######## design 1 ########
**Design 1: signal wires by layer**

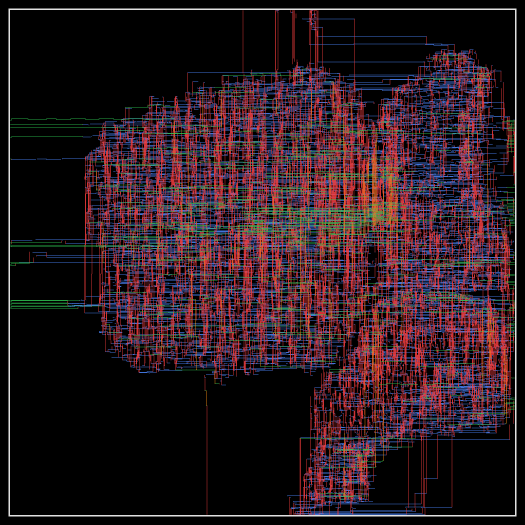

===== config.mk =====
export PLATFORM = sky130hd
export DESIGN_NAME = conv_mac_unit
export DESIGN_NICKNAME = d
export VERILOG_FILES = /design/src/rtl/conv_mac_unit.sv
export SDC_FILE = /design/constraint.sdc
export NUM_CORES = 2
export LEC_CHECK = 0
export CAP_MARGIN = 30
export CORE_UTILIZATION = 30
export CTS_CLUSTER_DIAMETER = 30
export DETAILED_ROUTE_END_ITERATION = 10
export MAX_ROUTING_LAYER = met4
export SYNTH_ARGS = -nofsm -noshare
export SYNTH_HDL_FRONTEND = slang
export SYNTH_SLANG_ARGS = --single-unit

===== constraint.sdc =====
create_clock -name clk -period 9.1 [get_ports clk]
set_input_delay 1.82 -clock clk [delete_from_list [all_inputs] [get_ports clk]]
set_output_delay 1.82 -clock clk [all_outputs]
set_load 0.1 [all_outputs]

===== src/rtl/conv_mac_unit.sv =====
// conv_mac_unit: multi-lane convolution MAC. Holds a KxK weight store and,
// once started, consumes one window tap per valid cycle on every lane in
// parallel, presenting the per-lane dot products for one cycle when done.
module conv_mac_unit #(
  parameter int DATA_WIDTH  = 16,
  parameter int NUM_UNITS   = 2,
  parameter int IMAGE_WIDTH = 8,
  parameter int ACC_WIDTH   = 40
) (
  input  logic                                           clk,
  input  logic                                           reset,
  input  logic                                           en,
  input  logic                                           start,
  input  logic [$clog2(IMAGE_WIDTH)-1:0]                 kernel_dim,
  input  logic                                           weight_we,
  input  logic [$clog2(IMAGE_WIDTH*IMAGE_WIDTH)-1:0]     weight_addr,
  input  logic [DATA_WIDTH-1:0]                          weight_in,
  input  logic                                           data_valid,
  input  logic [NUM_UNITS-1:0][DATA_WIDTH-1:0]           data_in,
  output logic                                           step,
  output logic [NUM_UNITS-1:0][ACC_WIDTH-1:0]            result,
  output logic                                           result_valid,
  output logic                                           busy
);

  localparam int KDIM_W = $clog2(IMAGE_WIDTH);
  localparam int TAP_W  = $clog2(IMAGE_WIDTH*IMAGE_WIDTH);
  localparam int DEPTH  = IMAGE_WIDTH*IMAGE_WIDTH;
  localparam int PROD_W = 2*DATA_WIDTH;

  typedef enum logic [1:0] {IDLE, RUN, DONE} state_t;

  state_t                         state_q, state_d;
  logic        [TAP_W-1:0]        tap_p0;
  logic        [TAP_W-1:0]        total_p0;
  logic signed [ACC_WIDTH-1:0]    acc_p0 [NUM_UNITS];
  logic signed [DATA_WIDTH-1:0]   w_mem  [DEPTH];

  logic                           launch;
  logic                           consume;
  logic        [TAP_W-1:0]        kdim_ext;
  logic        [TAP_W-1:0]        last_tap;

  // Full-precision signed product, sign-extended to the accumulator width.
  function automatic logic signed [ACC_WIDTH-1:0] mac_term(
    input logic signed [DATA_WIDTH-1:0] a,
    input logic signed [DATA_WIDTH-1:0] b
  );
    logic signed [PROD_W-1:0] ae;
    logic signed [PROD_W-1:0] be;
    logic signed [PROD_W-1:0] p;
    ae = {{DATA_WIDTH{a[DATA_WIDTH-1]}}, a};
    be = {{DATA_WIDTH{b[DATA_WIDTH-1]}}, b};
    p  = ae * be;
    return {{(ACC_WIDTH-PROD_W){p[PROD_W-1]}}, p};
  endfunction

  assign kdim_ext = {{(TAP_W-KDIM_W){1'b0}}, kernel_dim};
  assign last_tap = total_p0 - TAP_W'(1);
  assign launch   = (state_q == IDLE) && start && en && (kernel_dim != '0);
  assign consume  = (state_q == RUN) && en && data_valid;

  assign step         = (state_q == RUN) && en;
  assign result_valid = (state_q == DONE);
  assign busy         = (state_q != IDLE);

  // State register.
  always_ff @(posedge clk or negedge reset) begin
    if (!reset) state_q <= IDLE;
    else        state_q <= state_d;
  end

  // Next-state logic: the final accumulate edge also moves RUN to DONE.
  always_comb begin
    state_d = state_q;
    case (state_q)
      IDLE:    if (launch) state_d = RUN;
      RUN:     if (consume && (tap_p0 == last_tap)) state_d = DONE;
      DONE:    state_d = IDLE;
      default: state_d = IDLE;
    endcase
  end

  // Tap counter and lane accumulators; cleared on launch, advanced per valid tap.
  always_ff @(posedge clk or negedge reset) begin
    if (!reset) begin
      tap_p0   <= '0;
      total_p0 <= '0;
      for (int i = 0; i < NUM_UNITS; i++) acc_p0[i] <= '0;
    end else if (launch) begin
      tap_p0   <= '0;
      total_p0 <= kdim_ext * kdim_ext;
      for (int i = 0; i < NUM_UNITS; i++) acc_p0[i] <= '0;
    end else if (consume) begin
      tap_p0 <= tap_p0 + TAP_W'(1);
      for (int i = 0; i < NUM_UNITS; i++)
        acc_p0[i] <= acc_p0[i] + mac_term(data_in[i], w_mem[tap_p0]);
    end
  end

  // Weight store: writable only between windows, never reset.
  always_ff @(posedge clk) begin
    if (weight_we && (state_q == IDLE)) w_mem[weight_addr] <= weight_in;
  end

  // Accumulators double as the result holding register until the next launch.
  for (genvar g = 0; g < NUM_UNITS; g++) begin : g_res
    assign result[g] = acc_p0[g];
  end

endmodule


######## design 2 ########
===== src/rtl/cmd_stream_parser_if.sv =====
// Byte-in / record-out handshake bundle for the command stream parser.
interface cmd_stream_parser_if #(
   parameter int OPND_BYTES = 1,
   parameter int ADDR_BYTES = 2,
   parameter int ERR_CNT_W  = 16
);
   localparam int OPND_W = 8 * OPND_BYTES;
   localparam int ADDR_W = 8 * ADDR_BYTES;

   logic                 in_valid;
   logic                 in_ready;
   logic [7:0]           in_data;
   logic                 out_valid;
   logic                 out_ready;
   logic [1:0]           out_class;
   logic [5:0]           out_opcode;
   logic [OPND_W:0]      out_result;
   logic [7:0]           out_reg;
   logic [ADDR_W-1:0]    out_addr_a;
   logic [ADDR_W-1:0]    out_addr_b;
   logic                 out_err;
   logic [ERR_CNT_W-1:0] err_count;

   modport master (
      output in_valid, in_data, out_ready,
      input  in_ready, out_valid, out_class, out_opcode, out_result,
             out_reg, out_addr_a, out_addr_b, out_err, err_count
   );

   modport slave (
      input  in_valid, in_data, out_ready,
      output in_ready, out_valid, out_class, out_opcode, out_result,
             out_reg, out_addr_a, out_addr_b, out_err, err_count
   );
endinterface


===== src/rtl/cmd_stream_parser.sv =====
// Header-plus-operand command parser: collects bytes, decodes CPU/MEM commands,
// executes ADD/SUB and emits one result record per command.
module cmd_stream_parser #(
   parameter int OPND_BYTES = 1,
   parameter int ADDR_BYTES = 2,
   parameter int ERR_CNT_W  = 16
) (
   input logic               clk,
   input logic               rst_n,
   cmd_stream_parser_if.slave bus
);
   localparam int OPND_W   = 8 * OPND_BYTES;
   localparam int ADDR_W   = 8 * ADDR_BYTES;
   localparam int PL_A     = 2 * OPND_BYTES;
   localparam int PL_C     = 2 * ADDR_BYTES;
   localparam int PL_BYTES = (PL_A > PL_C) ? PL_A : PL_C;
   localparam int PL_W     = 8 * PL_BYTES;
   localparam int CNT_W    = $clog2(PL_BYTES) + 1;

   typedef enum logic [1:0] {S_IDLE, S_COLLECT, S_EMIT} state_t;

   state_t               state_q, state_d;
   logic                 rdy_en_q;
   logic [1:0]           cls_q, cls_d;
   logic [5:0]           opc_q, opc_d;
   logic [CNT_W-1:0]     cnt_q, cnt_d;
   logic [PL_W-1:0]      pl_q, pl_d;
   logic [OPND_W:0]      res_q, res_d;
   logic [7:0]           reg_q, reg_d;
   logic [ADDR_W-1:0]    addr_a_q, addr_a_d;
   logic [ADDR_W-1:0]    addr_b_q, addr_b_d;
   logic                 err_q, err_d;
   logic [ERR_CNT_W-1:0] err_cnt_q, err_cnt_d;

   logic in_ready_s;
   logic in_fire;
   logic legal;
   logic done;

   // rdy_en_q keeps in_ready low through reset and for no longer than one clock after it.
   assign in_ready_s = rdy_en_q && (state_q != S_EMIT);
   assign in_fire    = bus.in_valid && in_ready_s;

   always_ff @(posedge clk or negedge rst_n) begin
      if (!rst_n) begin
         state_q   <= S_IDLE;
         rdy_en_q  <= 1'b0;
         cls_q     <= '0;
         opc_q     <= '0;
         cnt_q     <= '0;
         pl_q      <= '0;
         res_q     <= '0;
         reg_q     <= '0;
         addr_a_q  <= '0;
         addr_b_q  <= '0;
         err_q     <= 1'b0;
         err_cnt_q <= '0;
      end else begin
         state_q   <= state_d;
         rdy_en_q  <= 1'b1;
         cls_q     <= cls_d;
         opc_q     <= opc_d;
         cnt_q     <= cnt_d;
         pl_q      <= pl_d;
         res_q     <= res_d;
         reg_q     <= reg_d;
         addr_a_q  <= addr_a_d;
         addr_b_q  <= addr_b_d;
         err_q     <= err_d;
         err_cnt_q <= err_cnt_d;
      end
   end

   always_comb begin
      state_d   = state_q;
      cls_d     = cls_q;
      opc_d     = opc_q;
      cnt_d     = cnt_q;
      pl_d      = pl_q;
      res_d     = res_q;
      reg_d     = reg_q;
      addr_a_d  = addr_a_q;
      addr_b_d  = addr_b_q;
      err_d     = err_q;
      err_cnt_d = err_cnt_q;
      done      = 1'b0;

      case (state_q)
         S_IDLE: begin
            if (in_fire) begin
               cls_d = bus.in_data[7:6];
               opc_d = bus.in_data[5:0];
               pl_d  = '0;
            end
         end
         S_COLLECT: begin
            if (in_fire) begin
               pl_d  = {pl_q[PL_W-9:0], bus.in_data};
               cnt_d = cnt_q - 1'b1;
            end
         end
         S_EMIT: begin
            if (bus.out_ready) state_d = S_IDLE;
         end
         default: state_d = S_IDLE;
      endcase

      legal = ((cls_d == 2'b00) && (opc_d <= 6'd2)) ||
              ((cls_d == 2'b01) && (opc_d <= 6'd3));

      if ((state_q == S_IDLE) && in_fire) begin
         if (!legal) begin
            done = 1'b1;
            if (err_cnt_q != '1) err_cnt_d = err_cnt_q + 1'b1;
         end else if (opc_d == 6'd0) begin
            done = 1'b1;
         end else begin
            // Counter holds payload bytes still to come minus one.
            state_d = S_COLLECT;
            if (cls_d == 2'b00)     cnt_d = CNT_W'(2 * OPND_BYTES - 1);
            else if (opc_d == 6'd3) cnt_d = CNT_W'(2 * ADDR_BYTES - 1);
            else                    cnt_d = CNT_W'(ADDR_BYTES);
         end
      end

      if ((state_q == S_COLLECT) && in_fire && (cnt_q == '0)) done = 1'b1;

      // Payload is right-aligned in pl_d, so fields are sliced from the low end.
      if (done) begin
         state_d  = S_EMIT;
         err_d    = !legal;
         res_d    = '0;
         reg_d    = '0;
         addr_a_d = '0;
         addr_b_d = '0;
         if (legal) begin
            case ({cls_d, opc_d})
               8'h01: res_d = {1'b0, pl_d[2*OPND_W-1:OPND_W]} + {1'b0, pl_d[OPND_W-1:0]};
               8'h02: res_d = {1'b0, pl_d[2*OPND_W-1:OPND_W]} - {1'b0, pl_d[OPND_W-1:0]};
               8'h41, 8'h42: begin
                  reg_d    = pl_d[ADDR_W+7:ADDR_W];
                  addr_a_d = pl_d[ADDR_W-1:0];
               end
               8'h43: begin
                  addr_a_d = pl_d[2*ADDR_W-1:ADDR_W];
                  addr_b_d = pl_d[ADDR_W-1:0];
               end
               default: ;
            endcase
         end
      end
   end

   assign bus.in_ready   = in_ready_s;
   assign bus.out_valid  = (state_q == S_EMIT);
   assign bus.out_class  = cls_q;
   assign bus.out_opcode = opc_q;
   assign bus.out_result = res_q;
   assign bus.out_reg    = reg_q;
   assign bus.out_addr_a = addr_a_q;
   assign bus.out_addr_b = addr_b_q;
   assign bus.out_err    = err_q;
   assign bus.err_count  = err_cnt_q;
endmodule


===== src/flat_wrapper.sv =====
// flat-port wrapper written by rule: the top's interface ports become plain ports
module cmd_stream_parser_flat 
#(
   parameter int OPND_BYTES = 1,
   parameter int ADDR_BYTES = 2,
   parameter int ERR_CNT_W  = 16
)
  (clk, rst_n, bus_in_valid, bus_in_data, bus_out_ready, bus_in_ready, bus_out_valid, bus_out_class, bus_out_opcode, bus_out_result, bus_out_reg, bus_out_addr_a, bus_out_addr_b, bus_out_err, bus_err_count);
  cmd_stream_parser_if #(.OPND_BYTES(OPND_BYTES), .ADDR_BYTES(ADDR_BYTES), .ERR_CNT_W(ERR_CNT_W)) bus_i ();
  input logic clk;
  input logic rst_n;
  input wire logic [$bits(bus_i.in_valid)-1:0] bus_in_valid;
  input wire logic [$bits(bus_i.in_data)-1:0] bus_in_data;
  input wire logic [$bits(bus_i.out_ready)-1:0] bus_out_ready;
  output wire logic [$bits(bus_i.in_ready)-1:0] bus_in_ready;
  output wire logic [$bits(bus_i.out_valid)-1:0] bus_out_valid;
  output wire logic [$bits(bus_i.out_class)-1:0] bus_out_class;
  output wire logic [$bits(bus_i.out_opcode)-1:0] bus_out_opcode;
  output wire logic [$bits(bus_i.out_result)-1:0] bus_out_result;
  output wire logic [$bits(bus_i.out_reg)-1:0] bus_out_reg;
  output wire logic [$bits(bus_i.out_addr_a)-1:0] bus_out_addr_a;
  output wire logic [$bits(bus_i.out_addr_b)-1:0] bus_out_addr_b;
  output wire logic [$bits(bus_i.out_err)-1:0] bus_out_err;
  output wire logic [$bits(bus_i.err_count)-1:0] bus_err_count;
  assign bus_i.in_valid = bus_in_valid;
  assign bus_i.in_data = bus_in_data;
  assign bus_i.out_ready = bus_out_ready;
  assign bus_in_ready = bus_i.in_ready;
  assign bus_out_valid = bus_i.out_valid;
  assign bus_out_class = bus_i.out_class;
  assign bus_out_opcode = bus_i.out_opcode;
  assign bus_out_result = bus_i.out_result;
  assign bus_out_reg = bus_i.out_reg;
  assign bus_out_addr_a = bus_i.out_addr_a;
  assign bus_out_addr_b = bus_i.out_addr_b;
  assign bus_out_err = bus_i.out_err;
  assign bus_err_count = bus_i.err_count;
  cmd_stream_parser #(.OPND_BYTES(OPND_BYTES), .ADDR_BYTES(ADDR_BYTES), .ERR_CNT_W(ERR_CNT_W)) u_core (.clk(clk), .rst_n(rst_n), .bus(bus_i));
endmodule

===== config.mk =====
export PLATFORM = sky130hd
export DESIGN_NAME = cmd_stream_parser_flat
export DESIGN_NICKNAME = d
export VERILOG_FILES = /design/src/rtl/cmd_stream_parser_if.sv /design/src/rtl/cmd_stream_parser.sv /design/src/flat_wrapper.sv
export SDC_FILE = /design/constraint.sdc
export NUM_CORES = 1
export LEC_CHECK = 0
export ABC_CLOCK_PERIOD_IN_PS = 5300
export CAP_MARGIN = 15
export CORE_MARGIN = 5
export CORE_UTILIZATION = 45
export DETAILED_ROUTE_END_ITERATION = 16
export PLACE_DENSITY = 0.81
export SYNTH_ARGS = -nofsm -noshare
export SYNTH_HDL_FRONTEND = slang
export SYNTH_SLANG_ARGS = --single-unit
export TNS_END_PERCENT = 50

===== constraint.sdc =====
create_clock -name clk -period 5.3 [get_ports clk]
set_input_delay 0.53 -clock clk [delete_from_list [all_inputs] [get_ports clk]]
set_output_delay 0.53 -clock clk [all_outputs]
set_load 0.02 [all_outputs]

######## design 3 ########
**config.mk**
```make
export PLATFORM = sky130hd
export DESIGN_NAME = iso_pwr_seq
export DESIGN_NICKNAME = d
export VERILOG_FILES = /design/src/rtl/iso_pwr_seq.sv
export SDC_FILE = /design/constraint.sdc
export NUM_CORES = 1
export LEC_CHECK = 0
export CAP_MARGIN = 10
export CORE_UTILIZATION = 50
export CTS_CLUSTER_DIAMETER = 120
export DETAILED_ROUTE_END_ITERATION = 16
export PLACE_DENSITY = 0.83
export SLEW_MARGIN = 20
export SYNTH_ARGS = -nofsm -noshare
export SYNTH_HDL_FRONTEND = slang
export SYNTH_SLANG_ARGS = --single-unit
```
**constraint.sdc**
```tcl
create_clock -name CLK -period 5.9 [get_ports CLK]
set_input_delay 1.475 -clock CLK [delete_from_list [all_inputs] [get_ports CLK]]
set_output_delay 1.475 -clock CLK [all_outputs]
set_load 0.02 [all_outputs]
```
**src/rtl/iso_pwr_seq.sv**
```systemverilog
// rtl/iso_pwr_seq.sv - power-domain sequencer: isolation, retention, domain reset and power-switch control
// All outputs are registered from the next state, so none has a combinational path from an input.
module iso_pwr_seq #(
  parameter int ISO_SETTLE  = 2,
  parameter int SAVE_CYC    = 2,
  parameter int PWR_TIMEOUT = 64,
  parameter int CNT_W       = 8
) (
  input  logic CLK,
  input  logic RSTN,
  input  logic REQ_OFF,
  output logic ACK_OFF,
  input  logic PWR_ACK,
  output logic PWR_EN,
  output logic ISO_LH_EN,
  output logic ISO_HL_EN,
  output logic SAVE,
  output logic RESTORE,
  output logic DOM_RSTN,
  output logic BUSY,
  output logic ERR
);

  typedef enum logic [3:0] {
    S_ON, S_ISO, S_SAVE, S_RST, S_PDN, S_OFF,
    S_PUP, S_RREL, S_RESTORE, S_DEISO, S_ERR
  } state_t;

  localparam logic [CNT_W-1:0] ISO_LOAD  = CNT_W'(ISO_SETTLE - 1);
  localparam logic [CNT_W-1:0] SAVE_LOAD = CNT_W'(SAVE_CYC - 1);
  localparam logic [CNT_W-1:0] PWR_LOAD  = CNT_W'(PWR_TIMEOUT - 1);

  state_t            state, nxt;
  logic [CNT_W-1:0]  cnt, cnt_nxt;
  logic              iso_nxt;

  function automatic logic [CNT_W-1:0] load_for(input state_t s);
    case (s)
      S_ISO, S_DEISO:     load_for = ISO_LOAD;
      S_SAVE, S_RESTORE:  load_for = SAVE_LOAD;
      S_PDN, S_PUP:       load_for = PWR_LOAD;
      default:            load_for = '0;
    endcase
  endfunction

  always_comb begin
    nxt     = state;
    cnt_nxt = (cnt == '0) ? '0 : cnt - 1'b1;
    case (state)
      S_ON:      if (REQ_OFF)      nxt = S_ISO;
      S_ISO:     if (cnt == '0)    nxt = S_SAVE;
      S_SAVE:    if (cnt == '0)    nxt = S_RST;
      S_RST:                       nxt = S_PDN;
      // Reaching the target level wins over an expiring timeout on the same cycle.
      S_PDN:     if (!PWR_ACK)     nxt = S_OFF;
                 else if (cnt == '0) nxt = S_ERR;
      S_OFF:     if (!REQ_OFF)     nxt = S_PUP;
      S_PUP:     if (PWR_ACK)      nxt = S_RREL;
                 else if (cnt == '0) nxt = S_ERR;
      S_RREL:                      nxt = S_RESTORE;
      S_RESTORE: if (cnt == '0)    nxt = S_DEISO;
      S_DEISO:   if (cnt == '0)    nxt = S_ON;
      default:                     nxt = S_ERR;
    endcase
    if (nxt != state) cnt_nxt = load_for(nxt);
    iso_nxt = !(nxt inside {S_ON, S_DEISO});
  end

  always_ff @(posedge CLK or negedge RSTN) begin
    if (!RSTN) begin
      state     <= S_ON;
      cnt       <= '0;
      PWR_EN    <= 1'b1;
      ISO_LH_EN <= 1'b0;
      ISO_HL_EN <= 1'b1;
      SAVE      <= 1'b0;
      RESTORE   <= 1'b0;
      DOM_RSTN  <= 1'b1;
      ACK_OFF   <= 1'b0;
      BUSY      <= 1'b0;
      ERR       <= 1'b0;
    end else begin
      state     <= nxt;
      cnt       <= cnt_nxt;
      PWR_EN    <= !(nxt inside {S_PDN, S_OFF, S_ERR});
      // Both clamp enables come from one term so they always flip on the same edge.
      ISO_LH_EN <= iso_nxt;
      ISO_HL_EN <= !iso_nxt;
      SAVE      <= (nxt == S_SAVE);
      RESTORE   <= (nxt == S_RESTORE);
      DOM_RSTN  <= !(nxt inside {S_RST, S_PDN, S_OFF, S_PUP, S_ERR});
      if (nxt != S_ERR) ACK_OFF <= (nxt == S_OFF);
      BUSY      <= !(nxt inside {S_ON, S_OFF, S_ERR});
      ERR       <= (nxt == S_ERR);
    end
  end

endmodule

```

==> screenshots <==
Metal 2.
shot_01.png
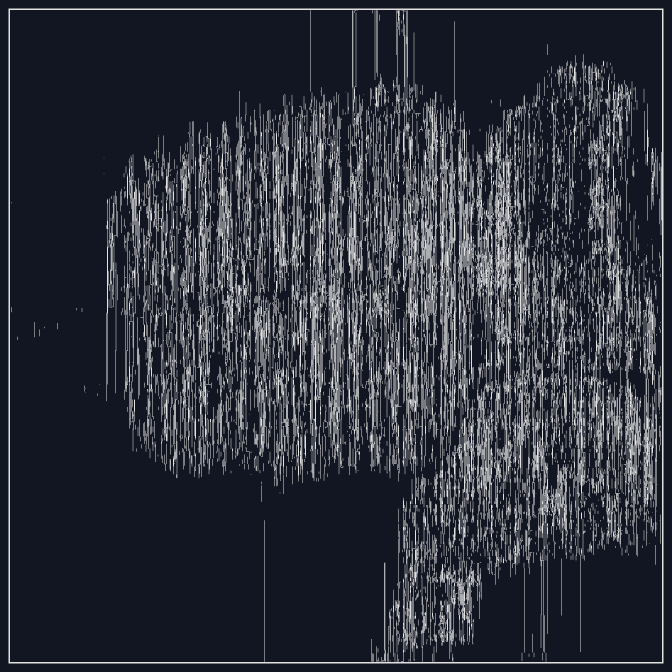
shot_02.png
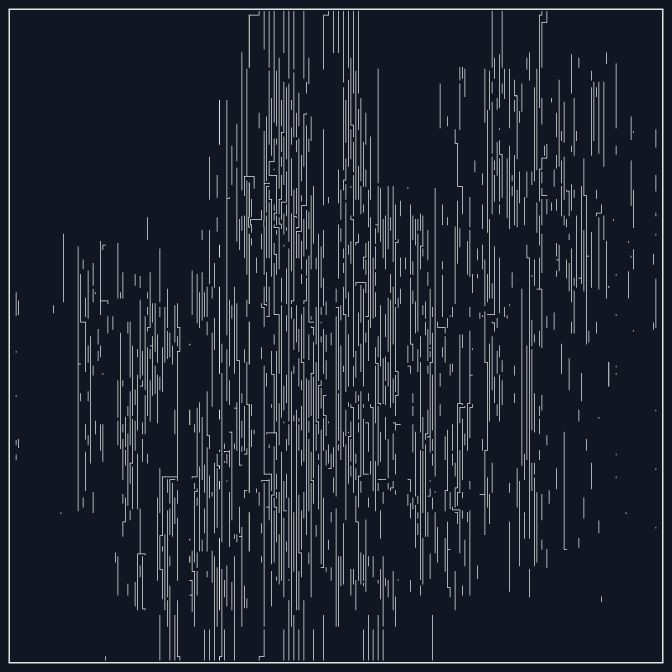
shot_03.png
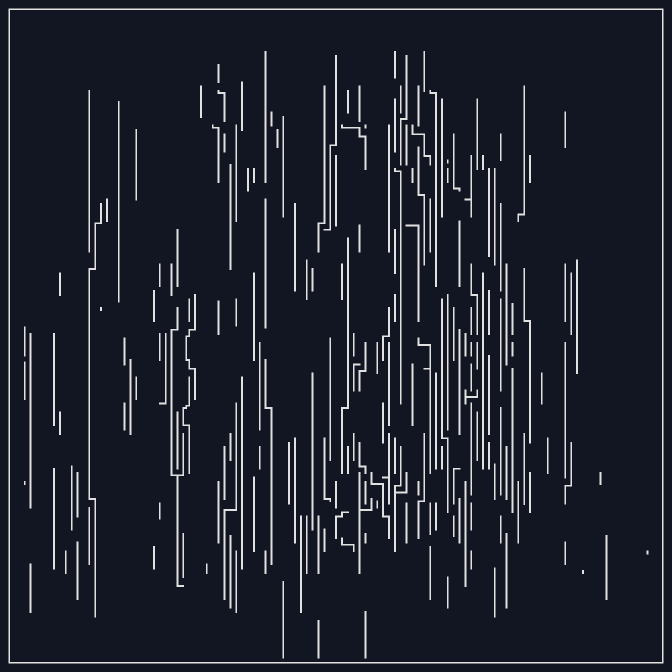
design 1: shot_01.png
design 3: shot_03.png
design 2: shot_02.png

**Design 2: selected gate families**

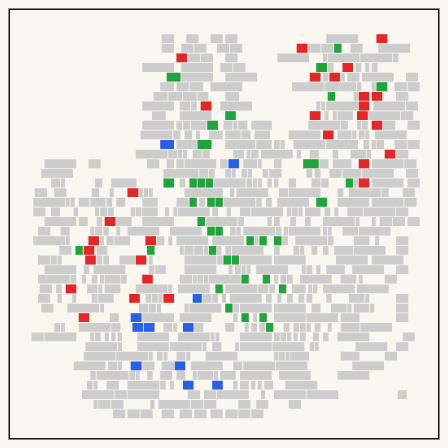
- AND-OR and OR-AND gates: blue (cells 11; most used o22a_1)
- AND and OR gates: green (cells 37; most used and3_1)
- XOR/XNOR gates: red (cells 29; most used xnor2_1)

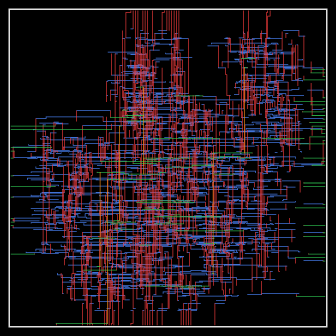
**Above:** design 2 (signal wires by layer).
- met1: blue (wire length 6,110 µm)
- met3: green (wire length 756 µm)
- met2: red (wire length 6,460 µm)
- met4: orange (wire length 241 µm)

==> reports/README.md, design 2 <==
| Quantity | Value | Unit |
|:---|:---|:---|
| Summed instance area of the synthesized netlist | 5540 | µm² |
| Flip-flop and latch count after synthesis | 112 | - |
| Top logic family | simple AND/OR/NAND/NOR gates | - |
| Comb_multi_in | 369 | - |
| Status | finished, final reports clean | - |
| Post-synthesis xor/xnor area fraction | 4.58 | % |
| Synth top area cells | dfrtp_1, nand2_1, xnor2_1 | - |
| Via count of the first global-routing pass | 4,203 | - |
| WP data arrival | 4.05 | ns |
| Detailed-route via count | 4,317 | - |
| Wire length on met2 | 6.46 | mm |
| Sequential cells | 112 | - |
| Library cell appearing most often on the critical path | a21oi_1 | - |
| GRT busiest layer | met2 | - |
| Count of warning messages emitted by the tools | 27 | - |
| Clock root buffer master | clkbuf_16 | - |
| Slowest cell on crit path | and4bb_1 | - |
| Die X | 121 | µm |
| Multiplexer share | 4.74 | % |
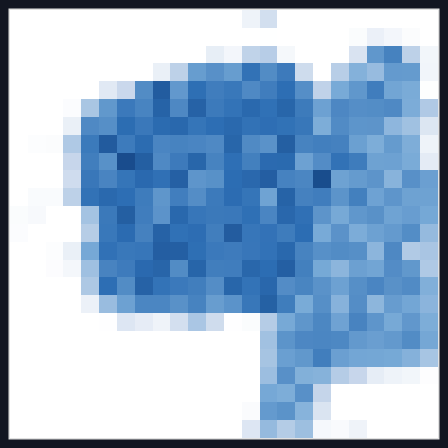
**Above:** design 1 (cell density map).
24 x 24 tiles, from white (low) to dark blue (high), 0 to 100% covered.
- emptiest ninth of the die: south-west
- fullest tile: 89%
- mean over tiles: 35%
- tiles over 75% full: 8.9%

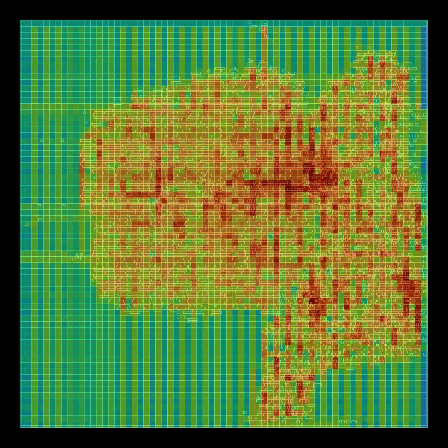
**Above:** design 1 (congestion heat map).
met2 usage: 25.9%
GR Util met3: 2.79%

## Picture notes: 'signal wires by layer' of design 1
- met2: red (wire length 88.0 mm)
- met3: green (wire length 13,500 µm)
- met4: orange (wire length 4,190 µm)
- met1: blue (wire length 76.5 mm)

==> reports/README.md, design 1 <==
| Quantity | Value | Unit |
|:---|:---|:---|
| Status | finished, final reports clean | - |
| Count of warning messages emitted by the tools | 30 | - |
| DR top layer | met4 | - |
| Final hold slack | 0.521 | ns |
| Tap cells | 2,992 | - |
| Biggest cell category by area in the final layout | flip-flops and latches | - |
| Top cell type by instance count after synthesis | edfxtp_1 | - |
| DR DRC count | 0 | - |
| Number of max-capacitance violations reported | 0 | - |
| Chip Height | 477 | µm |
| Count of inserted antenna diode cells | 15 | - |
| Via count of the first global-routing pass | 41.7k | - |
| Number of cell rows | 174 | - |
| Initial antenna violation count | 19 | - |
| Max-slew headroom | 32.1 | % |
| Worst R2R Setup Slack | 0.22 | ns |
| Layout-stage area growth over the synthesis result | 22.1 | % |
| I/O pin cnt | 146 | - |
| Share of the final layout cell area in sequential cells | 40.0 | % |
| Summed instance area of the synthesized netlist | 67,700 | µm² |
| GRT busiest layer | met2 | - |
| CTS clk-pin slew, worst paths | 0.05 | ns |
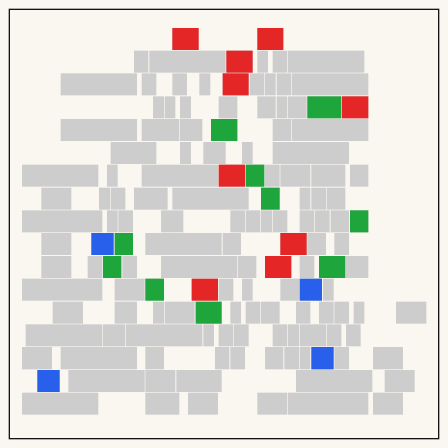
**Above:** design 3 (selected gate families).
- AND-OR and OR-AND gates: blue (cells 4)
- AND and OR gates: green (cells 10)
- XOR/XNOR gates: red (cells 9; most used xnor2_1)

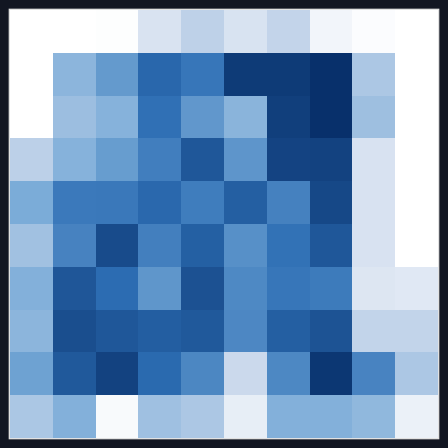
**Above:** design 3 (cell density map).
10 x 10 tiles, from white (low) to dark blue (high), 0 to 100% covered.
- tiles over 75% full: 28%
- emptiest ninth of the die: north-west
- densest ninth of the die: center
- fullest tile: 100%
- nearly empty tiles: 12%

==> reports/README.md, design 3 <==
| Quantity | Value | Unit |
|:---|:---|:---|
| DR DRC count | 0 | - |
| Max-slew headroom | 37.9 | % |
| Detailed placer's ending HPWL | 1.73 | mm |
| Overall fraction of global-route tracks in use | 22.6 | % |
| Wirelength, routed | 2.43 | mm |
| GR Layer Usage met1 | 32.3 | % |
| Fraction of cell area in non-clock buffers | 8.81 | % |
| Filler cell count in the final layout | 187 | - |
| Clock period minus worst slack | 3.37 | ns |
| Die X | 51.0 | µm |
| F_max | 296 | MHz |
| Post-Syn Instances | 130 | - |
| Transition time of the tightest slew-check pin | 0.929 | ns |
| Met2 usage | 32.7 | % |
| Status | finished, final reports clean | - |
| Initial antenna violation count | 0 | - |
| Maximum number of pins on one net before global-route repair | 22 | - |
| Area of all sequential standard cells | 529 | µm² |
| Clock tree cell share of total cell area | 1.93 | % |
| Inverters, non-clock | 6 | - |
| Total number of clock tree sinks | 21 | - |
| Total grt overflow | 0 | - |
| RSZ-0062 raised after global routing | no | - |
| Number of standard cells reported by yosys | 130 | - |

######## design 4 ########
**Design 4: cell density map**

20 x 20 tiles, from white (low) to dark blue (high), 0 to 100% covered.
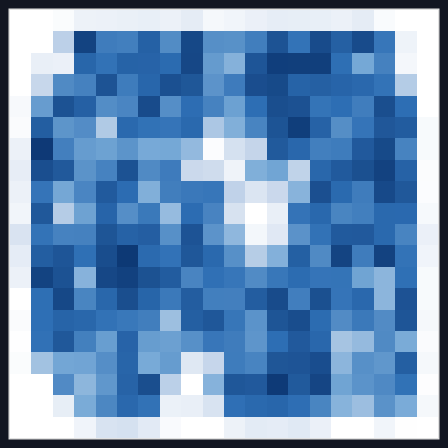

$ cat config.mk
export PLATFORM = sky130hd
export DESIGN_NAME = clkdiv_multi
export DESIGN_NICKNAME = d
export VERILOG_FILES = /design/src/rtl/clkdiv_multi.sv
export SDC_FILE = /design/constraint.sdc
export NUM_CORES = 1
export LEC_CHECK = 0
export ABC_AREA = 1
export CAP_MARGIN = 0
export CORE_MARGIN = 8
export CORE_UTILIZATION = 55
export DETAILED_ROUTE_END_ITERATION = 7
export PLACE_DENSITY = 0.8
export SLEW_MARGIN = 30
export SYNTH_ARGS = -nofsm -noshare
export SYNTH_HDL_FRONTEND = slang
export SYNTH_SLANG_ARGS = --single-unit
$ cat constraint.sdc
create_clock -name clk -period 3.99 [get_ports clk]
set_input_delay 0.399 -clock clk [delete_from_list [all_inputs] [get_ports clk]]
set_output_delay 0.399 -clock clk [all_outputs]
set_load 0.01 [all_outputs]
$ cat src/rtl/clkdiv_multi.sv
// clkdiv_multi: CHANNELS independent programmable clock dividers with pulse/wave outputs
// and boundary-aligned reload. Define CLKDIV_MULTI_PHASE_EN to add the per-channel phase input.

module clkdiv_multi #(
    parameter int CHANNELS  = 4,
    parameter int CNT_WIDTH = 16
) (
    input  logic                          clk,
    input  logic                          reset_n,
    input  logic [CHANNELS-1:0]           enable,
    input  logic [CHANNELS*CNT_WIDTH-1:0] divider,
    input  logic [CHANNELS*CNT_WIDTH-1:0] high_time,
    input  logic [CHANNELS-1:0]           load,
    input  logic                          sync,
`ifdef CLKDIV_MULTI_PHASE_EN
    input  logic [CHANNELS*CNT_WIDTH-1:0] phase,
`endif
    output logic [CHANNELS-1:0]           pulse,
    output logic [CHANNELS-1:0]           wave,
    output logic [CHANNELS-1:0]           pending
);

    typedef logic [CNT_WIDTH-1:0] cnt_t;

    function automatic cnt_t eff_period(input cnt_t d);
        return (d == '0) ? cnt_t'(1) : d;
    endfunction

`ifdef CLKDIV_MULTI_PHASE_EN
    function automatic cnt_t clamp_start(input cnt_t p, input cnt_t d);
        cnt_t last;
        last = eff_period(d) - cnt_t'(1);
        return (p > last) ? last : p;
    endfunction
`endif

    // The first edge after reset release treats every channel as disabled.
    logic first_q;

    always_ff @(posedge clk) begin
        if (!reset_n) first_q <= 1'b1;
        else          first_q <= 1'b0;
    end

    for (genvar i = 0; i < CHANNELS; i++) begin : g_ch
        cnt_t cnt_q, act_d_q, act_h_q, stg_d_q, stg_h_q;
        logic pend_q, pulse_q, wave_q;
        cnt_t cnt_nxt, act_d_nxt, act_h_nxt, stg_d_nxt, stg_h_nxt;
        logic pend_nxt, pulse_nxt, wave_nxt;
        cnt_t div_in, hi_in, cur;
        logic run, wrap, commit;

        assign div_in = divider[i*CNT_WIDTH +: CNT_WIDTH];
        assign hi_in  = high_time[i*CNT_WIDTH +: CNT_WIDTH];
        assign run    = enable[i] & ~first_q;

`ifdef CLKDIV_MULTI_PHASE_EN
        cnt_t ph_in;
        logic en_q;
        assign ph_in = phase[i*CNT_WIDTH +: CNT_WIDTH];

        always_ff @(posedge clk) begin
            if (!reset_n) en_q <= 1'b0;
            else          en_q <= run;
        end
`endif

        always_comb begin
            cnt_nxt   = '0;
            act_d_nxt = act_d_q;
            act_h_nxt = act_h_q;
            stg_d_nxt = stg_d_q;
            stg_h_nxt = stg_h_q;
            pend_nxt  = 1'b0;
            pulse_nxt = 1'b0;
            wave_nxt  = 1'b0;
            cur       = cnt_q;
            wrap      = 1'b0;
            commit    = 1'b0;
            if (!run) begin
                act_d_nxt = div_in;
                act_h_nxt = hi_in;
            end else begin
`ifdef CLKDIV_MULTI_PHASE_EN
                // On the enabling edge the counter behaves as if it had been parked at the phase offset.
                if (!en_q) cur = clamp_start(ph_in, act_d_q);
`endif
                wrap   = (cur == eff_period(act_d_q) - cnt_t'(1));
                commit = wrap | sync;
                if (commit) begin
                    if (load[i]) begin
                        act_d_nxt = div_in;
                        act_h_nxt = hi_in;
                    end else if (pend_q) begin
                        act_d_nxt = stg_d_q;
                        act_h_nxt = stg_h_q;
                    end
                end else if (load[i]) begin
                    stg_d_nxt = div_in;
                    stg_h_nxt = hi_in;
                    pend_nxt  = 1'b1;
                end else begin
                    pend_nxt = pend_q;
                end
                if (sync) begin
`ifdef CLKDIV_MULTI_PHASE_EN
                    cnt_nxt = clamp_start(ph_in, act_d_nxt);
`else
                    cnt_nxt = '0;
`endif
                end else if (wrap) begin
                    cnt_nxt = '0;
                end else begin
                    cnt_nxt = cur + cnt_t'(1);
                end
                pulse_nxt = wrap & ~sync;
                wave_nxt  = (cnt_nxt < act_h_nxt);
            end
        end

        always_ff @(posedge clk) begin
            if (!reset_n) begin
                cnt_q   <= '0;
                act_d_q <= '0;
                act_h_q <= '0;
                stg_d_q <= '0;
                stg_h_q <= '0;
                pend_q  <= 1'b0;
                pulse_q <= 1'b0;
                wave_q  <= 1'b0;
            end else begin
                cnt_q   <= cnt_nxt;
                act_d_q <= act_d_nxt;
                act_h_q <= act_h_nxt;
                stg_d_q <= stg_d_nxt;
                stg_h_q <= stg_h_nxt;
                pend_q  <= pend_nxt;
                pulse_q <= pulse_nxt;
                wave_q  <= wave_nxt;
            end
        end

        assign pulse[i]   = pulse_q;
        assign wave[i]    = wave_q;
        assign pending[i] = pend_q;
    end

endmodule
######## design 5 ########
[src/rtl/subleq_pkg.sv]
// Shared definitions for the SUBLEQ MMIO FIFO bridge: width and MMIO
// address defaults, plus the CPU-side access FSM state encoding.
package subleq_pkg;

    localparam int WORD_SIZE_DEF = 16;

    // Wide all-ones constant; the top slices it down to its own WORD_SIZE
    // so the default MMIO address tracks the configured width.
    localparam logic [63:0] IO_ADDR_DEF = '1;

    typedef enum logic [2:0] {
        S_IDLE,
        S_MEM,
        S_IORD,
        S_IOWR,
        S_RESP
    } cpu_state_t;

endpackage

[src/rtl/subleq_fifo.sv]
// Synchronous FIFO with registered pointers and occupancy count.
// A push while full or a pop while empty is ignored, so the FIFO cannot
// overflow or underflow. It has no bypass: a word pushed in one cycle
// can first be popped in the next cycle.
module subleq_fifo #(
    parameter int WIDTH = 16,
    parameter int DEPTH = 4
) (
    input  logic             clk,
    input  logic             areset,
    input  logic             push,
    input  logic             pop,
    input  logic [WIDTH-1:0] wdata,
    output logic             full,
    output logic             empty,
    output logic [WIDTH-1:0] head
);

    localparam int AW = $clog2(DEPTH);

    logic [WIDTH-1:0] mem [DEPTH];
    logic [AW-1:0]    wr_ptr;
    logic [AW-1:0]    rd_ptr;
    logic [AW:0]      count;
    logic             do_push;
    logic             do_pop;

    assign full    = (count == (AW+1)'(DEPTH));
    assign empty   = (count == '0);
    assign do_push = push & ~full;
    assign do_pop  = pop & ~empty;
    // Head reads as zero when the FIFO is empty, so data outputs are clean after reset.
    assign head    = empty ? '0 : mem[rd_ptr];

    // Storage write; the contents need no reset because count gates visibility.
    always_ff @(posedge clk) begin
        if (do_push) mem[wr_ptr] <= wdata;
    end

    // Pointers wrap naturally at the power-of-two depth; push and pop together leave count unchanged.
    always_ff @(posedge clk) begin
        if (areset) begin
            wr_ptr <= '0;
            rd_ptr <= '0;
            count  <= '0;
        end else begin
            if (do_push) wr_ptr <= wr_ptr + AW'(1);
            if (do_pop)  rd_ptr <= rd_ptr + AW'(1);
            case ({do_push, do_pop})
                2'b10:   count <= count + (AW+1)'(1);
                2'b01:   count <= count - (AW+1)'(1);
                default: count <= count;
            endcase
        end
    end

endmodule

[src/rtl/subleq_mmio_fifo.sv]
// MMIO bridge between a SUBLEQ CPU and memory. Accesses to IO_ADDR read
// from a prefetching input FIFO or write to a draining output FIFO. All
// other addresses are forwarded to memory.
module subleq_mmio_fifo
    import subleq_pkg::*;
#(
    parameter int                   WORD_SIZE = WORD_SIZE_DEF,
    parameter int                   IN_DEPTH  = 4,
    parameter int                   OUT_DEPTH = 4,
    parameter logic [WORD_SIZE-1:0] IO_ADDR   = IO_ADDR_DEF[WORD_SIZE-1:0]
) (
    input  logic                 clk,
    input  logic                 areset,
    input  logic                 in_eof,
    input  logic                 in_ack,
    output logic                 in_req,
    input  logic [WORD_SIZE-1:0] in_data,
    input  logic                 out_ack,
    output logic                 out_req,
    output logic [WORD_SIZE-1:0] out_data,
    output logic                 cpu_ack,
    input  logic                 cpu_req,
    input  logic                 cpu_halt,
    input  logic                 cpu_load,
    input  logic                 cpu_store,
    output logic [WORD_SIZE-1:0] cpu_rdata,
    input  logic [WORD_SIZE-1:0] cpu_wdata,
    input  logic [WORD_SIZE-1:0] cpu_addr,
    input  logic                 mem_ack,
    output logic                 mem_req,
    output logic                 mem_load,
    output logic                 mem_store,
    input  logic [WORD_SIZE-1:0] mem_rdata,
    output logic [WORD_SIZE-1:0] mem_wdata,
    output logic [WORD_SIZE-1:0] mem_addr,
    output logic                 done
);

    cpu_state_t           state;
    logic                 l_load;
    logic                 l_store;
    logic [WORD_SIZE-1:0] l_addr;
    logic [WORD_SIZE-1:0] l_wdata;
    logic                 eof_seen;

    logic                 in_full, in_empty, in_push, in_pop;
    logic                 out_full, out_empty, out_push;
    logic [WORD_SIZE-1:0] in_head;

    // Input prefetch: request whenever there is room and the stream is not yet exhausted.
    assign in_req  = ~areset & ~in_full & ~eof_seen;
    assign in_push = in_ack & ~in_eof;
    assign in_pop  = (state == S_IORD) & ~in_empty;

    // Output drain: the FIFO head is offered whenever it holds a word.
    assign out_req  = ~out_empty;
    // The push uses the full flag from the start of the cycle, so a same-cycle out_ack cannot free the slot.
    assign out_push = (state == S_IOWR) & ~out_full;

    // The memory port is driven from the latched request while mem_req is held.
    assign mem_load  = mem_req & l_load;
    assign mem_store = mem_req & l_store;
    assign mem_addr  = l_addr;
    assign mem_wdata = l_wdata;

    assign done = ~areset & cpu_halt & (state == S_IDLE) & out_empty;

    subleq_fifo #(.WIDTH(WORD_SIZE), .DEPTH(IN_DEPTH)) u_in_fifo (
        .clk   (clk),
        .areset(areset),
        .push  (in_push),
        .pop   (in_pop),
        .wdata (in_data),
        .full  (in_full),
        .empty (in_empty),
        .head  (in_head)
    );

    subleq_fifo #(.WIDTH(WORD_SIZE), .DEPTH(OUT_DEPTH)) u_out_fifo (
        .clk   (clk),
        .areset(areset),
        .push  (out_push),
        .pop   (out_ack),
        .wdata (l_wdata),
        .full  (out_full),
        .empty (out_empty),
        .head  (out_data)
    );

    // eof is sticky until reset and stops all further input requests.
    always_ff @(posedge clk) begin
        if (areset)                 eof_seen <= 1'b0;
        else if (in_ack && in_eof)  eof_seen <= 1'b1;
    end

    // CPU access FSM; cpu_ack and cpu_rdata are registered and last exactly one cycle in RESP.
    always_ff @(posedge clk) begin
        if (areset) begin
            state     <= S_IDLE;
            mem_req   <= 1'b0;
            cpu_ack   <= 1'b0;
            cpu_rdata <= '0;
            l_load    <= 1'b0;
            l_store   <= 1'b0;
            l_addr    <= '0;
            l_wdata   <= '0;
        end else begin
            case (state)
                S_IDLE: begin
                    if (cpu_req && !cpu_halt) begin
                        l_load  <= cpu_load;
                        l_store <= cpu_store;
                        l_addr  <= cpu_addr;
                        l_wdata <= cpu_wdata;
                        if (cpu_addr != IO_ADDR) begin
                            state   <= S_MEM;
                            mem_req <= 1'b1;
                        end else if (cpu_load) begin
                            state <= S_IORD;
                        end else if (cpu_store) begin
                            state <= S_IOWR;
                        end else begin
                            // An IO access with neither qualifier completes with no side effect.
                            state     <= S_RESP;
                            cpu_ack   <= 1'b1;
                            cpu_rdata <= '0;
                        end
                    end
                end
                S_MEM: begin
                    if (mem_ack) begin
                        mem_req   <= 1'b0;
                        cpu_ack   <= 1'b1;
                        cpu_rdata <= l_load ? mem_rdata : '0;
                        state     <= S_RESP;
                    end
                end
                S_IORD: begin
                    if (!in_empty) begin
                        cpu_ack   <= 1'b1;
                        cpu_rdata <= in_head;
                        state     <= S_RESP;
                    end else if (eof_seen) begin
                        cpu_ack   <= 1'b1;
                        cpu_rdata <= '1;
                        state     <= S_RESP;
                    end
                end
                S_IOWR: begin
                    if (!out_full) begin
                        cpu_ack   <= 1'b1;
                        cpu_rdata <= '0;
                        state     <= S_RESP;
                    end
                end
                S_RESP: begin
                    cpu_ack   <= 1'b0;
                    cpu_rdata <= '0;
                    state     <= S_IDLE;
                end
                default: state <= S_IDLE;
            endcase
        end
    end

endmodule

[config.mk]
export PLATFORM = sky130hd
export DESIGN_NAME = subleq_mmio_fifo
export DESIGN_NICKNAME = d
export VERILOG_FILES = /design/src/rtl/subleq_pkg.sv /design/src/rtl/subleq_fifo.sv /design/src/rtl/subleq_mmio_fifo.sv
export SDC_FILE = /design/constraint.sdc
export NUM_CORES = 1
export LEC_CHECK = 0
export ABC_AREA = 1
export CAP_MARGIN = 20
export CORE_MARGIN = 5
export CORE_UTILIZATION = 48
export CTS_CLUSTER_DIAMETER = 30
export CTS_CLUSTER_SIZE = 20
export DETAILED_ROUTE_END_ITERATION = 8
export PLACE_DENSITY_LB_ADDON = 0.1
export SYNTH_ARGS = -nofsm -noshare
export SYNTH_HDL_FRONTEND = slang
export SYNTH_SLANG_ARGS = --single-unit
[constraint.sdc]
create_clock -name clk -period 2.06 [get_ports clk]
set_input_delay 0.515 -clock clk [delete_from_list [all_inputs] [get_ports clk]]
set_output_delay 0.515 -clock clk [all_outputs]
set_load 0.005 [all_outputs]
######## design 6 ########
$ cat config.mk
export PLATFORM = sky130hd
export DESIGN_NAME = scaler_out_packer
export DESIGN_NICKNAME = d
export VERILOG_FILES = /design/src/rtl/scaler_pkg.sv /design/src/rtl/scaler_sync_fifo.sv /design/src/rtl/scaler_out_packer.sv
export SDC_FILE = /design/constraint.sdc
export NUM_CORES = 1
export LEC_CHECK = 0
export ABC_CLOCK_PERIOD_IN_PS = 9260
export CELL_PAD_IN_SITES_DETAIL_PLACEMENT = 1
export CELL_PAD_IN_SITES_GLOBAL_PLACEMENT = 2
export CORE_ASPECT_RATIO = 1.4
export CORE_UTILIZATION = 23
export CTS_BUF_LIST = sky130_fd_sc_hd__clkbuf_8
export DETAILED_ROUTE_END_ITERATION = 12
export GPL_TIMING_DRIVEN = 0
export PLACE_DENSITY_LB_ADDON = 0.1
export SLEW_MARGIN = 10
export SYNTH_ARGS = -nofsm -noshare
export SYNTH_HDL_FRONTEND = slang
export SYNTH_SLANG_ARGS = --single-unit
$ cat constraint.sdc
create_clock -name core_clk -period 9.26 [get_ports core_clk]
set_clock_uncertainty 0.05 [all_clocks]
set_input_delay 2.778 -clock core_clk [delete_from_list [all_inputs] [get_ports core_clk]]
set_output_delay 2.778 -clock core_clk [all_outputs]
set_load 0.01 [all_outputs]
$ cat src/rtl/scaler_pkg.sv
// scaler_pkg: shared defaults and FIFO word layout for the scaler output stage.
// Word layout is {pixel, done, tuser, tlast} with the flags packed in the low bits.
package scaler_pkg;
  localparam int PIXEL_BITWIDTH_DEF = 8;
  localparam int WIDTH_BITWIDTH_DEF = 12;
  localparam int LAST_BIT = 0;
  localparam int USER_BIT = 1;
  localparam int DONE_BIT = 2;
  localparam int PIX_LSB  = 3;
endpackage

$ cat src/rtl/scaler_sync_fifo.sv
// scaler_sync_fifo: synchronous FIFO with a registered output word; count includes it.
// i_mark sets the done flag on the most recently written word when no write is in flight.
module scaler_sync_fifo
  import scaler_pkg::*;
#(
  parameter int DW    = 11,
  parameter int DEPTH = 32,
  localparam int AW   = $clog2(DEPTH),
  localparam int CW   = AW + 1
) (
  input  logic          core_clk,
  input  logic          core_rst,
  input  logic          i_wr,
  input  logic [DW-1:0] i_wdata,
  input  logic          i_mark,
  input  logic          i_rd,
  output logic [DW-1:0] o_rdata,
  output logic          o_valid,
  output logic [CW-1:0] o_count,
  output logic          o_full,
  output logic          o_empty,
  output logic          o_mem_empty
);
  logic [DW-1:0] r_mem [DEPTH];
  logic [AW-1:0] r_wptr, r_rptr;
  logic [CW-1:0] r_mcnt;
  logic          r_ov;
  logic [DW-1:0] r_out;
  logic [DW-1:0] w_head;
  logic          w_load, w_pop, w_byp, w_push;
  assign w_load      = !r_ov || i_rd;
  assign w_pop       = w_load && r_mcnt != '0;
  assign w_byp       = w_load && r_mcnt == '0 && i_wr;
  assign w_push      = i_wr && !w_byp;
  assign o_count     = r_mcnt + CW'(r_ov);
  assign o_full      = o_count == CW'(DEPTH);
  assign o_empty     = o_count == '0;
  assign o_mem_empty = r_mcnt == '0;
  assign o_valid     = r_ov;
  assign o_rdata     = r_out;
  // a mark racing the pop of the last stored word must follow it into the output register
  always_comb begin
    w_head = r_mem[r_rptr];
    if (i_mark && r_mcnt == CW'(1)) w_head[DONE_BIT] = 1'b1;
  end
  always_ff @(posedge core_clk) begin
    if (w_push) r_mem[r_wptr] <= i_wdata;
    if (i_mark && r_mcnt != '0) r_mem[r_wptr - 1'b1][DONE_BIT] <= 1'b1;
  end
  always_ff @(posedge core_clk) begin
    if (!core_rst) begin
      r_wptr <= '0;
      r_rptr <= '0;
      r_mcnt <= '0;
      r_ov   <= 1'b0;
      r_out  <= '0;
    end else begin
      if (w_push) r_wptr <= r_wptr + 1'b1;
      if (w_pop) r_rptr <= r_rptr + 1'b1;
      r_mcnt <= r_mcnt + CW'(w_push) - CW'(w_pop);
      if (w_load) begin
        r_ov <= w_pop || w_byp;
        if (w_pop) r_out <= w_head;
        else if (w_byp) r_out <= i_wdata;
      end else if (i_mark && r_mcnt == '0) begin
        r_out[DONE_BIT] <= 1'b1;
      end
    end
  end
endmodule

$ cat src/rtl/scaler_out_packer.sv
// scaler_out_packer: frames bicubic core pixels into AXI4-Stream video with SOF/EOL flags.
// Define SCALER_OUT_STAT_EN to add frame/line statistics counters.
module scaler_out_packer
  import scaler_pkg::*;
#(
  parameter int PIXEL_BITWIDTH = PIXEL_BITWIDTH_DEF,
  parameter int FIFO_DEPTH     = 32,
  parameter int PIPE_LATENCY   = 10,
  parameter int WIDTH_BITWIDTH = WIDTH_BITWIDTH_DEF
) (
  input  logic                      core_clk,
  input  logic                      core_rst,
  input  logic [WIDTH_BITWIDTH-1:0] cfg_dst_width,
  input  logic                      s_axis_core_valid,
  input  logic [PIXEL_BITWIDTH-1:0] s_axis_core_pixel,
  input  logic                      s_axis_core_done,
  output logic                      s_axis_core_ready,
  output logic                      m_axis_tvalid,
  input  logic                      m_axis_tready,
  output logic [PIXEL_BITWIDTH-1:0] m_axis_tdata,
  output logic                      m_axis_tuser,
  output logic                      m_axis_tlast,
  output logic                      frame_done,
  output logic                      err_overflow,
`ifdef SCALER_OUT_STAT_EN
  output logic                      err_short_line,
  output logic [31:0]               stat_frame_cnt,
  output logic [WIDTH_BITWIDTH-1:0] stat_line_cnt
`else
  output logic                      err_short_line
`endif
);
  localparam int DW = PIXEL_BITWIDTH + PIX_LSB;
  localparam int CW = $clog2(FIFO_DEPTH) + 1;
  localparam int WB = WIDTH_BITWIDTH;
  logic [WB-1:0] r_col, r_w;
  logic          r_sof_pend, r_frame_done, r_err_ovf, r_err_short;
  logic [WB-1:0] w_w, w_col_adv;
  logic [DW-1:0] w_wdata, w_rdata;
  logic [CW-1:0] w_count;
  logic          w_sof, w_last, w_wr, w_rd, w_mark, w_ov, w_full, w_empty, w_mem_empty;
  assign w_sof     = s_axis_core_valid && r_col == '0 && r_sof_pend;
  assign w_w       = w_sof ? ((cfg_dst_width == '0) ? WB'(1) : cfg_dst_width) : r_w;
  assign w_last    = r_col == w_w - 1'b1;
  assign w_col_adv = !s_axis_core_valid ? r_col : (w_last ? '0 : r_col + 1'b1);
  assign w_wr      = s_axis_core_valid && !w_full;
  assign w_mark    = s_axis_core_done && !w_wr;
  assign w_wdata   = {s_axis_core_pixel, s_axis_core_done, w_sof, w_last};
  assign w_rd      = w_ov && m_axis_tready;
  scaler_sync_fifo #(.DW(DW), .DEPTH(FIFO_DEPTH)) u_fifo (
    .core_clk    (core_clk),
    .core_rst    (core_rst),
    .i_wr        (w_wr),
    .i_wdata     (w_wdata),
    .i_mark      (w_mark),
    .i_rd        (w_rd),
    .o_rdata     (w_rdata),
    .o_valid     (w_ov),
    .o_count     (w_count),
    .o_full      (w_full),
    .o_empty     (w_empty),
    .o_mem_empty (w_mem_empty)
  );
  assign m_axis_tvalid     = w_ov;
  assign m_axis_tdata      = w_rdata[PIX_LSB +: PIXEL_BITWIDTH];
  assign m_axis_tuser      = w_rdata[USER_BIT];
  assign m_axis_tlast      = w_rdata[LAST_BIT];
  assign s_axis_core_ready = (CW'(FIFO_DEPTH) - w_count) > CW'(PIPE_LATENCY);
  assign frame_done        = r_frame_done;
  assign err_overflow      = r_err_ovf;
  assign err_short_line    = r_err_short;
  always_ff @(posedge core_clk) begin
    if (!core_rst) begin
      r_col        <= '0;
      r_w          <= WB'(1);
      r_sof_pend   <= 1'b1;
      r_frame_done <= 1'b0;
      r_err_ovf    <= 1'b0;
      r_err_short  <= 1'b0;
    end else begin
      if (w_sof) r_w <= w_w;
      r_col        <= s_axis_core_done ? '0 : w_col_adv;
      r_sof_pend   <= s_axis_core_done || (r_sof_pend && !w_sof);
      // done is carried by the word it lands on, or fires at once if nothing is left to carry it
      r_frame_done <= (w_rd && (w_rdata[DONE_BIT] || (w_mark && w_mem_empty))) || (w_mark && w_empty);
      r_err_ovf    <= r_err_ovf || (s_axis_core_valid && w_full);
      r_err_short  <= r_err_short || (s_axis_core_done && w_col_adv != '0);
    end
  end
`ifdef SCALER_OUT_STAT_EN
  logic [31:0]   r_frame_cnt;
  logic [WB-1:0] r_line_cnt;
  assign stat_frame_cnt = r_frame_cnt;
  assign stat_line_cnt  = r_line_cnt;
  always_ff @(posedge core_clk) begin
    if (!core_rst) begin
      r_frame_cnt <= '0;
      r_line_cnt  <= '0;
    end else begin
      r_frame_cnt <= r_frame_cnt + 32'(r_frame_done);
      r_line_cnt  <= (r_frame_done ? '0 : r_line_cnt) + WB'(w_rd && m_axis_tlast);
    end
  end
`endif
endmodule
######## design 7 ########
--- src/rtl/instruction_fetch_unit.sv ---
// Instruction fetch stage: owns the PC, issues one word read at a time to
// instruction memory, and presents fetched words in a registered IF/OF slot.
module instruction_fetch_unit #(
    parameter logic [31:0] RESET_PC = 32'h0000_0000
) (
    input  logic        clk,
    input  logic        rst_n,
    output logic        imem_req,
    output logic [31:0] imem_addr,
    input  logic        imem_valid,
    input  logic [31:0] imem_rdata,
    input  logic        branch_taken,
    input  logic [31:0] branch_pc,
    input  logic        of_ready,
    output logic        of_valid,
    output logic [31:0] of_pc,
    output logic [31:0] of_instruction
);

    localparam logic [31:0] ALIGN_MASK = 32'hFFFF_FFFC;

    // Handshake: the slot transfers to operand fetch on a cycle where
    // of_valid && of_ready; its contents stay stable while of_valid && !of_ready.
    // imem_req/imem_addr stay stable from the first request cycle until imem_valid.
    typedef enum logic [1:0] {
        ST_REQ   = 2'd0,
        ST_HOLD  = 2'd1,
        ST_DRAIN = 2'd2
    } state_e;

    state_e      state_q, state_d;
    logic [31:0] pc_q, pc_d;
    logic [31:0] drain_addr_q, drain_addr_d;
    logic        of_valid_q, of_valid_d;
    logic [31:0] of_pc_q, of_pc_d;
    logic [31:0] of_instr_q, of_instr_d;
    logic        hold_valid_q, hold_valid_d;
    logic [31:0] hold_pc_q, hold_pc_d;
    logic [31:0] hold_instr_q, hold_instr_d;

    logic slot_free;
    logic resp_pending;

    assign slot_free    = !of_valid_q || of_ready;
    // A request is still outstanding past this edge when we are asking and
    // the memory has not answered yet.
    assign resp_pending = (state_q == ST_REQ || state_q == ST_DRAIN) && !imem_valid;

    always_comb begin
        state_d      = state_q;
        pc_d         = pc_q;
        drain_addr_d = drain_addr_q;
        of_valid_d   = of_valid_q;
        of_pc_d      = of_pc_q;
        of_instr_d   = of_instr_q;
        hold_valid_d = hold_valid_q;
        hold_pc_d    = hold_pc_q;
        hold_instr_d = hold_instr_q;

        if (of_valid_q && of_ready) begin
            of_valid_d = 1'b0;
        end

        unique case (state_q)
            ST_REQ: begin
                if (imem_valid) begin
                    pc_d = pc_q + 32'd4;
                    if (slot_free) begin
                        of_valid_d = 1'b1;
                        of_pc_d    = pc_q;
                        of_instr_d = imem_rdata;
                    end else begin
                        hold_valid_d = 1'b1;
                        hold_pc_d    = pc_q;
                        hold_instr_d = imem_rdata;
                        state_d      = ST_HOLD;
                    end
                end
            end
            ST_HOLD: begin
                if (!hold_valid_q) begin
                    state_d = ST_REQ;
                end else if (of_ready) begin
                    of_valid_d   = 1'b1;
                    of_pc_d      = hold_pc_q;
                    of_instr_d   = hold_instr_q;
                    hold_valid_d = 1'b0;
                    state_d      = ST_REQ;
                end
            end
            ST_DRAIN: begin
                if (imem_valid) begin
                    state_d = ST_REQ;
                end
            end
            default: begin
                state_d = ST_REQ;
            end
        endcase

        // A redirect overrides everything: the slot and hold entry are on the
        // wrong path, and an unanswered request must be drained at its old address.
        if (branch_taken) begin
            pc_d         = branch_pc & ALIGN_MASK;
            of_valid_d   = 1'b0;
            hold_valid_d = 1'b0;
            state_d      = resp_pending ? ST_DRAIN : ST_REQ;
            if (state_q == ST_REQ && !imem_valid) begin
                drain_addr_d = pc_q;
            end
        end
    end

    always_ff @(posedge clk) begin
        if (!rst_n) begin
            state_q      <= ST_REQ;
            pc_q         <= RESET_PC & ALIGN_MASK;
            drain_addr_q <= 32'd0;
            of_valid_q   <= 1'b0;
            of_pc_q      <= 32'd0;
            of_instr_q   <= 32'd0;
            hold_valid_q <= 1'b0;
            hold_pc_q    <= 32'd0;
            hold_instr_q <= 32'd0;
        end else begin
            state_q      <= state_d;
            pc_q         <= pc_d;
            drain_addr_q <= drain_addr_d;
            of_valid_q   <= of_valid_d;
            of_pc_q      <= of_pc_d;
            of_instr_q   <= of_instr_d;
            hold_valid_q <= hold_valid_d;
            hold_pc_q    <= hold_pc_d;
            hold_instr_q <= hold_instr_d;
        end
    end

    // Request is gated by rst_n so nothing is issued while reset is held.
    assign imem_req       = rst_n && (state_q == ST_REQ || state_q == ST_DRAIN);
    assign imem_addr      = (state_q == ST_DRAIN) ? drain_addr_q : pc_q;
    assign of_valid       = of_valid_q;
    assign of_pc          = of_pc_q;
    assign of_instruction = of_instr_q;

endmodule
--- config.mk ---
export PLATFORM = sky130hd
export DESIGN_NAME = instruction_fetch_unit
export DESIGN_NICKNAME = d
export VERILOG_FILES = /design/src/rtl/instruction_fetch_unit.sv
export SDC_FILE = /design/constraint.sdc
export NUM_CORES = 1
export LEC_CHECK = 0
export CORE_MARGIN = 2
export CORE_UTILIZATION = 48
export CTS_CLUSTER_SIZE = 8
export DETAILED_ROUTE_END_ITERATION = 10
export GPL_TIMING_DRIVEN = 1
export PLACE_DENSITY = 0.77
export SETUP_SLACK_MARGIN = 0.2
export SLEW_MARGIN = 20
export SYNTH_ARGS = -nofsm -noshare
export SYNTH_HDL_FRONTEND = slang
export SYNTH_SLANG_ARGS = --single-unit
export TNS_END_PERCENT = 1
--- constraint.sdc ---
create_clock -name clk -period 2.09 [get_ports clk]
set_input_delay 0.418 -clock clk [delete_from_list [all_inputs] [get_ports clk]]
set_output_delay 0.418 -clock clk [all_outputs]
set_load 0.1 [all_outputs]
**Design 6: congestion heat map**

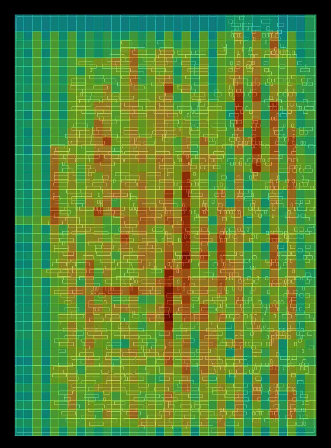
GRT busiest layer: met2
GR Util met3: 2.48%

==> reports/README.md, design 6 <==
| Quantity | Value | Unit |
|:---|:---|:---|
| Status | finished, final reports clean | - |
| Clock latency on the worst-skew pair | 0.66 | ns |
| Count of buffering cells on the critical path with inverters included | 4 | - |
| Filler cell count in the final layout | 8,028 | - |
| Layout Utilization | 27.1 | % |
| Synthesis Warnings | 0 | - |
| Sequential cells | 413 | - |
| Switching Power | 1.79 | mW |
| Total CTS buffers | 72 | - |
| Total die size | 78,100 | µm² |
| CTS tree | built | - |
| Synth area leader | edfxtp_1 | - |
| Final hold slack | 0.404 | ns |
| Max-slew headroom | 16.9 | % |
| Register share of total power | 40.5 | % |
| GPL Wtd Cong | 0.721 | - |
| Overall fraction of global-route tracks in use | 14.4 | % |
| Number of nets with antenna violations after detailed routing | 0 | - |
| Post-placement worst setup slack | 0.935 | ns |
| Hold-critical path depth | 1 | - |
| Transition time of the tightest slew-check pin | 1.24 | ns |
| Total combinational power | 1.62 | mW |
| HP Class | flip-flop to flip-flop | - |
| Synthesized Nets | 1,124 | - |
| Setup TNS | 0 | ns |
| Post-synthesis xor/xnor area fraction | 2.42 | % |
| Met3 wirelength from detailed routing | 1.98 | mm |
| Number of placed cells counting well taps | 2,091 | - |
| Share of the final layout cell area in sequential cells | 57.0 | % |
| F_max | 143 | MHz |
| Die X | 237 | µm |
| Biggest cell category by area in the final layout | flip-flops and latches | - |
| Worst vdd rail ir drop | 0.0728 | mV |
| Worst R2R Setup Slack | 4.37 | ns |
| Worst reg2reg path endpoint | u_fifo.r_mem[1][0]$_DFFE_PP_ | - |
| Worst Reg2Reg Path Length in Cells | 17 | - |
| Tap cells | 976 | - |
| Slowest cell on crit path | and4_2 | - |
| Wire length on met2 | 28.9 | mm |
| Ratio of total power to cell area | 263 | nW/µm² |
| Max FFs per register | 352 | - |
| Inverters, non-clock | 23 | - |
| Commonest cells in the synthesized netlist | edfxtp_1, mux4_2, nor2_1 | - |
| Count of inserted antenna diode cells | 1 | - |
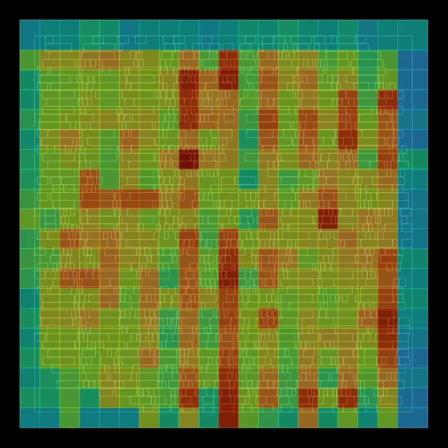
**Above:** design 5 (congestion heat map).
met2 usage: 36.8%
Layout Utilization: 69.2%
GRT busiest layer: met2
overall fraction of global-route tracks in use: 20.0%

==> reports/README.md, design 5 <==
| Quantity | Value | Unit |
|:---|:---|:---|
| I/O pin cnt | 145 | - |
| Area of the placeable core | 17,100 | µm² |
| Power share of the combinational group | 23.2 | % |
| Post-Place Cell Area | 10,300 | µm² |
| Wire length on met2 | 10.6 | mm |
| Violations in the final reports | setup timing | - |
| Commonest cells in the synthesized netlist | nor2_1, nand2_1, edfxtp_1 | - |
| Final std cells w/o fill | 1,321 | - |
| CTS tree | built | - |
| Final setup violation count | 16 | - |
| Inverters, non-clock | 61 | - |
| Cell chain of the critical path | buf_6 -> buf_8 -> nor2_1 -> nor2_1 -> o21ai_1 -> a21oi_2 -> buf_2 | - |
| Proportion of cell area occupied by multi-input gates | 22.2 | % |
| Standby leakage power | 4.77 | nW |
| Average wire length per cell after detail routing | 15.4 | µm |
| Initial cell density of the core | 48.5 | % |
| Clock buffer count in the final layout | 48 | - |
| Buffers added on ports | 144 | - |
| Status | finished with violations | - |
| Post-placement worst setup slack | -0.396 | ns |
| Crit path max-delay family | flip-flops | - |
| Chip Height | 141 | µm |
| Top cell type by instance count after synthesis | nor2_1 | - |
| Largest type area fraction | 46.3 | % |
| Area of all sequential standard cells | 5340 | µm² |
| Layout cell share with drive strength beyond 1 | 17.5 | % |
| Setup slack of the critical path after layout | -0.121 | ns |
| Post-synthesis xor/xnor area fraction | 0 | % |
| Largest clock skew in the final design | 0.00923 | ns |
| Number of nets at the end of the flow | 1,149 | - |
| Largest incremental delay on the critical path | 0.41 | ns |
| Setup TNS | -1.14 | ns |
| Maximum number of pins on one net before global-route repair | 37 | - |
| Detailed-route via count | 6,582 | - |
| Group drawing the most power | the clock network | - |
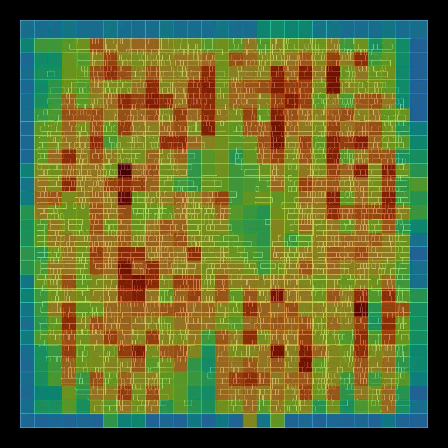
**Above:** design 4 (congestion heat map).
Layout Utilization: 66.0%
overall fraction of global-route tracks in use: 24.3%
GR Layer Usage met1: 31.0%
GRT busiest layer: met2
met2 usage: 41.3%

## Picture notes: 'cell density map' of design 4
- mean over tiles: 54%
- fullest tile: 97%
- tiles over 75% full: 33%
- nearly empty tiles: 8.3%

==> reports/README.md, design 4 <==
| Quantity | Value | Unit |
|:---|:---|:---|
| Status | finished, final reports clean | - |
| Startpoint of the lowest-slack register-to-register path | g_ch[0].act_d_q[9]$_SDFFE_PN0P_ | - |
| Global-route wire length before repair | 84.2 | mm |
| Switching part of the total power | 27.3 | % |
| Layout cell share with drive strength beyond 1 | 11.2 | % |
| Count of inserted antenna diode cells | 3 | - |
| Hold-critical path endpoint | g_ch[0].stg_d_q[9]$_SDFFE_PN0P_ | - |
| Buffers added on ports | 150 | - |
| Clock-net power | 3.51 | mW |
| Biggest cell category by area in the final layout | multi-input combinational cells | - |
| Hold-critical path depth | 3 | - |
| DR top layer | met5 | - |
| GPL Wtd Cong | 0.927 | - |
| Detailed-route via count | 17.9k | - |
| Max-slew headroom | 36.2 | % |
| Fraction of cell area in non-clock buffers | 9.24 | % |
| Inverters, non-clock | 434 | - |
| I/O pin cnt | 151 | - |
| Worst Reg2Reg Path Length in Cells | 28 | - |
| Sequential cell area fraction in the yosys report | 35.0 | % |
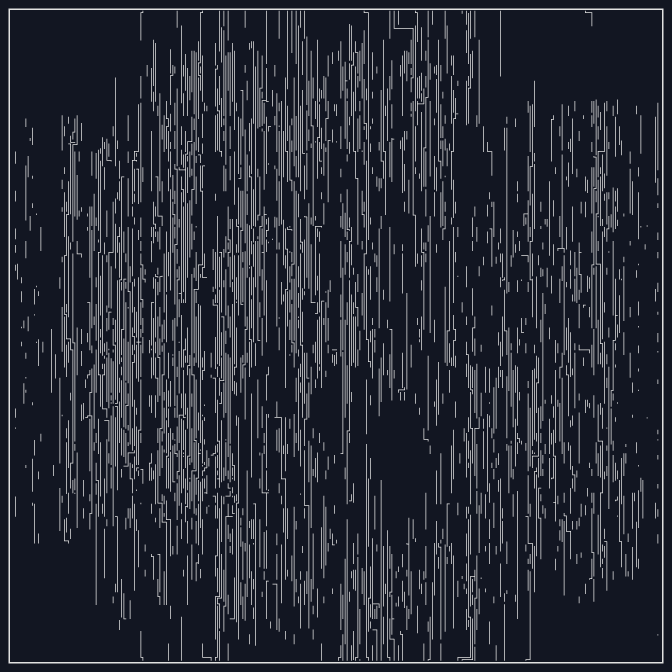
**Above:** design 7 (metal 2).
- share of all routed wire: 47%
- nets with wire on the layer: 1,044
- wire length on this layer: 11,400 µm

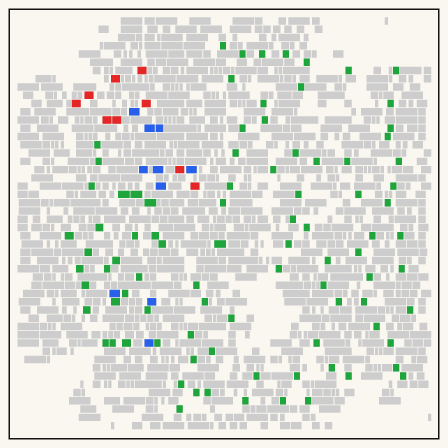
**Above:** design 7 (selected gate families).
- XOR/XNOR gates: red (cells 9; most used xnor2_1; where north-west)
- AND and OR gates: green (cells 89; most used or3_1; where spread over the die)
- AND-OR and OR-AND gates: blue (cells 10)

==> reports/README.md, design 7 <==
| Quantity | Value | Unit |
|:---|:---|:---|
| Number of standard cells reported by yosys | 1,059 | - |
| CTS clk-pin slew, worst paths | 0.06 | ns |
| Number of setup buffers added after CTS | 2 | - |
| HP Class | input pin to flip-flop | - |
| Setup slack of the critical path after layout | -0.137 | ns |
| Violations in the final reports | setup timing | - |
| Standby leakage power | 4.91 | nW |
| Crit path depth | 6 | - |
| Count of warning messages emitted by the tools | 31 | - |
| Global-route wire length before repair | 39.0 | mm |
| Crit path max fanout | 5 | - |
| Final setup violation count | 29 | - |
| GR Layer Usage met1 | 34.4 | % |
| CP Launch Point | state_q[0]$_SDFFE_PN0P_ | - |
| Total number of clock tree sinks | 188 | - |
| Status | finished with violations | - |
| Power share of the combinational group | 22.1 | % |
| Inverters, non-clock | 7 | - |
| Slowest cell on crit path | dfxtp_2 | - |
| Count of flip-flops with a built-in enable after synthesis | 0 | - |

==> notes/layouts.md <==
Pictures saved along the way, in no particular order.

Signal wires by layer.
image #1
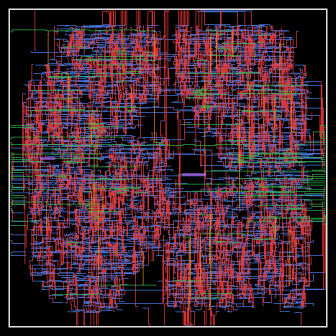
image #2
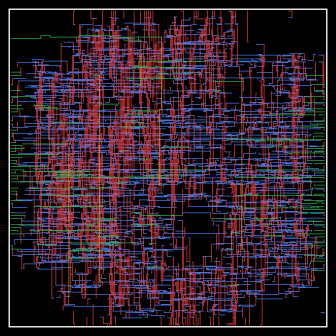
image #3
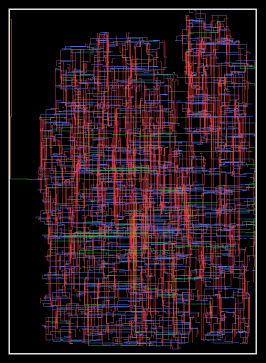
image #4
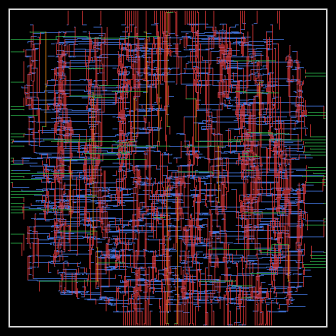
- image #1 = design 4
- image #3 = design 6
- image #2 = design 7
- image #4 = design 5
- least wire: image #4



==> notes/layouts.md <==
Pictures saved along the way, in no particular order.

Congestion heat map.
Plate I
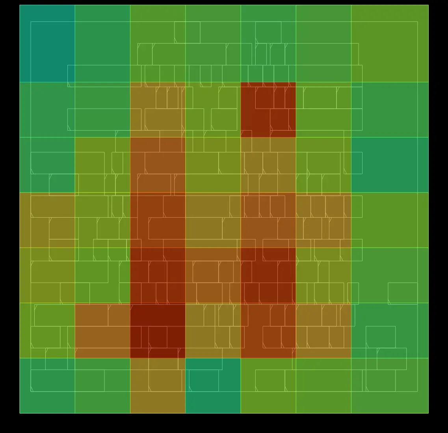
Plate II
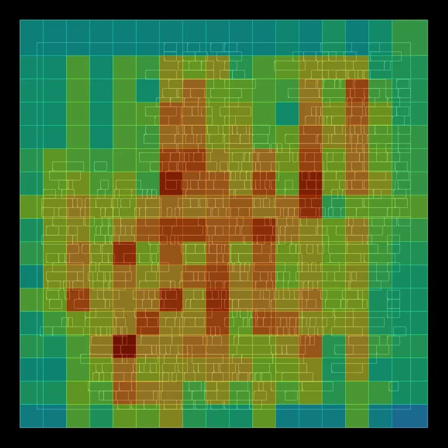
Plate III
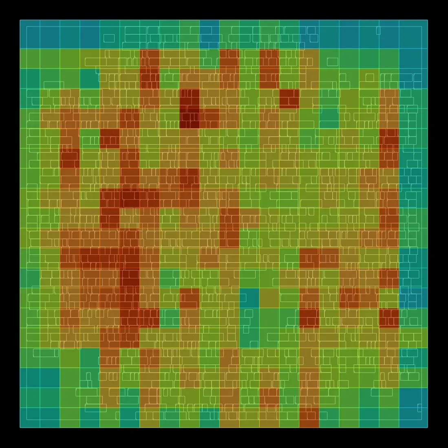
Of these, lowest track usage: Plate II
Of these, least wire per cell: Plate I
| picture | from |
|---|---|
| Plate II | design 2 |
| Plate III | design 7 |
| Plate I | design 3 |


==> gallery <==
Cell density map.
panel A
12 x 12 tiles, from white (low) to dark blue (high), 0 to 100% covered.
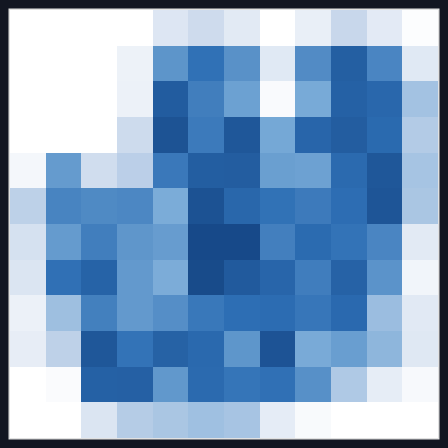
panel B
14 x 14 tiles, from white (low) to dark blue (high), 0 to 100% covered.
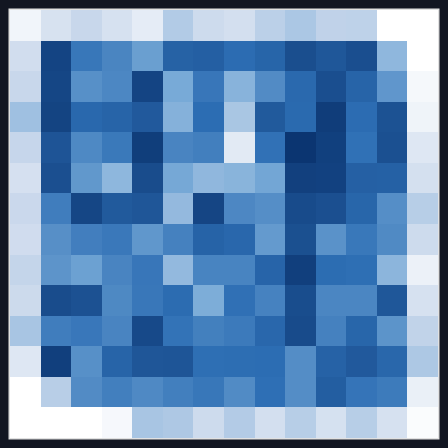
panel C
24 x 33 tiles, from white (low) to dark blue (high), 0 to 100% covered.
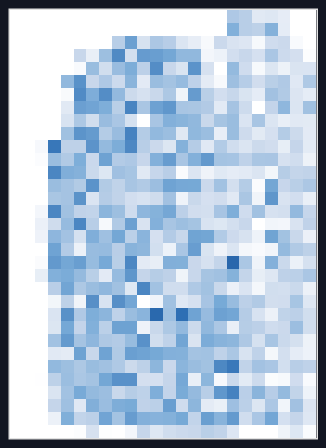
panel D
14 x 14 tiles, from white (low) to dark blue (high), 0 to 100% covered.
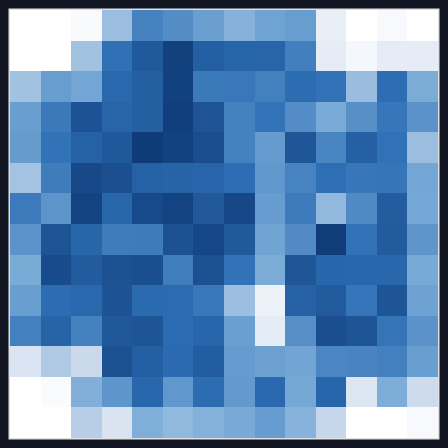
The one with the lowest utilization is panel C.
design 2: panel A
design 6: panel C
design 7: panel D
design 5: panel B

Power and IR drop assume default switching activity.
